=== block 1 ===
Figure 1. Nets reached from selected ports (block 1).
Scale: 4 px per µm.
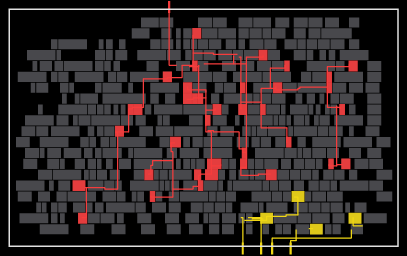

$ cat src/rtl/hazard_ctrl.sv
// hazard_ctrl: pipeline stall/flush/forwarding controller with memory-wait timeout and saturating stats
module hazard_ctrl #(
  parameter int MAX_WAIT = 15,
  parameter int CNT_W    = 16
) (
  input  logic             clk,
  input  logic             reset,
  input  logic [3:0]       srcAddD1,
  input  logic [3:0]       srcAddD2,
  input  logic             useSrcD1,
  input  logic             useSrcD2,
  input  logic [3:0]       destAddE,
  input  logic             RegWriteE,
  input  logic             MemToRegE,
  input  logic [3:0]       srcAddE1,
  input  logic [3:0]       srcAddE2,
  input  logic [3:0]       destAddM,
  input  logic             RegWriteM,
  input  logic [3:0]       destAddW,
  input  logic             RegWriteW,
  input  logic             branchTakenE,
  input  logic             memReqM,
  input  logic             memReadyM,
  output logic             stallF,
  output logic             stallD,
  output logic             stallE,
  output logic             flushD,
  output logic             flushC,
  output logic [1:0]       fwdSelE1,
  output logic [1:0]       fwdSelE2,
  output logic             memErr,
  output logic             halt,
  output logic [CNT_W-1:0] stallCnt,
  output logic [CNT_W-1:0] flushCnt
);
  typedef enum logic [1:0] {RUN, MEM_WAIT, ERR} state_t;
  state_t state_q, state_d;
  logic [7:0] wait_q, wait_d;
  logic mem_err_q, mem_err_d;
  logic [CNT_W-1:0] stall_cnt_q, stall_cnt_d, flush_cnt_q, flush_cnt_d;
  logic mem_busy, load_use, at_max;
  assign mem_busy = memReqM & ~memReadyM;
  assign load_use = RegWriteE & MemToRegE & (destAddE != 4'd0) &
                    ((useSrcD1 & (srcAddD1 == destAddE)) | (useSrcD2 & (srcAddD2 == destAddE)));
  assign at_max   = wait_q == 8'(MAX_WAIT);
  always_comb begin
    state_d   = state_q;
    wait_d    = wait_q;
    mem_err_d = 1'b0;
    stallF    = 1'b0;
    stallD    = 1'b0;
    stallE    = 1'b0;
    flushD    = 1'b0;
    flushC    = 1'b0;
    halt      = 1'b0;
    case (state_q)
      RUN: begin
        if (mem_busy) begin
          {stallF, stallD, stallE} = 3'b111;
          state_d = MEM_WAIT;
          wait_d  = 8'd1;
        end else if (branchTakenE) begin
          {flushD, flushC} = 2'b11;
        end else if (load_use) begin
          {stallF, stallD, flushC} = 3'b111;
        end
      end
      MEM_WAIT: begin
        if (memReadyM) begin
          state_d = RUN;
        end else begin
          {stallF, stallD, stallE} = 3'b111;
          if (at_max) begin
            state_d   = ERR;
            mem_err_d = 1'b1;
          end else begin
            wait_d = wait_q + 8'd1;
          end
        end
      end
      default: begin
        {stallF, stallD, stallE} = 3'b111;
        halt = 1'b1;
      end
    endcase
    fwdSelE1 = (srcAddE1 == 4'd0) ? 2'b00 :
               (RegWriteM && destAddM == srcAddE1) ? 2'b10 :
               (RegWriteW && destAddW == srcAddE1) ? 2'b01 : 2'b00;
    fwdSelE2 = (srcAddE2 == 4'd0) ? 2'b00 :
               (RegWriteM && destAddM == srcAddE2) ? 2'b10 :
               (RegWriteW && destAddW == srcAddE2) ? 2'b01 : 2'b00;
    // while reset is held the pipeline is flushed and nothing is stalled or forwarded
    if (!reset) begin
      {stallF, stallD, stallE, halt} = 4'b0000;
      {flushD, flushC} = 2'b11;
      fwdSelE1 = 2'b00;
      fwdSelE2 = 2'b00;
    end
    stall_cnt_d = (stallD && stall_cnt_q != '1) ? stall_cnt_q + 1'b1 : stall_cnt_q;
    flush_cnt_d = (flushC && flush_cnt_q != '1) ? flush_cnt_q + 1'b1 : flush_cnt_q;
  end
  always_ff @(posedge clk) begin
    if (!reset) begin
      state_q     <= RUN;
      wait_q      <= 8'd0;
      mem_err_q   <= 1'b0;
      stall_cnt_q <= '0;
      flush_cnt_q <= '0;
    end else begin
      state_q     <= state_d;
      wait_q      <= wait_d;
      mem_err_q   <= mem_err_d;
      stall_cnt_q <= stall_cnt_d;
      flush_cnt_q <= flush_cnt_d;
    end
  end
  assign memErr   = mem_err_q;
  assign stallCnt = stall_cnt_q;
  assign flushCnt = flush_cnt_q;
endmodule

$ cat config.mk
export PLATFORM = sky130hd
export DESIGN_NAME = hazard_ctrl
export DESIGN_NICKNAME = d
export VERILOG_FILES = /design/src/rtl/hazard_ctrl.sv
export SDC_FILE = /design/constraint.sdc
export NUM_CORES = 1
export LEC_CHECK = 0
export CORE_ASPECT_RATIO = 0.6
export CORE_MARGIN = 1
export CORE_UTILIZATION = 46
export DETAILED_ROUTE_END_ITERATION = 6
export PLACE_DENSITY = 0.81
export SLEW_MARGIN = 20
export SYNTH_ARGS = -nofsm -noshare
export SYNTH_HDL_FRONTEND = slang
export SYNTH_SLANG_ARGS = --single-unit
$ cat constraint.sdc
create_clock -name clk -period 2.55 [get_ports clk]
set_clock_uncertainty 0.15 [all_clocks]
set_input_delay 0.51 -clock clk [delete_from_list [all_inputs] [get_ports clk]]
set_output_delay 0.51 -clock clk [all_outputs]
set_load 0.03 [all_outputs]
=== block 2 ===
**src/rtl/vc_arbiter_if.sv**
```systemverilog
// Purpose: interface bundle between the VC FIFOs / destination FIFOs and the VC arbiter.
// Signals: enable, VC0/VC1 empty flags and head words, D0/D1 almost-full flags (into the arbiter);
//          VC0/VC1 pop strobes, valid_out, vc_sel, state_out (out of the arbiter).
// Modports: slave = arbiter side, master = environment side.
interface vc_arbiter_if #(
  parameter int unsigned BW = 6
);
  logic          enable;
  logic          VC0_empty;
  logic          VC1_empty;
  logic [BW-1:0] VC0_head;
  logic [BW-1:0] VC1_head;
  logic          D0_almost_full;
  logic          D1_almost_full;
  logic          VC0_pop;
  logic          VC1_pop;
  logic          valid_out;
  logic          vc_sel;
  logic [1:0]    state_out;

  modport slave (
    input  enable, VC0_empty, VC1_empty, VC0_head, VC1_head,
           D0_almost_full, D1_almost_full,
    output VC0_pop, VC1_pop, valid_out, vc_sel, state_out
  );

  modport master (
    output enable, VC0_empty, VC1_empty, VC0_head, VC1_head,
           D0_almost_full, D1_almost_full,
    input  VC0_pop, VC1_pop, valid_out, vc_sel, state_out
  );
endinterface

```
**src/rtl/vc_arbiter.sv**
```systemverilog
// Purpose: weighted two-VC arbiter. VC0 may take up to WEIGHT consecutive grants while
//          VC1 is eligible, then VC1 gets one. A VC is eligible only when enabled, non-empty
//          and the destination selected by its head word is not almost full.
// Ports:   clk, reset_L (async active-low), bus (vc_arbiter_if.slave):
//          VC0_pop/VC1_pop combinational; valid_out, vc_sel, state_out registered.
module vc_arbiter #(
  parameter int unsigned BW       = 6,
  parameter int unsigned WEIGHT   = 4,
  parameter int unsigned DEST_BIT = 4
) (
  input  logic         clk,
  input  logic         reset_L,
  vc_arbiter_if.slave  bus
);

  localparam int unsigned CW       = 4;
  localparam int unsigned DEST_IDX = (DEST_BIT < BW) ? DEST_BIT : BW - 1;
  localparam logic [CW-1:0] WMAX   = CW'(WEIGHT);

  typedef enum logic [1:0] {
    IDLE  = 2'b00,
    S_VC0 = 2'b01,
    S_VC1 = 2'b10
  } state_t;

  state_t        state, state_nxt;
  logic [CW-1:0] cnt, cnt_nxt;
  logic          e0, e1;
  logic          g0, g1;

  // Eligibility, grant selection, counter update and pop strobes.
  always_comb begin
    state_nxt   = IDLE;
    cnt_nxt     = cnt;
    g0          = 1'b0;
    g1          = 1'b0;
    e0 = bus.enable & ~bus.VC0_empty &
         ~(bus.VC0_head[DEST_IDX] ? bus.D1_almost_full : bus.D0_almost_full);
    e1 = bus.enable & ~bus.VC1_empty &
         ~(bus.VC1_head[DEST_IDX] ? bus.D1_almost_full : bus.D0_almost_full);

    if (e0 && ((cnt < WMAX) || !e1)) begin
      g0        = 1'b1;
      state_nxt = S_VC0;
      cnt_nxt   = (cnt < WMAX) ? cnt + CW'(1) : WMAX;
    end else if (e1) begin
      g1        = 1'b1;
      state_nxt = S_VC1;
      cnt_nxt   = '0;
    end

    // Reset masks the strobes asynchronously so nothing is popped while held in reset.
    bus.VC0_pop = g0 & reset_L;
    bus.VC1_pop = g1 & reset_L;
  end

  // State, counter and the one-cycle-delayed grant report.
  always_ff @(posedge clk or negedge reset_L) begin
    if (!reset_L) begin
      state         <= IDLE;
      cnt           <= '0;
      bus.valid_out <= 1'b0;
      bus.vc_sel    <= 1'b0;
    end else begin
      state         <= state_nxt;
      cnt           <= cnt_nxt;
      bus.valid_out <= g0 | g1;
      if (g0 | g1) begin
        bus.vc_sel <= g1;
      end
    end
  end

  assign bus.state_out = state;

endmodule

```
**src/flat_wrapper.sv**
```systemverilog
// flat-port wrapper written by rule: the top's interface ports become plain ports
module vc_arbiter_flat 
#(
  parameter int unsigned BW       = 6,
  parameter int unsigned WEIGHT   = 4,
  parameter int unsigned DEST_BIT = 4
)
  (clk, reset_L, bus_enable, bus_VC0_empty, bus_VC1_empty, bus_VC0_head, bus_VC1_head, bus_D0_almost_full, bus_D1_almost_full, bus_VC0_pop, bus_VC1_pop, bus_valid_out, bus_vc_sel, bus_state_out);
  vc_arbiter_if #(.BW(BW)) bus_i ();
  input  logic clk;
  input  logic reset_L;
  input wire logic [$bits(bus_i.enable)-1:0] bus_enable;
  input wire logic [$bits(bus_i.VC0_empty)-1:0] bus_VC0_empty;
  input wire logic [$bits(bus_i.VC1_empty)-1:0] bus_VC1_empty;
  input wire logic [$bits(bus_i.VC0_head)-1:0] bus_VC0_head;
  input wire logic [$bits(bus_i.VC1_head)-1:0] bus_VC1_head;
  input wire logic [$bits(bus_i.D0_almost_full)-1:0] bus_D0_almost_full;
  input wire logic [$bits(bus_i.D1_almost_full)-1:0] bus_D1_almost_full;
  output wire logic [$bits(bus_i.VC0_pop)-1:0] bus_VC0_pop;
  output wire logic [$bits(bus_i.VC1_pop)-1:0] bus_VC1_pop;
  output wire logic [$bits(bus_i.valid_out)-1:0] bus_valid_out;
  output wire logic [$bits(bus_i.vc_sel)-1:0] bus_vc_sel;
  output wire logic [$bits(bus_i.state_out)-1:0] bus_state_out;
  assign bus_i.enable = bus_enable;
  assign bus_i.VC0_empty = bus_VC0_empty;
  assign bus_i.VC1_empty = bus_VC1_empty;
  assign bus_i.VC0_head = bus_VC0_head;
  assign bus_i.VC1_head = bus_VC1_head;
  assign bus_i.D0_almost_full = bus_D0_almost_full;
  assign bus_i.D1_almost_full = bus_D1_almost_full;
  assign bus_VC0_pop = bus_i.VC0_pop;
  assign bus_VC1_pop = bus_i.VC1_pop;
  assign bus_valid_out = bus_i.valid_out;
  assign bus_vc_sel = bus_i.vc_sel;
  assign bus_state_out = bus_i.state_out;
  vc_arbiter #(.BW(BW), .WEIGHT(WEIGHT), .DEST_BIT(DEST_BIT)) u_core (.clk(clk), .reset_L(reset_L), .bus(bus_i));
endmodule
```
**config.mk**
```make
export PLATFORM = sky130hd
export DESIGN_NAME = vc_arbiter_flat
export DESIGN_NICKNAME = d
export VERILOG_FILES = /design/src/rtl/vc_arbiter_if.sv /design/src/rtl/vc_arbiter.sv /design/src/flat_wrapper.sv
export SDC_FILE = /design/constraint.sdc
export NUM_CORES = 1
export LEC_CHECK = 0
export ABC_AREA = 1
export CAP_MARGIN = 20
export CORE_AREA = 2 2 39 41
export CTS_CLUSTER_SIZE = 12
export DETAILED_ROUTE_END_ITERATION = 6
export DIE_AREA = 0 0 41 43
export HOLD_SLACK_MARGIN = 0.02
export PLACE_DENSITY = 0.78
export SLEW_MARGIN = 20
export SYNTH_ARGS = -nofsm -noshare
export SYNTH_HDL_FRONTEND = slang
export SYNTH_SLANG_ARGS = --single-unit
```
**constraint.sdc**
```tcl
create_clock -name clk -period 2.9 [get_ports clk]
set_input_delay 0.29 -clock clk [delete_from_list [all_inputs] [get_ports clk]]
set_output_delay 0.29 -clock clk [all_outputs]
set_load 0.005 [all_outputs]
```
Figure 2. Local utilization (block 2).
Scale: 8 px per µm. 8 x 9 tiles, from dark blue (low) to red (high), 0 to 100% covered.
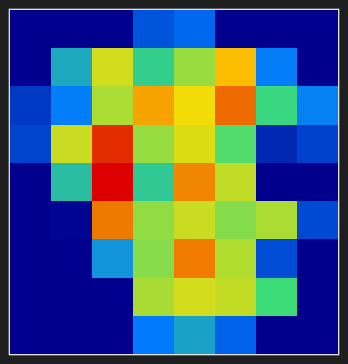
tiles over 75% full	11%
emptiest ninth of the die	south-west
fullest tile	100%
mean over tiles	34%
Core Density at Floorplan: 0.310
core area: 1380 µm²
Finished Core Util: 0.448

==> results.toml, block 2 <==
# implementation run metrics
[drt]
post-route-drc-count = 0
detail_route.iter0.violations = 4

[final_layout]
mostFrequentLayoutCell = "sky130_fd_sc_hd__clkdlybuf4s50_1"

[sta]
worst_clock_skew_ns = 0.000456
fin_max_slew_vios = 0

[worst_setup_path]
cp_num_cells = 8
worst_setup_path_end_kind = "output port"
max_stage_delay_ns = 0.52
crit_fanout = 6
rrSetupSlack_ns = 1.85

[pwr]
p_comb_frac = 0.247
total_design_power_uw = 285
power.density_cell_area_nw_per_um2 = 460

[global_route]
grt_max_degree = 10
global_route_wire_length_before_repair_mm = 1.39

[clocking]
number_of_levels_in_the_clock_h_tree = 1

[synth]
area_fraction_in_compound_gates_after_synthesis = 0.0204

[status]
outcome = "complete, no violations"
-- block 2: layout make-up --
type	count	area (µm²)
Inverter	11	42.5
Tap cell	16	20.0
Clock buffer	3	22.5
Fill cell	145	764
Multi-Input combinational cell	31	186
Sequential cell	8	200
Timing Repair Buffer	15	148
-- block 2: layer usage --
layer / wire length [µm] / GRT usage / vias up
met5: 0 / 0 / -
met4: 0 / 0 / 0
met3: 41 / 0.0785 / 0
met2: 393 / 0.188 / 7
met1: 310 / 0.130 / 167
li1: - / - / 193
Figure 3. The metal 1 layer (block 1).
Scale: 6 px per µm. Supply wires on this layer in gray.
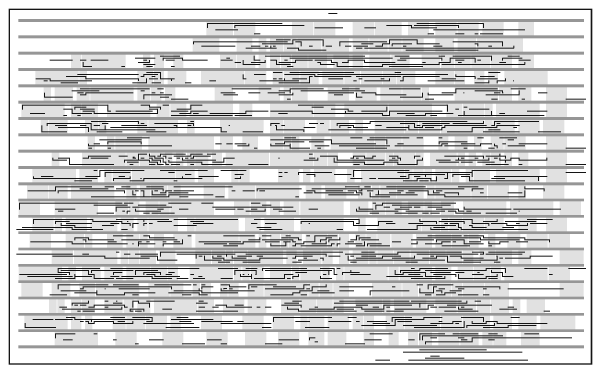
main direction	horizontal
nets with wire on the layer	430
Final Routed Wirelength: 7.39 mm
overall via count from detail_route: 2689
met1 track utilization from global routing: 0.358

Figure 4. Cell placement (block 1).
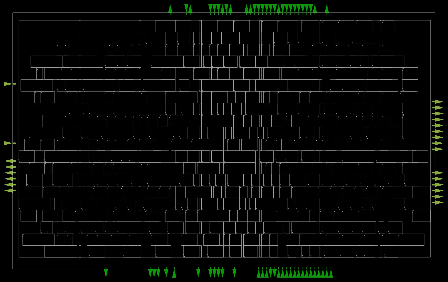
total number of tap cells: 66
floorplan row count: 20
number of sequential cells: 43
Finished Core Util: 0.741
core area: 5130 µm²

About Figure 1:
port	color	direction	end cells	buffers	wire
srcAddD2	yellow	input	4	4	73.3 µm
reset	red	input	37	4	371 µm

==> results.toml, block 1 <==
# implementation run metrics
[status]
outcome = "complete, no violations"

[worst_setup_path]
max_stage_delay_ns = 0.46
cpMaxStageDelayCell = "sky130_fd_sc_hd__clkdlybuf4s50_1"
critPathMostFrequentCell = "sky130_fd_sc_hd__nor3_1"

[synth]
top_cells_by_area_in_the_synthesized_netlist = "sky130_fd_sc_hd__dfxtp_1 (35%), sky130_fd_sc_hd__xor2_1 (7.1%), sky130_fd_sc_hd__mux2i_1 (5.7%)"
syn_area_um2 = 2480
top_area_cell = "sky130_fd_sc_hd__dfxtp_1"
synth_area_per_cell_um2 = 8.16
ys.warnings.count = 0
synthDominantCellAreaShare = 0.347
synth_simple_gate_area_share = 0.339

[placed_design]
globalplace.congestion = 0.837
detailedPlacementHpwl_mm = 5.50
numPortBuffers = 81

[drt]
highest-signal-layer = "met4"
route.antenna.remaining_nets = 0

[final_layout]
layoutNonFillerInstCount = 493
logic_gates = 249
layout.nets = 468
area.combinational_um2 = 1640

[hold_path]
hold_end = "stallCnt[4]"
holdPathStages = 1

[sta]
slew_hr = 0.755
fmax_mhz = 397

[floorplanning]
fp.dieH_um = 58.9

[global_route]
global_route_wire_length_before_repair_mm = 11.6

[clocking]
cts-buffers-inserted = 5
-- block 1: metrics by stage --
step | hold slack [ns] | total power, µW | setup TNS [ns] | instance area [µm²]
final | 0.346 | 1560 | 0 | 3800
after global routing | 0.375 | 1620 | 0 | 3800
after CTS | 0.347 | 1560 | 0 | 3770
after detailed placement | 0.328 | 1010 | -5.69 | 3590
after global placement | 0.321 | 1000 | -4.20 | 3590
after floorplan | 0.303 | 843 | 0 | 2480
-- block 1: critical path: cells and delay by family --
kind	cells	cell delay [ns]
AND-OR/OR-AND	1	0.12
buffers and inverters	3	0.80
AND/OR/NAND/NOR	3	0.43

=== block 3 ===
Figure 5. Cell placement (block 3).
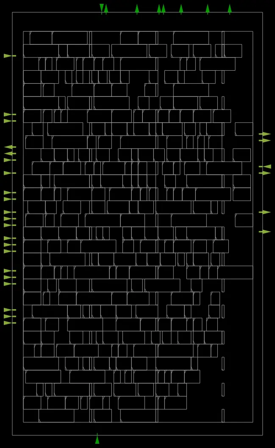

<file path="src/rtl/hp_au_seq.sv">
// hp_au_seq - sequential arithmetic unit with valid/ready handshakes.
//
// Performs binary add/sub in a single execute cycle, or multi-digit BCD
// add/sub one digit per cycle (least-significant digit first). Results and
// status flags are registered and held until the consumer takes them.
//
// Ports:
//   clk        rising-edge clock
//   rst        synchronous, active-high reset
//   in_valid   operand request
//   in_ready   block can accept operands (IDLE and not in reset)
//   a, b       WIDTH-bit operands
//   sel        00 bin add, 01 bin sub, 10 BCD add, 11 BCD sub
//   out_valid  result and flags valid (DONE state)
//   out_ready  consumer accepts result
//   result     WIDTH-bit result
//   cout       carry out; for subtraction 1 = no borrow
//   ovf        signed overflow (binary only)
//   bcd_err    some operand digit > 9 (BCD only)
//   zero       result == 0
module hp_au_seq #(
    parameter int WIDTH = 8
) (
    input  logic             clk,
    input  logic             rst,
    input  logic             in_valid,
    output logic             in_ready,
    input  logic [WIDTH-1:0] a,
    input  logic [WIDTH-1:0] b,
    input  logic [1:0]       sel,
    output logic             out_valid,
    input  logic             out_ready,
    output logic [WIDTH-1:0] result,
    output logic             cout,
    output logic             ovf,
    output logic             bcd_err,
    output logic             zero
);

    localparam int unsigned NDIG = WIDTH / 4;
    localparam int unsigned CW   = (NDIG > 1) ? $clog2(NDIG) : 1;

    typedef enum logic [1:0] {
        S_IDLE,
        S_BIN,
        S_BCD,
        S_DONE
    } state_t;

    state_t           state_q, state_d;
    logic [WIDTH-1:0] a_q, a_d;
    logic [WIDTH-1:0] b_q, b_d;
    logic             sub_q, sub_d;
    logic [CW-1:0]    dig_q, dig_d;
    logic             carry_q, carry_d;
    logic [WIDTH-1:0] result_q, result_d;
    logic             cout_q, cout_d;
    logic             ovf_q, ovf_d;
    logic             err_q, err_d;
    logic             zero_q, zero_d;

    // Binary datapath
    logic [WIDTH-1:0] b_bin;
    logic [WIDTH:0]   bin_sum;
    logic             bin_ovf;

    // BCD digit datapath
    logic [3:0]       bcd_bp;
    logic [4:0]       bcd_s;
    logic [3:0]       bcd_digit;
    logic             bcd_c;
    logic             last_digit;

    function automatic logic has_bad_digit(input logic [WIDTH-1:0] v);
        logic [WIDTH-1:0] t;
        logic             bad;
        t   = v;
        bad = 1'b0;
        for (int unsigned i = 0; i < NDIG; i++) begin
            if (t[3:0] > 4'd9) bad = 1'b1;
            t = t >> 4;
        end
        return bad;
    endfunction

    assign in_ready  = (state_q == S_IDLE) && !rst;
    assign out_valid = (state_q == S_DONE);
    assign result    = result_q;
    assign cout      = cout_q;
    assign ovf       = ovf_q;
    assign bcd_err   = err_q;
    assign zero      = zero_q;

    always_comb begin
        b_bin   = sub_q ? ~b_q : b_q;
        bin_sum = {1'b0, a_q} + {1'b0, b_bin} + {{WIDTH{1'b0}}, sub_q};
        // Overflow when both addends share a sign that the sum does not.
        bin_ovf = (a_q[WIDTH-1] == b_bin[WIDTH-1]) &&
                  (bin_sum[WIDTH-1] != a_q[WIDTH-1]);
    end

    // The operand registers are shifted right one digit per BCD cycle, so the
    // current digit is always in bits [3:0].
    always_comb begin
        bcd_bp = sub_q ? (4'd9 - b_q[3:0]) : b_q[3:0];
        bcd_s  = {1'b0, a_q[3:0]} + {1'b0, bcd_bp} + {4'b0000, carry_q};
        if (bcd_s > 5'd9) begin
            bcd_digit = bcd_s[3:0] + 4'd6;
            bcd_c     = 1'b1;
        end else begin
            bcd_digit = bcd_s[3:0];
            bcd_c     = 1'b0;
        end
        last_digit = (dig_q == CW'(NDIG - 1));
    end

    always_comb begin
        state_d  = state_q;
        a_d      = a_q;
        b_d      = b_q;
        sub_d    = sub_q;
        dig_d    = dig_q;
        carry_d  = carry_q;
        result_d = result_q;
        cout_d   = cout_q;
        ovf_d    = ovf_q;
        err_d    = err_q;
        zero_d   = zero_q;

        case (state_q)
            S_IDLE: begin
                if (in_valid) begin
                    a_d     = a;
                    b_d     = b;
                    sub_d   = sel[0];
                    dig_d   = '0;
                    // BCD subtraction starts with an incoming carry of 1
                    // (nines' complement + 1); unused by binary ops.
                    carry_d = sel[0];
                    ovf_d   = 1'b0;
                    err_d   = sel[1] ? (has_bad_digit(a) | has_bad_digit(b)) : 1'b0;
                    state_d = sel[1] ? S_BCD : S_BIN;
                end
            end

            S_BIN: begin
                result_d = bin_sum[WIDTH-1:0];
                cout_d   = bin_sum[WIDTH];
                ovf_d    = bin_ovf;
                zero_d   = (bin_sum[WIDTH-1:0] == '0);
                state_d  = S_DONE;
            end

            S_BCD: begin
                // New digit enters at the top; after NDIG cycles every digit
                // has been shifted down to its final position.
                result_d              = result_q >> 4;
                result_d[WIDTH-1 -: 4] = bcd_digit;
                carry_d               = bcd_c;
                a_d                   = a_q >> 4;
                b_d                   = b_q >> 4;
                dig_d                 = dig_q + 1'b1;
                if (last_digit) begin
                    cout_d  = bcd_c;
                    ovf_d   = 1'b0;
                    zero_d  = (result_d == '0);
                    state_d = S_DONE;
                end
            end

            S_DONE: begin
                if (out_ready) state_d = S_IDLE;
            end

            default: state_d = S_IDLE;
        endcase
    end

    always_ff @(posedge clk) begin
        if (rst) begin
            state_q  <= S_IDLE;
            a_q      <= '0;
            b_q      <= '0;
            sub_q    <= 1'b0;
            dig_q    <= '0;
            carry_q  <= 1'b0;
            result_q <= '0;
            cout_q   <= 1'b0;
            ovf_q    <= 1'b0;
            err_q    <= 1'b0;
            zero_q   <= 1'b0;
        end else begin
            state_q  <= state_d;
            a_q      <= a_d;
            b_q      <= b_d;
            sub_q    <= sub_d;
            dig_q    <= dig_d;
            carry_q  <= carry_d;
            result_q <= result_d;
            cout_q   <= cout_d;
            ovf_q    <= ovf_d;
            err_q    <= err_d;
            zero_q   <= zero_d;
        end
    end

endmodule

</file>
<file path="config.mk">
export PLATFORM = sky130hd
export DESIGN_NAME = hp_au_seq
export DESIGN_NICKNAME = d
export VERILOG_FILES = /design/src/rtl/hp_au_seq.sv
export SDC_FILE = /design/constraint.sdc
export NUM_CORES = 1
export LEC_CHECK = 0
export ABC_CLOCK_PERIOD_IN_PS = 4100
export CAP_MARGIN = 20
export CORE_ASPECT_RATIO = 1.75
export CORE_MARGIN = 2
export CORE_UTILIZATION = 56
export DETAILED_ROUTE_END_ITERATION = 16
export PLACE_DENSITY_LB_ADDON = 0.3
export SETUP_SLACK_MARGIN = 0.05
export SLEW_MARGIN = 40
export SYNTH_ARGS = -nofsm -noshare
export SYNTH_HDL_FRONTEND = slang
export SYNTH_SLANG_ARGS = --single-unit
</file>
<file path="constraint.sdc">
create_clock -name clk -period 4.1 [get_ports clk]
set_clock_uncertainty 0.1 [all_clocks]
set_input_delay 0.41 -clock clk [delete_from_list [all_inputs] [get_ports clk]]
set_output_delay 0.41 -clock clk [all_outputs]
set_load 0.02 [all_outputs]
</file>
=== block 4 ===
**src/rtl/inst_fetch_if.sv**
```systemverilog
// Fetch-to-decode handshake: registered queue head plus the misalignment pulse.
// The fetch stage is the master; decode drives ready_i back.
interface inst_fetch_if #(
    parameter int REG_SIZE = 32
);
    logic                valid_o;
    logic                ready_i;
    logic [REG_SIZE-1:0] inst_o;
    logic [REG_SIZE-1:0] inst_pc_o;
    logic                fault_o;
    logic                misalign_o;

    modport master (
        output valid_o,
        output inst_o,
        output inst_pc_o,
        output fault_o,
        output misalign_o,
        input  ready_i
    );

    modport slave (
        input  valid_o,
        input  inst_o,
        input  inst_pc_o,
        input  fault_o,
        input  misalign_o,
        output ready_i
    );
endinterface

```
**src/rtl/inst_fetch.sv**
```systemverilog
// Instruction fetch stage: owns the PC, reads a combinational instruction memory and
// buffers fetched words in a 2-entry queue toward decode, with redirect/trap flushing.
module inst_fetch #(
    parameter int                  REG_SIZE       = 32,
    parameter logic [REG_SIZE-1:0] RESET_PC       = '0,
    parameter int                  MEM_SIZE_IN_KB = 1,
    parameter logic [REG_SIZE-1:0] NOP_INST       = 32'h0000_0013
) (
    input  logic                clk,
    input  logic                rst_n,
    output logic [REG_SIZE-1:0] pc_o,
    input  logic [REG_SIZE-1:0] inst_i,
    input  logic                fetch_en_i,
    input  logic                redirect_i,
    input  logic [REG_SIZE-1:0] redirect_pc_i,
    input  logic                trap_i,
    input  logic [REG_SIZE-1:0] trap_pc_i,
    inst_fetch_if.master        dec
);

    localparam int DEPTH = 2;
    localparam int AW1   = REG_SIZE + 1;
    // One extra bit so a memory filling the whole address space still compares correctly.
    localparam logic [AW1-1:0] MEM_BYTES = AW1'(MEM_SIZE_IN_KB * 1024);

    logic [REG_SIZE-1:0] r_pc;
    logic [1:0]          r_count;
    logic                r_rd_ptr;
    logic                r_wr_ptr;
    logic                r_misalign;

    logic [REG_SIZE-1:0] r_ent_inst  [DEPTH];
    logic [REG_SIZE-1:0] r_ent_pc    [DEPTH];
    logic                r_ent_fault [DEPTH];

    logic                w_pop;
    logic                w_push;
    logic                w_flush;
    logic                w_oor;
    logic [REG_SIZE-1:0] w_target;
    logic [REG_SIZE-1:0] w_fetch_inst;

    assign w_flush      = trap_i | redirect_i;
    assign w_target     = trap_i ? trap_pc_i : redirect_pc_i;
    assign w_pop        = (r_count != 2'd0) && dec.ready_i;
    assign w_push       = fetch_en_i && !w_flush && ((r_count != 2'd2) || w_pop);
    assign w_oor        = ({1'b0, r_pc} >= MEM_BYTES);
    assign w_fetch_inst = w_oor ? NOP_INST : inst_i;

    assign pc_o = r_pc;

    always_ff @(posedge clk or negedge rst_n) begin
        if (!rst_n) begin
            r_pc       <= RESET_PC;
            r_count    <= 2'd0;
            r_rd_ptr   <= 1'b0;
            r_wr_ptr   <= 1'b0;
            r_misalign <= 1'b0;
        end else begin
            r_misalign <= w_flush && (w_target[1:0] != 2'b00);
            if (w_flush) begin
                // Any pop this cycle is already consumed by decode; the rest is discarded.
                r_pc     <= {w_target[REG_SIZE-1:2], 2'b00};
                r_count  <= 2'd0;
                r_rd_ptr <= 1'b0;
                r_wr_ptr <= 1'b0;
            end else begin
                if (w_push) begin
                    r_pc     <= r_pc + REG_SIZE'(4);
                    r_wr_ptr <= ~r_wr_ptr;
                end
                if (w_pop) begin
                    r_rd_ptr <= ~r_rd_ptr;
                end
                case ({w_push, w_pop})
                    2'b10:   r_count <= r_count + 2'd1;
                    2'b01:   r_count <= r_count - 2'd1;
                    default: r_count <= r_count;
                endcase
            end
        end
    end

    // When full with a simultaneous pop, the tail slot is the head being consumed.
    genvar gi;
    generate
        for (gi = 0; gi < DEPTH; gi++) begin : g_entry
            always_ff @(posedge clk or negedge rst_n) begin
                if (!rst_n) begin
                    r_ent_inst[gi]  <= '0;
                    r_ent_pc[gi]    <= '0;
                    r_ent_fault[gi] <= 1'b0;
                end else if (w_push && (r_wr_ptr == 1'(gi))) begin
                    r_ent_inst[gi]  <= w_fetch_inst;
                    r_ent_pc[gi]    <= r_pc;
                    r_ent_fault[gi] <= w_oor;
                end
            end
        end
    endgenerate

    assign dec.valid_o    = (r_count != 2'd0);
    assign dec.inst_o     = r_ent_inst[r_rd_ptr];
    assign dec.inst_pc_o  = r_ent_pc[r_rd_ptr];
    assign dec.fault_o    = r_ent_fault[r_rd_ptr];
    assign dec.misalign_o = r_misalign;

endmodule

```
**src/flat_wrapper.sv**
```systemverilog
// flat-port wrapper written by rule: the top's interface ports become plain ports
module inst_fetch_flat 
#(
    parameter int                  REG_SIZE       = 32,
    parameter logic [REG_SIZE-1:0] RESET_PC       = '0,
    parameter int                  MEM_SIZE_IN_KB = 1,
    parameter logic [REG_SIZE-1:0] NOP_INST       = 32'h0000_0013
)
  (clk, rst_n, pc_o, inst_i, fetch_en_i, redirect_i, redirect_pc_i, trap_i, trap_pc_i, dec_valid_o, dec_inst_o, dec_inst_pc_o, dec_fault_o, dec_misalign_o, dec_ready_i);
  inst_fetch_if #(.REG_SIZE(REG_SIZE)) dec_i ();
  input  logic clk;
  input  logic rst_n;
  output logic [REG_SIZE-1:0] pc_o;
  input  logic [REG_SIZE-1:0] inst_i;
  input  logic fetch_en_i;
  input  logic redirect_i;
  input  logic [REG_SIZE-1:0] redirect_pc_i;
  input  logic trap_i;
  input  logic [REG_SIZE-1:0] trap_pc_i;
  output wire logic [$bits(dec_i.valid_o)-1:0] dec_valid_o;
  output wire logic [$bits(dec_i.inst_o)-1:0] dec_inst_o;
  output wire logic [$bits(dec_i.inst_pc_o)-1:0] dec_inst_pc_o;
  output wire logic [$bits(dec_i.fault_o)-1:0] dec_fault_o;
  output wire logic [$bits(dec_i.misalign_o)-1:0] dec_misalign_o;
  input wire logic [$bits(dec_i.ready_i)-1:0] dec_ready_i;
  assign dec_valid_o = dec_i.valid_o;
  assign dec_inst_o = dec_i.inst_o;
  assign dec_inst_pc_o = dec_i.inst_pc_o;
  assign dec_fault_o = dec_i.fault_o;
  assign dec_misalign_o = dec_i.misalign_o;
  assign dec_i.ready_i = dec_ready_i;
  inst_fetch #(.REG_SIZE(REG_SIZE), .RESET_PC(RESET_PC), .MEM_SIZE_IN_KB(MEM_SIZE_IN_KB), .NOP_INST(NOP_INST)) u_core (.clk(clk), .rst_n(rst_n), .pc_o(pc_o), .inst_i(inst_i), .fetch_en_i(fetch_en_i), .redirect_i(redirect_i), .redirect_pc_i(redirect_pc_i), .trap_i(trap_i), .trap_pc_i(trap_pc_i), .dec(dec_i));
endmodule
```
**config.mk**
```make
export PLATFORM = sky130hd
export DESIGN_NAME = inst_fetch_flat
export DESIGN_NICKNAME = d
export VERILOG_FILES = /design/src/rtl/inst_fetch_if.sv /design/src/rtl/inst_fetch.sv /design/src/flat_wrapper.sv
export SDC_FILE = /design/constraint.sdc
export NUM_CORES = 1
export LEC_CHECK = 0
export CAP_MARGIN = 20
export CORE_MARGIN = 4
export CORE_UTILIZATION = 53
export DETAILED_ROUTE_END_ITERATION = 8
export GPL_TIMING_DRIVEN = 0
export PLACE_DENSITY = 0.9
export SETUP_SLACK_MARGIN = 0.5
export SLEW_MARGIN = 5
export SYNTH_ARGS = -nofsm -noshare
export SYNTH_HDL_FRONTEND = slang
export SYNTH_SLANG_ARGS = --single-unit
```
**constraint.sdc**
```tcl
create_clock -name clk -period 6 [get_ports clk]
set_input_delay 0.6 -clock clk [delete_from_list [all_inputs] [get_ports clk]]
set_output_delay 0.6 -clock clk [all_outputs]
set_load 0.02 [all_outputs]
```
Figure 6. Placed cells, one color a class (block 4).
Scale: 3 px per µm.
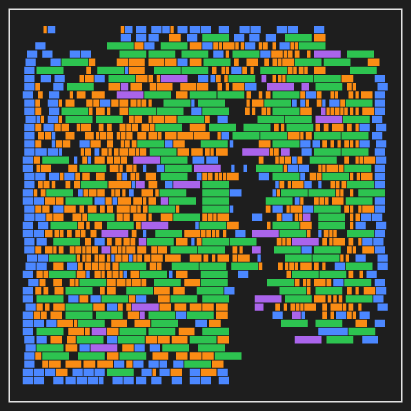
class	color	cells
registers	green	161
remaining logic cells	orange	534
remaining buffers and delay cells	blue	254
clock drivers and dummy loads	purple	32
core area: 14600 µm²
fraction of area in registers: 0.377

Figure 7. Local utilization (block 4).
Scale: 3 px per µm. 13 x 13 tiles, from dark blue (low) to red (high), 0 to 100% covered.
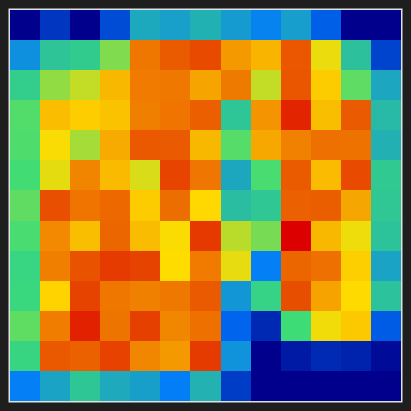
mean over tiles	62%
fullest tile	100%
emptiest ninth of the die	south-east

==> results.toml, block 4 <==
# implementation run metrics
[sta]
report.final.hold_viol_count = 0
min_period_ns = 3.43

[synth]
synth_flops = 161
yosys-top-cells-count = "sky130_fd_sc_hd__dfrtp_1 (161), sky130_fd_sc_hd__nand2_1 (131), sky130_fd_sc_hd__mux2_2 (90), sky130_fd_sc_hd__o21ai_1 (56), sky130_fd_sc_hd__o21ai_0 (34)"
synth_area_per_cell_um2 = 10.6
synth-edff-count = 0
synth.logic.top_family = "multiplexers"
synthDominantCellAreaShare = 0.508

[final_layout]
layout.area.seq_um2 = 4030
layout_overhead_on_the_synthesized_area_pct = 34.9
largest_reg_flops = 64
layout.nets = 1073

[worst_setup_path]
worst_setup_path_end_kind = "output port"
worst_r2r_path_depth = 7
critPathMostFrequentCell = "sky130_fd_sc_hd__clkbuf_1"
worstSetupPathType = "reg2out"

[clocking]
cts_hold_buffers = 0
cts-buffers-inserted = 17
number_of_levels_in_the_clock_h_tree = 4

[drt]
route.vias.total = 6833
route.detailed.vias_per_inst = 5.87

[pwr]
worst_ir_drop_vdd_mv = 0.212
total_design_power_uw = 3030
powerClk_uw = 1000
seqPwrFrac = 0.441
p_comb_frac = 0.230

[status]
outcome = "complete, no violations"

[floorplanning]
die.size.x_um = 130

[placed_design]
placement.cell_area_um2 = 10200
==> block 4: per-layer routing <==
metal | vias up | routed length [µm] | GRT usage
met5 | - | 0 | 0
met4 | 0 | 661 | 0.112
met3 | 68 | 2170 | 0.0794
met2 | 389 | 11000 | 0.456
met1 | 3288 | 9130 | 0.335
li1 | 3088 | - | -
==> block 4: critical path: cells and delay by family (launching register included) <==
family	cells	cell delay [ns]
buf+inv	3	1.67
mux	1	0.41
flops	1	0.32
Figure 8. Placed cells, one color a class (block 3).
Scale: 6 px per µm.
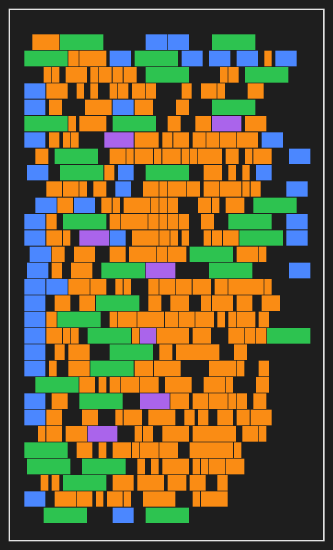
class	color	cells
remaining logic cells	orange	224
remaining buffers and delay cells	blue	39
registers	green	33
clock drivers and dummy loads	purple	7

Notes on Figure 5 above:
number of sequential cells: 33
total number of tap cells: 48
floorplan row count: 30
core area: 3900 µm²
Finished Core Util: 0.705

==> results.toml, block 3 <==
# implementation run metrics
[status]
outcome = "complete, no violations"

[pwr]
switching_power_uw = 1070
powerComb_uw = 1490
power.clock.fraction = 0.115

[drt]
post-route-drc-count = 0
route.antenna.remaining_nets = 0
met3WireLength_um = 165
route.vias.total = 2110

[sta]
grt_setup_unrepaired = "no"
finalWorstSetupSlack_ns = 0.798
timing_worst_slew_pin_value_ns = 0.583
fmax_mhz = 303

[final_layout]
logic_gates = 210
area_share_clock_buf_inv = 0.0327
largest_class = "multi-input combinational cells"
layout_overhead_on_the_synthesized_area_pct = 21.0
area.combinational_um2 = 1510
layout.area.seq_um2 = 661

[run]
openroad.warnings = 30
max_cap_violations = 0

[synth]
yosys_area_um2 = 2270
synthArstFlopShare = 0
ys.warnings.count = 0

[worst_setup_path]
critPathMostFrequentCell = "sky130_fd_sc_hd__inv_1"
cpMaxStageDelayCell = "sky130_fd_sc_hd__dfxtp_1"

[global_route]
use_met3 = 0.0524
grt_antenna_before_repair = 0

[floorplanning]
design.die.area_um2 = 4610
## block 3: path summary, 6_finish.rpt
| kind | from | to | slack, ns | cells past startpoint |
|---|---|---|---|---|
| worst max-delay path | sub_q | carry_q | 0.80 | 11 |
| worst min register to register | bcd_err | bcd_err | 0.37 | 2 |
| worst min-delay path | bcd_err | bcd_err | 0.37 | 2 |
| worst max register to register | sub_q | carry_q | 0.80 | 11 |
## block 3: flip-flops by register name (all words and copies together), names as in the netlist
signal   count
a_q          8
b_q          8
bcd_err      1
carry_q      1
cout         1
dig_q        1
ovf          1
result       8
state_q      2
sub_q        1
zero         1

=== block 5 ===
Figure 9. Cell placement (block 5).
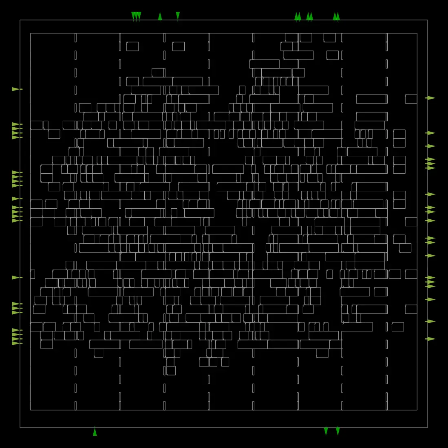

===== config.mk =====
export PLATFORM = sky130hd
export DESIGN_NAME = sdiv_seq_flat
export DESIGN_NICKNAME = d
export VERILOG_FILES = /design/src/rtl/sdiv_seq_if.sv /design/src/rtl/sdiv_seq.sv /design/src/flat_wrapper.sv
export SDC_FILE = /design/constraint.sdc
export NUM_CORES = 1
export LEC_CHECK = 0
export CAP_MARGIN = 0
export CORE_MARGIN = 3
export CORE_UTILIZATION = 30
export CTS_CLUSTER_DIAMETER = 120
export CTS_CLUSTER_SIZE = 8
export DETAILED_ROUTE_END_ITERATION = 7
export GPL_TIMING_DRIVEN = 0
export SKIP_LAST_GASP = 1
export SLEW_MARGIN = 5
export SYNTH_ARGS = -nofsm -noshare
export SYNTH_HDL_FRONTEND = slang
export SYNTH_SLANG_ARGS = --single-unit

===== constraint.sdc =====
create_clock -name clk -period 2.5 [get_ports clk]
set_input_delay 0.625 -clock clk [delete_from_list [all_inputs] [get_ports clk]]
set_output_delay 0.625 -clock clk [all_outputs]
set_load 0.02 [all_outputs]

===== src/rtl/sdiv_seq_if.sv =====
// sdiv_seq_if: start/done handshake and operand/result bus of the sequential
// signed divider. The master (controlling FSM) drives the request and
// operands. The slave (divider) returns status and results.
interface sdiv_seq_if #(
  parameter int D_WIDTH1 = 16,
  parameter int D_WIDTH2 = 8
);
  logic                start;
  logic [D_WIDTH1-1:0] div_a;
  logic [D_WIDTH2-1:0] div_b;
  logic                busy;
  logic                done;
  logic [D_WIDTH1-1:0] quot;
  logic [D_WIDTH2-1:0] rem;
  logic                dbz;
  logic                ovf;

  modport master (
    output start, div_a, div_b,
    input  busy, done, quot, rem, dbz, ovf
  );

  modport slave (
    input  start, div_a, div_b,
    output busy, done, quot, rem, dbz, ovf
  );
endinterface


===== src/rtl/sdiv_seq.sv =====
// sdiv_seq: sequential signed two's-complement divider.
// The operands are converted to magnitudes. A restoring division produces one
// quotient bit per clock, and the signs are reapplied in a final SIGN cycle.
// Divide-by-zero skips the iteration. A quotient that cannot be represented
// (most-negative / -1) saturates and sets ovf.
// Optional macro SDIV_RND_EN adds a ROUND state that rounds the quotient half
// away from zero. The remainder still reports the truncating value.
module sdiv_seq #(
  parameter int D_WIDTH1 = 16,
  parameter int D_WIDTH2 = 8
) (
  input logic      clk,
  input logic      n_rst,
  sdiv_seq_if.slave bus
);

  localparam int CNT_W = $clog2(D_WIDTH1 + 1);

  localparam logic [1:0] S_IDLE  = 2'd0;
  localparam logic [1:0] S_CALC  = 2'd1;
  localparam logic [1:0] S_ROUND = 2'd2;
  localparam logic [1:0] S_SIGN  = 2'd3;

  localparam logic [D_WIDTH1-1:0] Q_MAX = {1'b0, {(D_WIDTH1-1){1'b1}}};
  localparam logic [D_WIDTH1-1:0] Q_MIN = {1'b1, {(D_WIDTH1-1){1'b0}}};

  // Magnitude as an unsigned value; the most-negative input maps to 2^(W-1).
  function automatic logic [D_WIDTH1-1:0] abs_a(input logic [D_WIDTH1-1:0] v);
    return v[D_WIDTH1-1] ? (~v + D_WIDTH1'(1)) : v;
  endfunction

  function automatic logic [D_WIDTH2-1:0] abs_b(input logic [D_WIDTH2-1:0] v);
    return v[D_WIDTH2-1] ? (~v + D_WIDTH2'(1)) : v;
  endfunction

  logic [1:0]          state_q, state_d;
  logic [D_WIDTH1-1:0] a_q, a_d;       // dividend shifting out, quotient shifting in
  logic [D_WIDTH2-1:0] b_q, b_d;       // divisor magnitude
  logic [D_WIDTH2-1:0] pr_q, pr_d;     // partial remainder, always < |b|
  logic [CNT_W-1:0]    cnt_q, cnt_d;
  logic                qsign_q, qsign_d;
  logic                rsign_q, rsign_d;
  logic                zdiv_q, zdiv_d;  // current operation has a zero divisor
  logic                busy_q, busy_d;
  logic                done_q, done_d;
  logic [D_WIDTH1-1:0] quot_q, quot_d;
  logic [D_WIDTH2-1:0] rem_q, rem_d;
  logic                dbz_q, dbz_d;
  logic                ovf_q, ovf_d;

  logic [D_WIDTH2:0]   shifted_s;
  logic                ge_s;
  logic [D_WIDTH2-1:0] trial_s;

  // Next-state logic: operand capture, one restoring step per CALC cycle, sign fix-up.
  always_comb begin
    state_d = state_q;
    a_d     = a_q;
    b_d     = b_q;
    pr_d    = pr_q;
    cnt_d   = cnt_q;
    qsign_d = qsign_q;
    rsign_d = rsign_q;
    zdiv_d  = zdiv_q;
    busy_d  = busy_q;
    done_d  = 1'b0;
    quot_d  = quot_q;
    rem_d   = rem_q;
    dbz_d   = dbz_q;
    ovf_d   = ovf_q;

    // Bring the next dividend bit into the remainder and trial-subtract |b|.
    // When ge_s holds, the difference is below |b| and fits in D_WIDTH2 bits.
    shifted_s = {pr_q, a_q[D_WIDTH1-1]};
    ge_s      = (shifted_s >= {1'b0, b_q});
    trial_s   = shifted_s[D_WIDTH2-1:0] - b_q;

    case (state_q)
      S_IDLE: begin
        if (bus.start) begin
          a_d     = abs_a(bus.div_a);
          b_d     = abs_b(bus.div_b);
          qsign_d = bus.div_a[D_WIDTH1-1] ^ bus.div_b[D_WIDTH2-1];
          rsign_d = bus.div_a[D_WIDTH1-1];
          pr_d    = {D_WIDTH2{1'b0}};
          cnt_d   = CNT_W'(D_WIDTH1);
          busy_d  = 1'b1;
          zdiv_d  = (bus.div_b == {D_WIDTH2{1'b0}});
          state_d = (bus.div_b == {D_WIDTH2{1'b0}}) ? S_SIGN : S_CALC;
        end else begin
          state_d = S_IDLE;
        end
      end
      S_CALC: begin
        pr_d  = ge_s ? trial_s : shifted_s[D_WIDTH2-1:0];
        a_d   = {a_q[D_WIDTH1-2:0], ge_s};
        cnt_d = cnt_q - CNT_W'(1);
        if (cnt_q == CNT_W'(1)) begin
`ifdef SDIV_RND_EN
          state_d = S_ROUND;
`else
          state_d = S_SIGN;
`endif
        end else begin
          state_d = S_CALC;
        end
      end
`ifdef SDIV_RND_EN
      S_ROUND: begin
        // Round half away from zero on the magnitude. The sign is applied afterwards.
        if ({pr_q, 1'b0} >= {1'b0, b_q}) begin
          a_d = a_q + D_WIDTH1'(1);
        end else begin
          a_d = a_q;
        end
        state_d = S_SIGN;
      end
`endif
      S_SIGN: begin
        done_d  = 1'b1;
        busy_d  = 1'b0;
        state_d = S_IDLE;
        if (zdiv_q) begin
          quot_d = rsign_q ? Q_MIN : Q_MAX;
          rem_d  = {D_WIDTH2{1'b0}};
          dbz_d  = 1'b1;
          ovf_d  = 1'b0;
        end else begin
          dbz_d = 1'b0;
          rem_d = rsign_q ? (~pr_q + D_WIDTH2'(1)) : pr_q;
          if (qsign_q) begin
            // A negative magnitude of 2^(W-1) negates to the legal minimum.
            quot_d = ~a_q + D_WIDTH1'(1);
            ovf_d  = 1'b0;
          end else if (a_q[D_WIDTH1-1]) begin
            quot_d = Q_MAX;
            ovf_d  = 1'b1;
          end else begin
            quot_d = a_q;
            ovf_d  = 1'b0;
          end
        end
      end
      default: begin
        state_d = S_IDLE;
        busy_d  = 1'b0;
      end
    endcase
  end

  // State and datapath registers. Reset discards any in-flight operation.
  always_ff @(posedge clk or negedge n_rst) begin
    if (!n_rst) begin
      state_q <= S_IDLE;
      a_q     <= {D_WIDTH1{1'b0}};
      b_q     <= {D_WIDTH2{1'b0}};
      pr_q    <= {D_WIDTH2{1'b0}};
      cnt_q   <= {CNT_W{1'b0}};
      qsign_q <= 1'b0;
      rsign_q <= 1'b0;
      zdiv_q  <= 1'b0;
      busy_q  <= 1'b0;
      done_q  <= 1'b0;
      quot_q  <= {D_WIDTH1{1'b0}};
      rem_q   <= {D_WIDTH2{1'b0}};
      dbz_q   <= 1'b0;
      ovf_q   <= 1'b0;
    end else begin
      state_q <= state_d;
      a_q     <= a_d;
      b_q     <= b_d;
      pr_q    <= pr_d;
      cnt_q   <= cnt_d;
      qsign_q <= qsign_d;
      rsign_q <= rsign_d;
      zdiv_q  <= zdiv_d;
      busy_q  <= busy_d;
      done_q  <= done_d;
      quot_q  <= quot_d;
      rem_q   <= rem_d;
      dbz_q   <= dbz_d;
      ovf_q   <= ovf_d;
    end
  end

  assign bus.busy = busy_q;
  assign bus.done = done_q;
  assign bus.quot = quot_q;
  assign bus.rem  = rem_q;
  assign bus.dbz  = dbz_q;
  assign bus.ovf  = ovf_q;

endmodule


===== src/flat_wrapper.sv =====
// flat-port wrapper written by rule: the top's interface ports become plain ports
module sdiv_seq_flat 
#(
  parameter int D_WIDTH1 = 16,
  parameter int D_WIDTH2 = 8
)
  (clk, n_rst, bus_start, bus_div_a, bus_div_b, bus_busy, bus_done, bus_quot, bus_rem, bus_dbz, bus_ovf);
  sdiv_seq_if #(.D_WIDTH1(D_WIDTH1), .D_WIDTH2(D_WIDTH2)) bus_i ();
  input logic clk;
  input logic n_rst;
  input wire logic [$bits(bus_i.start)-1:0] bus_start;
  input wire logic [$bits(bus_i.div_a)-1:0] bus_div_a;
  input wire logic [$bits(bus_i.div_b)-1:0] bus_div_b;
  output wire logic [$bits(bus_i.busy)-1:0] bus_busy;
  output wire logic [$bits(bus_i.done)-1:0] bus_done;
  output wire logic [$bits(bus_i.quot)-1:0] bus_quot;
  output wire logic [$bits(bus_i.rem)-1:0] bus_rem;
  output wire logic [$bits(bus_i.dbz)-1:0] bus_dbz;
  output wire logic [$bits(bus_i.ovf)-1:0] bus_ovf;
  assign bus_i.start = bus_start;
  assign bus_i.div_a = bus_div_a;
  assign bus_i.div_b = bus_div_b;
  assign bus_busy = bus_i.busy;
  assign bus_done = bus_i.done;
  assign bus_quot = bus_i.quot;
  assign bus_rem = bus_i.rem;
  assign bus_dbz = bus_i.dbz;
  assign bus_ovf = bus_i.ovf;
  sdiv_seq #(.D_WIDTH1(D_WIDTH1), .D_WIDTH2(D_WIDTH2)) u_core (.clk(clk), .n_rst(n_rst), .bus(bus_i));
endmodule

=== block 6 ===
<file path="src/rtl/apb2axi_issue_sched.sv">
// ---------------------------------------------------------------------------
// apb2axi_issue_sched
//   Picks pending directory tags round-robin and offers them to the AXI AR
//   (read) and AW (write) request builders, one holding stage per direction.
//   Outstanding reads/writes are tracked from issue and completion events and
//   new loads are throttled at MAX_RD_OUT / MAX_WR_OUT.
//
// Ports
//   aclk, aresetn                 clock, asynchronous active-low reset
//   sched_en                      allow new picks (held requests still issue)
//   pending_vec, is_write_vec     per-tag PENDING and direction bits
//   ar_req_valid/tag/ready        read tag channel to the AR builder
//   aw_req_valid/tag/ready        write tag channel to the AW builder
//   rd_issued, wr_issued          handshake pulses back to the directory
//   rd_cpl, wr_cpl                one completion retired per pulse
//   rd_out_cnt, wr_out_cnt        outstanding counts
//   cnt_err                       sticky: completion seen with count at zero
// ---------------------------------------------------------------------------
module apb2axi_issue_sched #(
    parameter  int TAG_W      = 4,
    parameter  int MAX_RD_OUT = 8,
    parameter  int MAX_WR_OUT = 8,
    localparam int N_TAG      = 1 << TAG_W,
    localparam int CNT_W      = $clog2(N_TAG + 1)
) (
    input  logic             aclk,
    input  logic             aresetn,
    input  logic             sched_en,
    input  logic [N_TAG-1:0] pending_vec,
    input  logic [N_TAG-1:0] is_write_vec,
    output logic             ar_req_valid,
    output logic [TAG_W-1:0] ar_req_tag,
    input  logic             ar_req_ready,
    output logic             aw_req_valid,
    output logic [TAG_W-1:0] aw_req_tag,
    input  logic             aw_req_ready,
    output logic             rd_issued,
    output logic             wr_issued,
    input  logic             rd_cpl,
    input  logic             wr_cpl,
    output logic [CNT_W-1:0] rd_out_cnt,
    output logic [CNT_W-1:0] wr_out_cnt,
    output logic             cnt_err
);

    // First set bit of mask strictly after ptr, wrapping modulo N_TAG.
    // At i = N_TAG the index wraps back onto ptr itself.
    function automatic logic [TAG_W-1:0] rr_pick(input logic [N_TAG-1:0] mask,
                                                 input logic [TAG_W-1:0] ptr);
        logic [TAG_W-1:0] idx;
        logic [TAG_W-1:0] res;
        logic             found;
        res   = '0;
        found = 1'b0;
        for (int i = 1; i <= N_TAG; i++) begin
            idx = ptr + TAG_W'(i);
            if (!found && mask[idx]) begin
                res   = idx;
                found = 1'b1;
            end
        end
        return res;
    endfunction

    function automatic logic [N_TAG-1:0] tag_bit(input logic [TAG_W-1:0] t);
        logic [N_TAG-1:0] m;
        m    = '0;
        m[t] = 1'b1;
        return m;
    endfunction

    // A simultaneous issue and completion cancel; a lone completion at zero
    // leaves the count at zero (the error flag is raised separately).
    function automatic logic [CNT_W-1:0] cnt_next(input logic [CNT_W-1:0] cnt,
                                                  input logic hs, input logic cpl);
        if (hs && !cpl)
            return cnt + CNT_W'(1);
        else if (!hs && cpl && cnt != '0)
            return cnt - CNT_W'(1);
        return cnt;
    endfunction

    logic             ar_hs, aw_hs;
    logic [N_TAG-1:0] held_mask, last_issued_mask;
    logic [N_TAG-1:0] rd_cand, wr_cand;
    logic [CNT_W:0]   rd_sum, wr_sum;
    logic             rd_room, wr_room;
    logic             ar_load, aw_load;
    logic [TAG_W-1:0] rd_pick, wr_pick;
    logic [TAG_W-1:0] rd_ptr, wr_ptr;
    logic             rd_under, wr_under;

    always_comb begin
        ar_hs = ar_req_valid & ar_req_ready;
        aw_hs = aw_req_valid & aw_req_ready;

        // Tags already offered, or handshaked last cycle (the directory drops
        // PENDING one cycle late), must not be picked again.
        held_mask = (ar_req_valid ? tag_bit(ar_req_tag) : '0)
                  | (aw_req_valid ? tag_bit(aw_req_tag) : '0);
        rd_cand   = pending_vec & ~is_write_vec & ~held_mask & ~last_issued_mask;
        wr_cand   = pending_vec &  is_write_vec & ~held_mask & ~last_issued_mask;

        // The handshake in flight this cycle is counted so a new load can
        // never push the outstanding count past its limit.
        rd_sum  = {1'b0, rd_out_cnt} + {{CNT_W{1'b0}}, ar_hs};
        wr_sum  = {1'b0, wr_out_cnt} + {{CNT_W{1'b0}}, aw_hs};
        rd_room = rd_sum < (CNT_W+1)'(MAX_RD_OUT);
        wr_room = wr_sum < (CNT_W+1)'(MAX_WR_OUT);

        ar_load = sched_en & (~ar_req_valid | ar_hs) & (|rd_cand) & rd_room;
        aw_load = sched_en & (~aw_req_valid | aw_hs) & (|wr_cand) & wr_room;
        rd_pick = rr_pick(rd_cand, rd_ptr);
        wr_pick = rr_pick(wr_cand, wr_ptr);

        rd_under = rd_cpl & ~ar_hs & (rd_out_cnt == '0);
        wr_under = wr_cpl & ~aw_hs & (wr_out_cnt == '0);
    end

    assign rd_issued = ar_hs;
    assign wr_issued = aw_hs;

    // Holding stage, round-robin pointers and outstanding counters
    always_ff @(posedge aclk or negedge aresetn) begin
        if (!aresetn) begin
            ar_req_valid     <= 1'b0;
            ar_req_tag       <= '0;
            aw_req_valid     <= 1'b0;
            aw_req_tag       <= '0;
            rd_ptr           <= TAG_W'(N_TAG - 1);
            wr_ptr           <= TAG_W'(N_TAG - 1);
            rd_out_cnt       <= '0;
            wr_out_cnt       <= '0;
            cnt_err          <= 1'b0;
            last_issued_mask <= '0;
        end else begin
            if (ar_load) begin
                ar_req_valid <= 1'b1;
                ar_req_tag   <= rd_pick;
            end else if (ar_hs) begin
                ar_req_valid <= 1'b0;
            end
            if (aw_load) begin
                aw_req_valid <= 1'b1;
                aw_req_tag   <= wr_pick;
            end else if (aw_hs) begin
                aw_req_valid <= 1'b0;
            end
            if (ar_hs) rd_ptr <= ar_req_tag;
            if (aw_hs) wr_ptr <= aw_req_tag;
            rd_out_cnt       <= cnt_next(rd_out_cnt, ar_hs, rd_cpl);
            wr_out_cnt       <= cnt_next(wr_out_cnt, aw_hs, wr_cpl);
            cnt_err          <= cnt_err | rd_under | wr_under;
            last_issued_mask <= (ar_hs ? tag_bit(ar_req_tag) : '0)
                              | (aw_hs ? tag_bit(aw_req_tag) : '0);
        end
    end

endmodule

</file>
<file path="config.mk">
export PLATFORM = sky130hd
export DESIGN_NAME = apb2axi_issue_sched
export DESIGN_NICKNAME = d
export VERILOG_FILES = /design/src/rtl/apb2axi_issue_sched.sv
export SDC_FILE = /design/constraint.sdc
export NUM_CORES = 1
export LEC_CHECK = 0
export CORE_ASPECT_RATIO = 1.1
export CORE_MARGIN = 10
export CORE_UTILIZATION = 45
export CTS_BUF_LIST = sky130_fd_sc_hd__clkbuf_4
export CTS_CLUSTER_DIAMETER = 80
export CTS_CLUSTER_SIZE = 30
export DETAILED_ROUTE_END_ITERATION = 16
export PLACE_DENSITY = 0.76
export SYNTH_ARGS = -nofsm -noshare
export SYNTH_HDL_FRONTEND = slang
export SYNTH_SLANG_ARGS = --single-unit
</file>
<file path="constraint.sdc">
create_clock -name aclk -period 4.25 [get_ports aclk]
set_input_delay 0.85 -clock aclk [delete_from_list [all_inputs] [get_ports aclk]]
set_output_delay 0.85 -clock aclk [all_outputs]
set_load 0.01 [all_outputs]
</file>
=== block 7 ===
`src/rtl/quad_pkg.sv`:
```
// Shared types and helpers for the quadrature decoder: the {a,b} state encoding,
// the decode-mode constants and the transition classifier.
package quad_pkg;

    typedef enum logic [1:0] {
        Q00 = 2'b00,
        Q10 = 2'b10,
        Q11 = 2'b11,
        Q01 = 2'b01
    } quad_state_t;

    typedef enum logic [1:0] {
        MV_NONE,
        MV_UP,
        MV_DOWN,
        MV_ILLEGAL
    } quad_move_t;

    localparam int DEC_X1 = 1;
    localparam int DEC_X2 = 2;
    localparam int DEC_X4 = 4;

    // Successor along the up sequence 00->10->11->01->00 (A leads B).
    function automatic quad_state_t next_up(input quad_state_t s);
        case (s)
            Q00:     return Q10;
            Q10:     return Q11;
            Q11:     return Q01;
            default: return Q00;
        endcase
    endfunction

    function automatic quad_move_t classify(input quad_state_t prev, input quad_state_t next);
        logic [1:0] diff;
        diff = prev ^ next;
        if (diff == 2'b00)
            return MV_NONE;
        else if (diff == 2'b11)
            return MV_ILLEGAL;
        else if (next == next_up(prev))
            return MV_UP;
        else
            return MV_DOWN;
    endfunction

endpackage

```
`src/rtl/quad_glitch_filter.sv`:
```
// One encoder channel: multi-flop synchroniser followed by a stability counter
// that accepts a new level only after FILTER_CYCLES consecutive mismatches.
module quad_glitch_filter #(
    parameter int SYNC_STAGES   = 2,
    parameter int FILTER_CYCLES = 4
) (
    input  logic clk,
    input  logic reset,
    input  logic raw,
    input  logic active,
    input  logic load,
    output logic synced,
    output logic filtered
);

    localparam logic [3:0] CNT_LAST = 4'(FILTER_CYCLES - 1);

    logic [SYNC_STAGES-1:0] sync_q;
    logic [3:0]             cnt;

    assign synced = sync_q[SYNC_STAGES-1];

    // NOTE: non-blocking assignments make every flop here sample pre-edge values,
    // so the shift chain and the counter/filtered pair stay in lockstep.
    always_ff @(posedge clk) begin
        if (!reset) begin
            sync_q   <= '0;
            cnt      <= '0;
            filtered <= 1'b0;
        end else begin
            sync_q <= {sync_q[SYNC_STAGES-2:0], raw};
            if (load) begin
                filtered <= synced;
                cnt      <= '0;
            end else if (!active || synced == filtered) begin
                cnt <= '0;
            end else if (cnt == CNT_LAST) begin
                filtered <= ~filtered;
                cnt      <= '0;
            end else begin
                cnt <= cnt + 4'd1;
            end
        end
    end

endmodule

```
`src/rtl/quad_decoder.sv`:
```
// Quadrature decoder: primes from the synchronised inputs after reset, then turns
// filtered A/B transitions into step/dir pulses for the up/down counter, flagging illegal jumps.
module quad_decoder
    import quad_pkg::*;
#(
    parameter int SYNC_STAGES   = 2,
    parameter int FILTER_CYCLES = 4,
    parameter int DECODE_X      = 4
) (
    input  logic clk,
    input  logic reset,
    input  logic enc_a,
    input  logic enc_b,
    input  logic en,
    input  logic err_clr,
    output logic step,
    output logic dir,
    output logic err
);

    localparam logic [2:0] PRIME_LAST = 3'(SYNC_STAGES);

    logic       sync_a, sync_b;
    logic       filt_a, filt_b;
    logic       primed;
    logic [2:0] prime_cnt;
    logic       load;
    logic [1:0] prev_ab;
    logic [1:0] filt_ab;
    quad_move_t move;
    logic       selected;

    // Filtered state is loaded straight from the synchronisers once the chain has flushed.
    assign load    = !primed && (prime_cnt == PRIME_LAST);
    assign filt_ab = {filt_a, filt_b};
    assign move    = classify(quad_state_t'(prev_ab), quad_state_t'(filt_ab));

    quad_glitch_filter #(
        .SYNC_STAGES  (SYNC_STAGES),
        .FILTER_CYCLES(FILTER_CYCLES)
    ) u_filt_a (
        .clk     (clk),
        .reset   (reset),
        .raw     (enc_a),
        .active  (primed),
        .load    (load),
        .synced  (sync_a),
        .filtered(filt_a)
    );

    quad_glitch_filter #(
        .SYNC_STAGES  (SYNC_STAGES),
        .FILTER_CYCLES(FILTER_CYCLES)
    ) u_filt_b (
        .clk     (clk),
        .reset   (reset),
        .raw     (enc_b),
        .active  (primed),
        .load    (load),
        .synced  (sync_b),
        .filtered(filt_b)
    );

    // Which legal transitions produce a count at the chosen resolution.
    always_comb begin
        selected = 1'b1;
        if (DECODE_X == DEC_X2)
            selected = (prev_ab[1] != filt_ab[1]);
        else if (DECODE_X == DEC_X1)
            selected = (prev_ab == Q00 && filt_ab == Q10) || (prev_ab == Q10 && filt_ab == Q00);
    end

    always_ff @(posedge clk) begin
        if (!reset) begin
            primed    <= 1'b0;
            prime_cnt <= '0;
            prev_ab   <= Q00;
            step      <= 1'b0;
            dir       <= 1'b1;
            err       <= 1'b0;
        end else begin
            // NOTE: step defaults low every edge, which is what keeps it a one-cycle pulse.
            step <= 1'b0;
            if (!primed) begin
                if (load) begin
                    primed  <= 1'b1;
                    prev_ab <= {sync_a, sync_b};
                end else begin
                    prime_cnt <= prime_cnt + 3'd1;
                end
            end else begin
                prev_ab <= filt_ab;
                if (move == MV_UP || move == MV_DOWN) begin
                    dir  <= (move == MV_UP);
                    step <= en && selected;
                end
            end

            if (primed && move == MV_ILLEGAL)
                err <= 1'b1;
            else if (err_clr)
                err <= 1'b0;
        end
    end

endmodule
```
`config.mk`:
```
export PLATFORM = sky130hd
export DESIGN_NAME = quad_decoder
export DESIGN_NICKNAME = d
export VERILOG_FILES = /design/src/rtl/quad_pkg.sv /design/src/rtl/quad_glitch_filter.sv /design/src/rtl/quad_decoder.sv
export SDC_FILE = /design/constraint.sdc
export NUM_CORES = 1
export LEC_CHECK = 0
export ABC_CLOCK_PERIOD_IN_PS = 1900
export CORE_ASPECT_RATIO = 1.2
export CORE_UTILIZATION = 30
export DETAILED_ROUTE_END_ITERATION = 8
export GPL_TIMING_DRIVEN = 0
export HOLD_SLACK_MARGIN = 0.02
export PLACE_DENSITY_LB_ADDON = 0.25
export SYNTH_ARGS = -nofsm -noshare
export SYNTH_HDL_FRONTEND = slang
export SYNTH_SLANG_ARGS = --single-unit
```
`constraint.sdc`:
```
create_clock -name clk -period 1.9 [get_ports clk]
set_input_delay 0.19 -clock clk [delete_from_list [all_inputs] [get_ports clk]]
set_output_delay 0.19 -clock clk [all_outputs]
set_load 0.05 [all_outputs]
```
=== block 8 ===
File: src/rtl/uart_pkg.sv
// rtl/uart_pkg.sv - shared UART types, MMIO map and line-status bit positions
package uart_pkg;

  // Drain sequencer states for the transmit buffer
  typedef enum logic [1:0] {
    IDLE      = 2'd0,
    ISSUE     = 2'd1,
    WAIT_BUSY = 2'd2,
    WAIT_DONE = 2'd3
  } tx_state_t;

  // MMIO addresses decoded by the core write/read paths
  localparam logic [31:0] UART_RW_ADDRESS     = 32'h1001_0000;
  localparam logic [31:0] UART_STATUS_ADDRESS = 32'h1001_0005;
  localparam logic [31:0] BAUD_MAX_ADDRESS    = 32'h1001_0100;

  // Line-status register bit positions
  localparam int LSR_READ_READY  = 0;
  localparam int LSR_TX_OVERFLOW = 4;
  localparam int LSR_TX_FULL     = 5;
  localparam int LSR_BUSY        = 6;

  // Assembles the line-status byte; busy should be driven with !empty || uart_busy
  function automatic logic [7:0] line_status(
    input logic read_ready,
    input logic busy,
    input logic tx_full,
    input logic tx_overflow
  );
    logic [7:0] lsr;
    lsr                  = 8'h00;
    lsr[LSR_READ_READY]  = read_ready;
    lsr[LSR_TX_OVERFLOW] = tx_overflow;
    lsr[LSR_TX_FULL]     = tx_full;
    lsr[LSR_BUSY]        = busy;
    return lsr;
  endfunction

endpackage

File: src/rtl/sync_fifo.sv
// rtl/sync_fifo.sv - single-clock circular FIFO with registered occupancy
module sync_fifo #(
  parameter int WIDTH = 8,
  parameter int DEPTH = 16
) (
  input  logic                       clk,
  input  logic                       rst,
  input  logic                       push,
  input  logic [WIDTH-1:0]           push_data,
  input  logic                       pop,
  output logic [WIDTH-1:0]           pop_data,
  output logic                       full,
  output logic                       empty,
  output logic [$clog2(DEPTH):0]     level
);

  localparam int PW = $clog2(DEPTH);
  localparam int CW = PW + 1;
  localparam logic [CW-1:0] FULL_COUNT = CW'(DEPTH);

  logic [WIDTH-1:0] mem [DEPTH];
  logic [PW-1:0]    wr_ptr;
  logic [PW-1:0]    rd_ptr;
  logic [CW-1:0]    count;
  logic             wr_en;
  logic             rd_en;

  // A push while full is dropped even if a pop frees a slot this cycle
  assign wr_en    = push && !full;
  assign rd_en    = pop && !empty;
  assign pop_data = mem[rd_ptr];
  assign full     = (count == FULL_COUNT);
  assign empty    = (count == '0);
  assign level    = count;

  // Storage array; reset discards contents by rewinding the pointers only
  always_ff @(posedge clk) begin
    if (wr_en) begin
      mem[wr_ptr] <= push_data;
    end
  end

  // Pointers wrap naturally because DEPTH is a power of two
  always_ff @(posedge clk) begin
    if (!rst) begin
      wr_ptr <= '0;
      rd_ptr <= '0;
      count  <= '0;
    end else begin
      if (wr_en) begin
        wr_ptr <= wr_ptr + 1'b1;
      end
      if (rd_en) begin
        rd_ptr <= rd_ptr + 1'b1;
      end
      case ({wr_en, rd_en})
        2'b10:   count <= count + 1'b1;
        2'b01:   count <= count - 1'b1;
        default: count <= count;
      endcase
    end
  end

endmodule

File: src/rtl/uart_tx_fifo.sv
// rtl/uart_tx_fifo.sv - transmit buffer draining queued bytes into the UART one frame at a time
module uart_tx_fifo
  import uart_pkg::*;
#(
  parameter int DEPTH         = 16,
  parameter int BUSY_WAIT_MAX = 4
) (
  input  logic                   clk,
  input  logic                   rst,
  input  logic                   push,
  input  logic [7:0]             push_data,
  input  logic                   clr_overflow,
  input  logic                   uart_busy,
  output logic [7:0]             uart_data,
  output logic                   uart_write_enable,
  output logic                   full,
  output logic                   empty,
  output logic                   overflow,
  output logic [$clog2(DEPTH):0] level
);

  localparam int WAIT_W = $clog2(BUSY_WAIT_MAX + 1);
  localparam logic [WAIT_W-1:0] WAIT_LAST = WAIT_W'(BUSY_WAIT_MAX - 1);

  tx_state_t         state;
  tx_state_t         state_next;
  logic [WAIT_W-1:0] wait_cnt;
  logic [WAIT_W-1:0] wait_next;
  logic              pop;
  logic [7:0]        pop_data;

  sync_fifo #(
    .WIDTH (8),
    .DEPTH (DEPTH)
  ) u_fifo (
    .clk       (clk),
    .rst       (rst),
    .push      (push),
    .push_data (push_data),
    .pop       (pop),
    .pop_data  (pop_data),
    .full      (full),
    .empty     (empty),
    .level     (level)
  );

  // Sticky drop flag; a dropped push in the same cycle as a clear keeps it set
  always_ff @(posedge clk) begin
    if (!rst) begin
      overflow <= 1'b0;
    end else if (push && full) begin
      overflow <= 1'b1;
    end else if (clr_overflow) begin
      overflow <= 1'b0;
    end
  end

  // Drain sequencer registers; the strobe is registered so it is high exactly while in ISSUE
  always_ff @(posedge clk) begin
    if (!rst) begin
      state             <= IDLE;
      wait_cnt          <= '0;
      uart_data         <= 8'h00;
      uart_write_enable <= 1'b0;
    end else begin
      state             <= state_next;
      wait_cnt          <= wait_next;
      uart_write_enable <= (state_next == ISSUE);
      if (pop) begin
        uart_data <= pop_data;
      end
    end
  end

  // Next-state logic; a UART that never acknowledges is abandoned after BUSY_WAIT_MAX cycles
  always_comb begin
    state_next = state;
    wait_next  = wait_cnt;
    pop        = 1'b0;
    case (state)
      IDLE: begin
        if (!empty && !uart_busy) begin
          pop        = 1'b1;
          state_next = ISSUE;
        end
      end
      ISSUE: begin
        wait_next  = '0;
        state_next = WAIT_BUSY;
      end
      WAIT_BUSY: begin
        if (uart_busy) begin
          state_next = WAIT_DONE;
        end else begin
          wait_next = wait_cnt + 1'b1;
          if (wait_cnt == WAIT_LAST) begin
            state_next = IDLE;
          end
        end
      end
      WAIT_DONE: begin
        if (!uart_busy) begin
          state_next = IDLE;
        end
      end
      default: state_next = IDLE;
    endcase
  end

endmodule

File: config.mk
export PLATFORM = sky130hd
export DESIGN_NAME = uart_tx_fifo
export DESIGN_NICKNAME = d
export VERILOG_FILES = /design/src/rtl/uart_pkg.sv /design/src/rtl/sync_fifo.sv /design/src/rtl/uart_tx_fifo.sv
export SDC_FILE = /design/constraint.sdc
export NUM_CORES = 1
export LEC_CHECK = 0
export CORE_ASPECT_RATIO = 0.6
export CORE_UTILIZATION = 47
export DETAILED_ROUTE_END_ITERATION = 8
export GPL_TIMING_DRIVEN = 0
export SLEW_MARGIN = 20
export SYNTH_ARGS = -nofsm -noshare
export SYNTH_HDL_FRONTEND = slang
export SYNTH_SLANG_ARGS = --single-unit
File: constraint.sdc
create_clock -name clk -period 3.3 [get_ports clk]
set_clock_uncertainty 0.1 [all_clocks]
set_input_delay 0.33 -clock clk [delete_from_list [all_inputs] [get_ports clk]]
set_output_delay 0.33 -clock clk [all_outputs]
set_load 0.05 [all_outputs]
Figure 10. Placed cells, one color a class (block 6).
Scale: 2 px per µm.
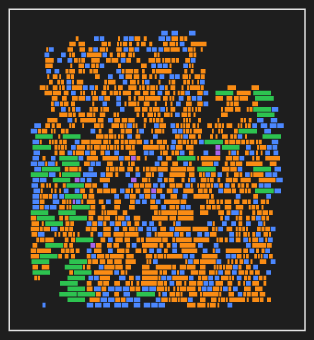
class	color	cells
remaining logic cells	orange	901
clock drivers and dummy loads	purple	8
registers	green	45
remaining buffers and delay cells	blue	311

==> results.toml, block 6 <==
# implementation run metrics
[status]
outcome = "complete, no violations"

[global_route]
use_met3 = 0.0757
grt_max_degree = 46

[synth]
ys.warnings.count = 0
synthArstFlopShare = 1.00
synthMostInstantiatedCell = "sky130_fd_sc_hd__nand2_1"
ys_seq_frac = 0.142

[placed_design]
detailedPlacementHpwl_mm = 29.3

[sta]
slew_hr = 0.254

[worst_setup_path]
cp_num_cells = 15

[drt]
route.antenna.remaining_nets = 0
drt-met1-wl_mm = 13.8

[clocking]
cts_resized = 6
cts_max_path_buffers = 2

[run]
openroad.warnings = 36
-- block 6: metrics by stage --
| stage | worst slack (ns) | hold WS, ns | instances |
|---|---|---|---|
| floorplan | 0.000635 | 0.509 | 1014 |
| global placement | -0.345 | 0.498 | 1490 |
| detailed placement | -0.403 | 0.517 | 1490 |
| CTS | 0.0129 | 0.536 | 1498 |
| global route | -0.0730 | 0.541 | 1503 |
| finish | 0.0628 | 0.536 | 1504 |
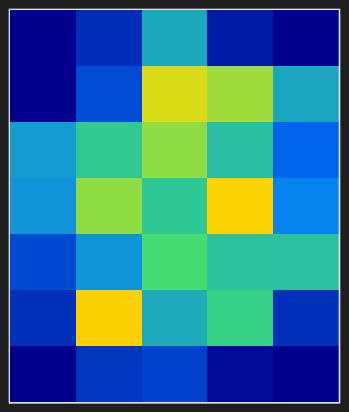
Figure 11: block 7, local utilization.
Scale: 6 px per µm. 5 x 7 tiles, from dark blue (low) to red (high), 0 to 100% covered.
nearly empty tiles	14%
emptiest ninth of the die	north-west
densest ninth of the die	center
fullest tile	76%
mean over tiles	31%

Figure 12. Cell placement (block 7).
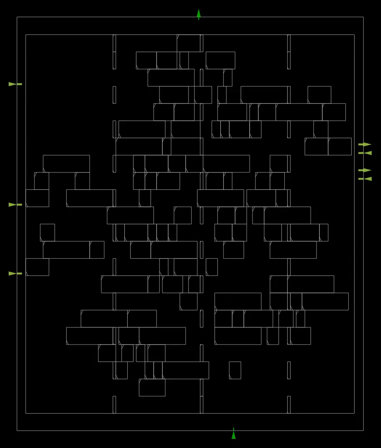
final-layout fill cell count: 328
floorplan row count: 22
Finished Core Util: 0.368
core area: 3110 µm²

==> results.toml, block 7 <==
# implementation run metrics
[worst_setup_path]
cpMaxStageDelayCell = "sky130_fd_sc_hd__or4_1"
path_delay_family = "simple AND/OR/NAND/NOR gates"
max_stage_delay_ns = 0.53
worst_setup_path_start_kind = "flip-flop"

[global_route]
grt_pass1_vias = 718
use_met3 = 0.0208
groute.layer.met1.usage = 0.126

[drt]
drt-met1-wl_um = 782
detail_route.wl_per_cell_um = 10.9

[clocking]
cts_root_buf = "sky130_fd_sc_hd__clkbuf_4"

[status]
outcome = "complete, no violations"

[final_layout]
layout.area.seq_um2 = 460

[sta]
report.final.hold_viol_count = 0

[synth]
synth_xor_xnor_area_share = 0.0698

[floorplanning]
fp.dieH_um = 65.4
## block 7: final cells by class
| cell class | instances | share of cell area |
|---|---|---|
| Tap cell | 36 | 0.0393 |
| Clock buffer | 4 | 0.0230 |
| Sequential cell | 23 | 0.402 |
| Timing Repair Buffer | 7 | 0.0612 |
| Buffer | 4 | 0.0164 |
| Inverter | 4 | 0.0131 |
| Multi-Input combinational cell | 71 | 0.445 |
Figure 13. Nets reached from selected ports (block 8).
Scale: 2 px per µm.
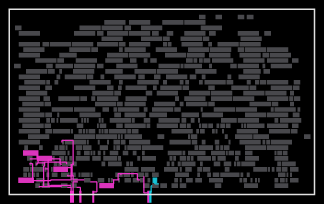
port	color	direction	end cells	buffers	wire
level	magenta	output	5	5	226 µm
clr_overflow	cyan	input	1	1	8.40 µm
Ports: 30
I/O Buffers: 28

Figure 14. Placed cells, one color a class (block 8).
Scale: 3 px per µm.
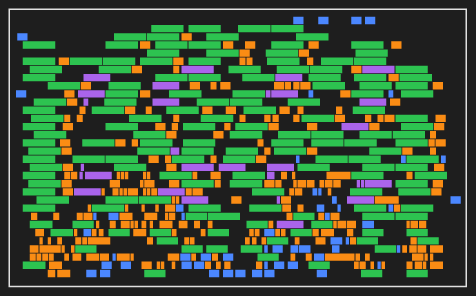
class	color	cells
remaining buffers and delay cells	blue	55
registers	green	156
clock drivers and dummy loads	purple	29
remaining logic cells	orange	243

==> results.toml, block 8 <==
# implementation run metrics
[synth]
synthDominantCellAreaShare = 0.607
area_fraction_in_compound_gates_after_synthesis = 0.0660
top_cells_by_area_in_the_synthesized_netlist = "sky130_fd_sc_hd__edfxtp_1 (61%), sky130_fd_sc_hd__mux2i_1 (9.8%), sky130_fd_sc_hd__dfxtp_1 (8.9%)"

[drt]
met3WireLength_um = 781
detail_route.wl_per_cell_um = 21.4

[sta]
min_period_ns = 3.13
slew_hr = 0.289
finalWorstSetupSlack_ns = 0.170

[clocking]
cts-buffers-inserted = 17
cts_hold_buffers = 0
cts.reportedPaths.clkPinSlew_ns = 0.06

[final_layout]
top_register = "u_fifo.mem"
signal_buffer_area_fraction = 0.0582
fillerInstances = 1023
logic_gates = 233
sh_seq_area = 0.592
layout_overhead_on_the_synthesized_area_pct = 17.6
finalInstanceArea_um2 = 7440

[placed_design]
detailedPlacementHpwl_mm = 9.42

[worst_setup_path]
critPathBufInv = 3
cp_num_cells = 12
startpoint = "u_fifo.level[3]"

[status]
outcome = "complete, no violations"
block 8: what timing repair did:
item	CTS	global route
resized	1	2
setup endpoints to repair	1	1
pin swaps	0	2
buffers inserted	0	3
block 8: worst min-delay path by stage:
stage,startpoint,to,slack (ns),cells after the start
4_1_cts,rst,uart_data[6],0.22,3
3_5_place_dp,u_fifo.level[4],u_fifo.level[4],0.42,2
3_3_place_gp,u_fifo.level[4],u_fifo.level[4],0.40,2
6_report,rst,uart_data[1],0.24,3
2_1_floorplan,push_data[0],u_fifo.mem[0][0],0.33,0
5_1_grt,rst,uart_data[6],0.26,3
Figure 15. Nets reached from selected ports (block 5).
Scale: 2 px per µm.
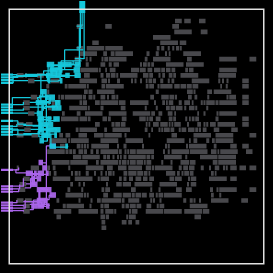
port	color	direction	end cells	buffers	wire
bus_div_b	purple	input	20	8	220 µm
bus_div_a	cyan	input	39	17	612 µm

Figure 16. Placed cells, one color a class (block 5).
Scale: 3 px per µm.
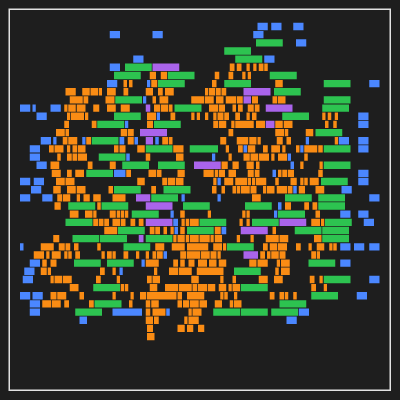
class	color	cells
clock drivers and dummy loads	purple	16
remaining logic cells	orange	395
remaining buffers and delay cells	blue	87
registers	green	70
Finished Core Util: 0.388
core area: 14000 µm²
post-route cell area: 5440 µm²
floorplan row count: 43

## Picture notes: Figure 9
number of sequential cells: 70
final-layout fill cell count: 1400
fraction of area in registers: 0.322

==> results.toml, block 5 <==
# implementation run metrics
[drt]
detail_route.wl_per_cell_um = 15.2

[sta]
timing.hold.ws_ns = 0.0803
worst_clock_skew_ns = 0.00763

[synth]
synth.lib_cells_used.distinct = 64
yosys_area_um2 = 4360
synth_flops = 70
ys_sh_adder = 0.0448
synthDominantCellAreaShare = 0.402

[floorplanning]
top_level_ports = 55

[status]
outcome = "complete, no violations"

[global_route]
grt_antenna_before_repair = 0

[worst_setup_path]
crit_fanout = 10

[final_layout]
area_share_clock_buf_inv = 0.0527
[block 5: flip-flops by register name (all words and copies together), names as in the netlist]
name / count
u_core.a_q: 16
u_core.bus.quot: 16
u_core.b_q: 8
u_core.bus.rem: 8
u_core.pr_q: 8
u_core.cnt_q: 5
u_core.state_q: 2
u_core.bus.busy: 1
u_core.bus.dbz: 1
u_core.bus.done: 1
u_core.bus.ovf: 1
u_core.qsign_q: 1
u_core.rsign_q: 1
u_core.zdiv_q: 1
[block 5: repair_timing]
item,4_1_cts,5_1_grt
endpoints found under the setup margin,1,2
hold buffers,0,0
resized,1,5
pin swaps,0,0


==> screenshots <==
The metal 1 layer.
image #1
Scale: 8 px per µm. Supply wires on this layer in gray.
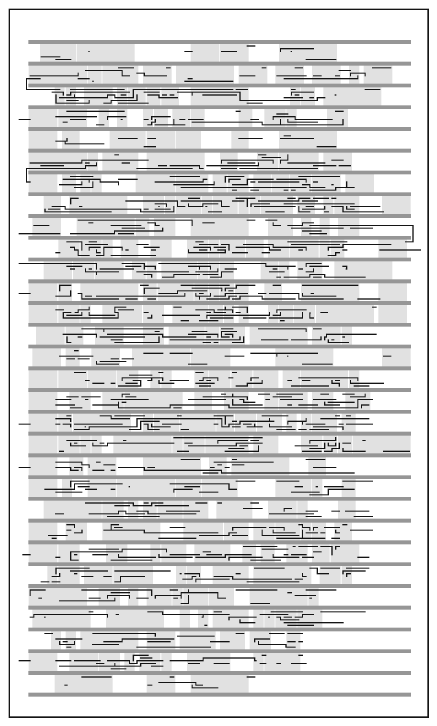
image #2
Scale: 3 px per µm. Supply wires on this layer in gray.
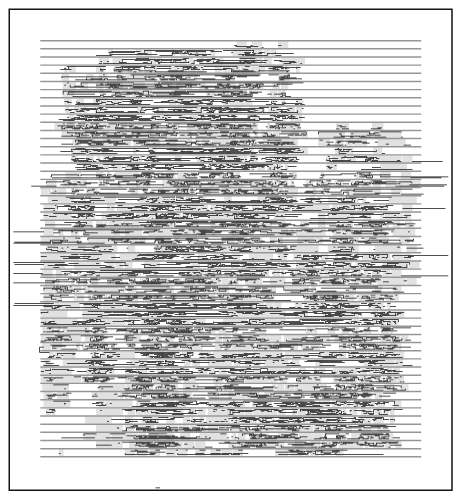
image #3
Scale: 8 px per µm. Supply wires on this layer in gray.
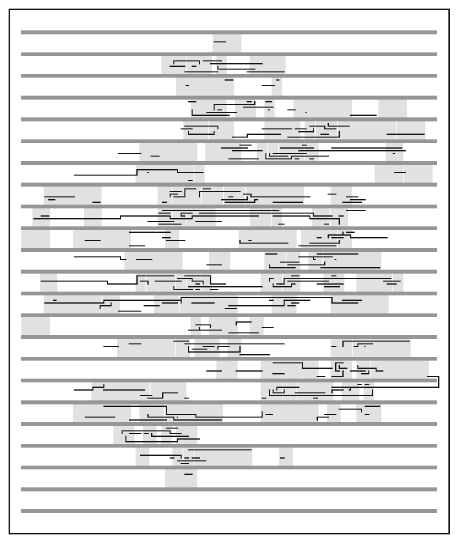
image #4
Scale: 4 px per µm. Supply wires on this layer in gray.
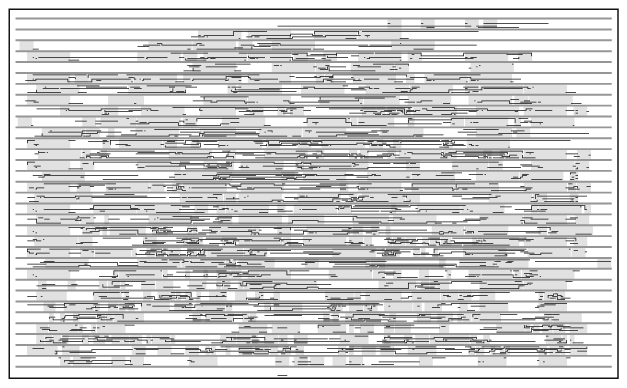
image #5
Scale: 4 px per µm. Supply wires on this layer in gray.
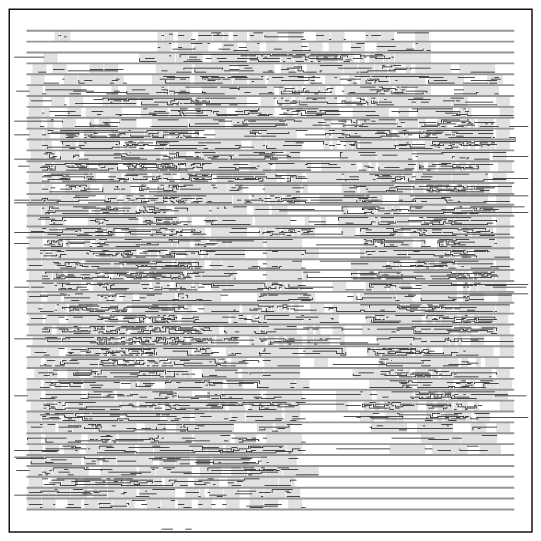
image #6
Scale: 12 px per µm. Supply wires on this layer in gray.
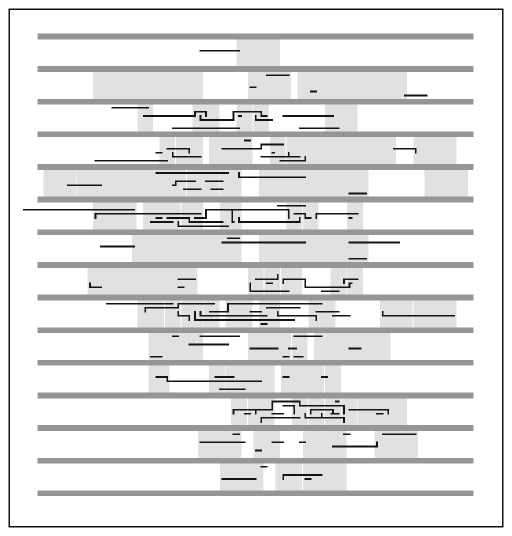
The one with the largest die is image #2.
The one with the smallest die is image #6.
block 4: image #5
block 6: image #2
block 8: image #4
block 7: image #3
block 2: image #6
block 3: image #1


==> gallery <==
Nets reached from selected ports.
Plate I
Scale: 2 px per µm.
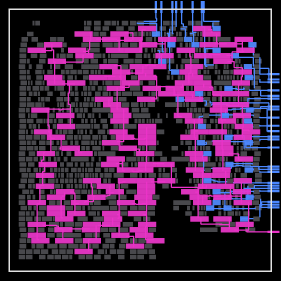
Plate II
Scale: 4 px per µm.
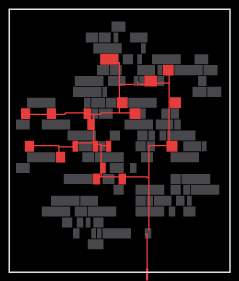
Plate III
Scale: 4 px per µm.
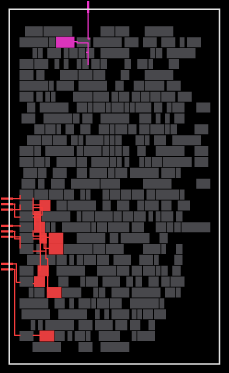
Plate IV
Scale: 6 px per µm.
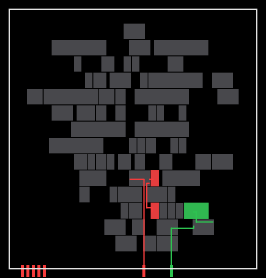
Plate V
Scale: 1.5 px per µm.
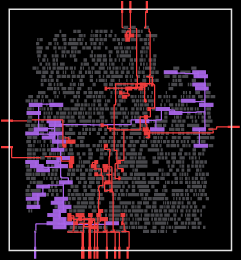
Plate IV is block 2.
Plate III is block 3.
Plate II is block 7.
Plate I is block 4.
Plate V is block 6.
- smallest die: Plate IV

Power figures rest on the tool's default switching activity, not on a simulated workload.
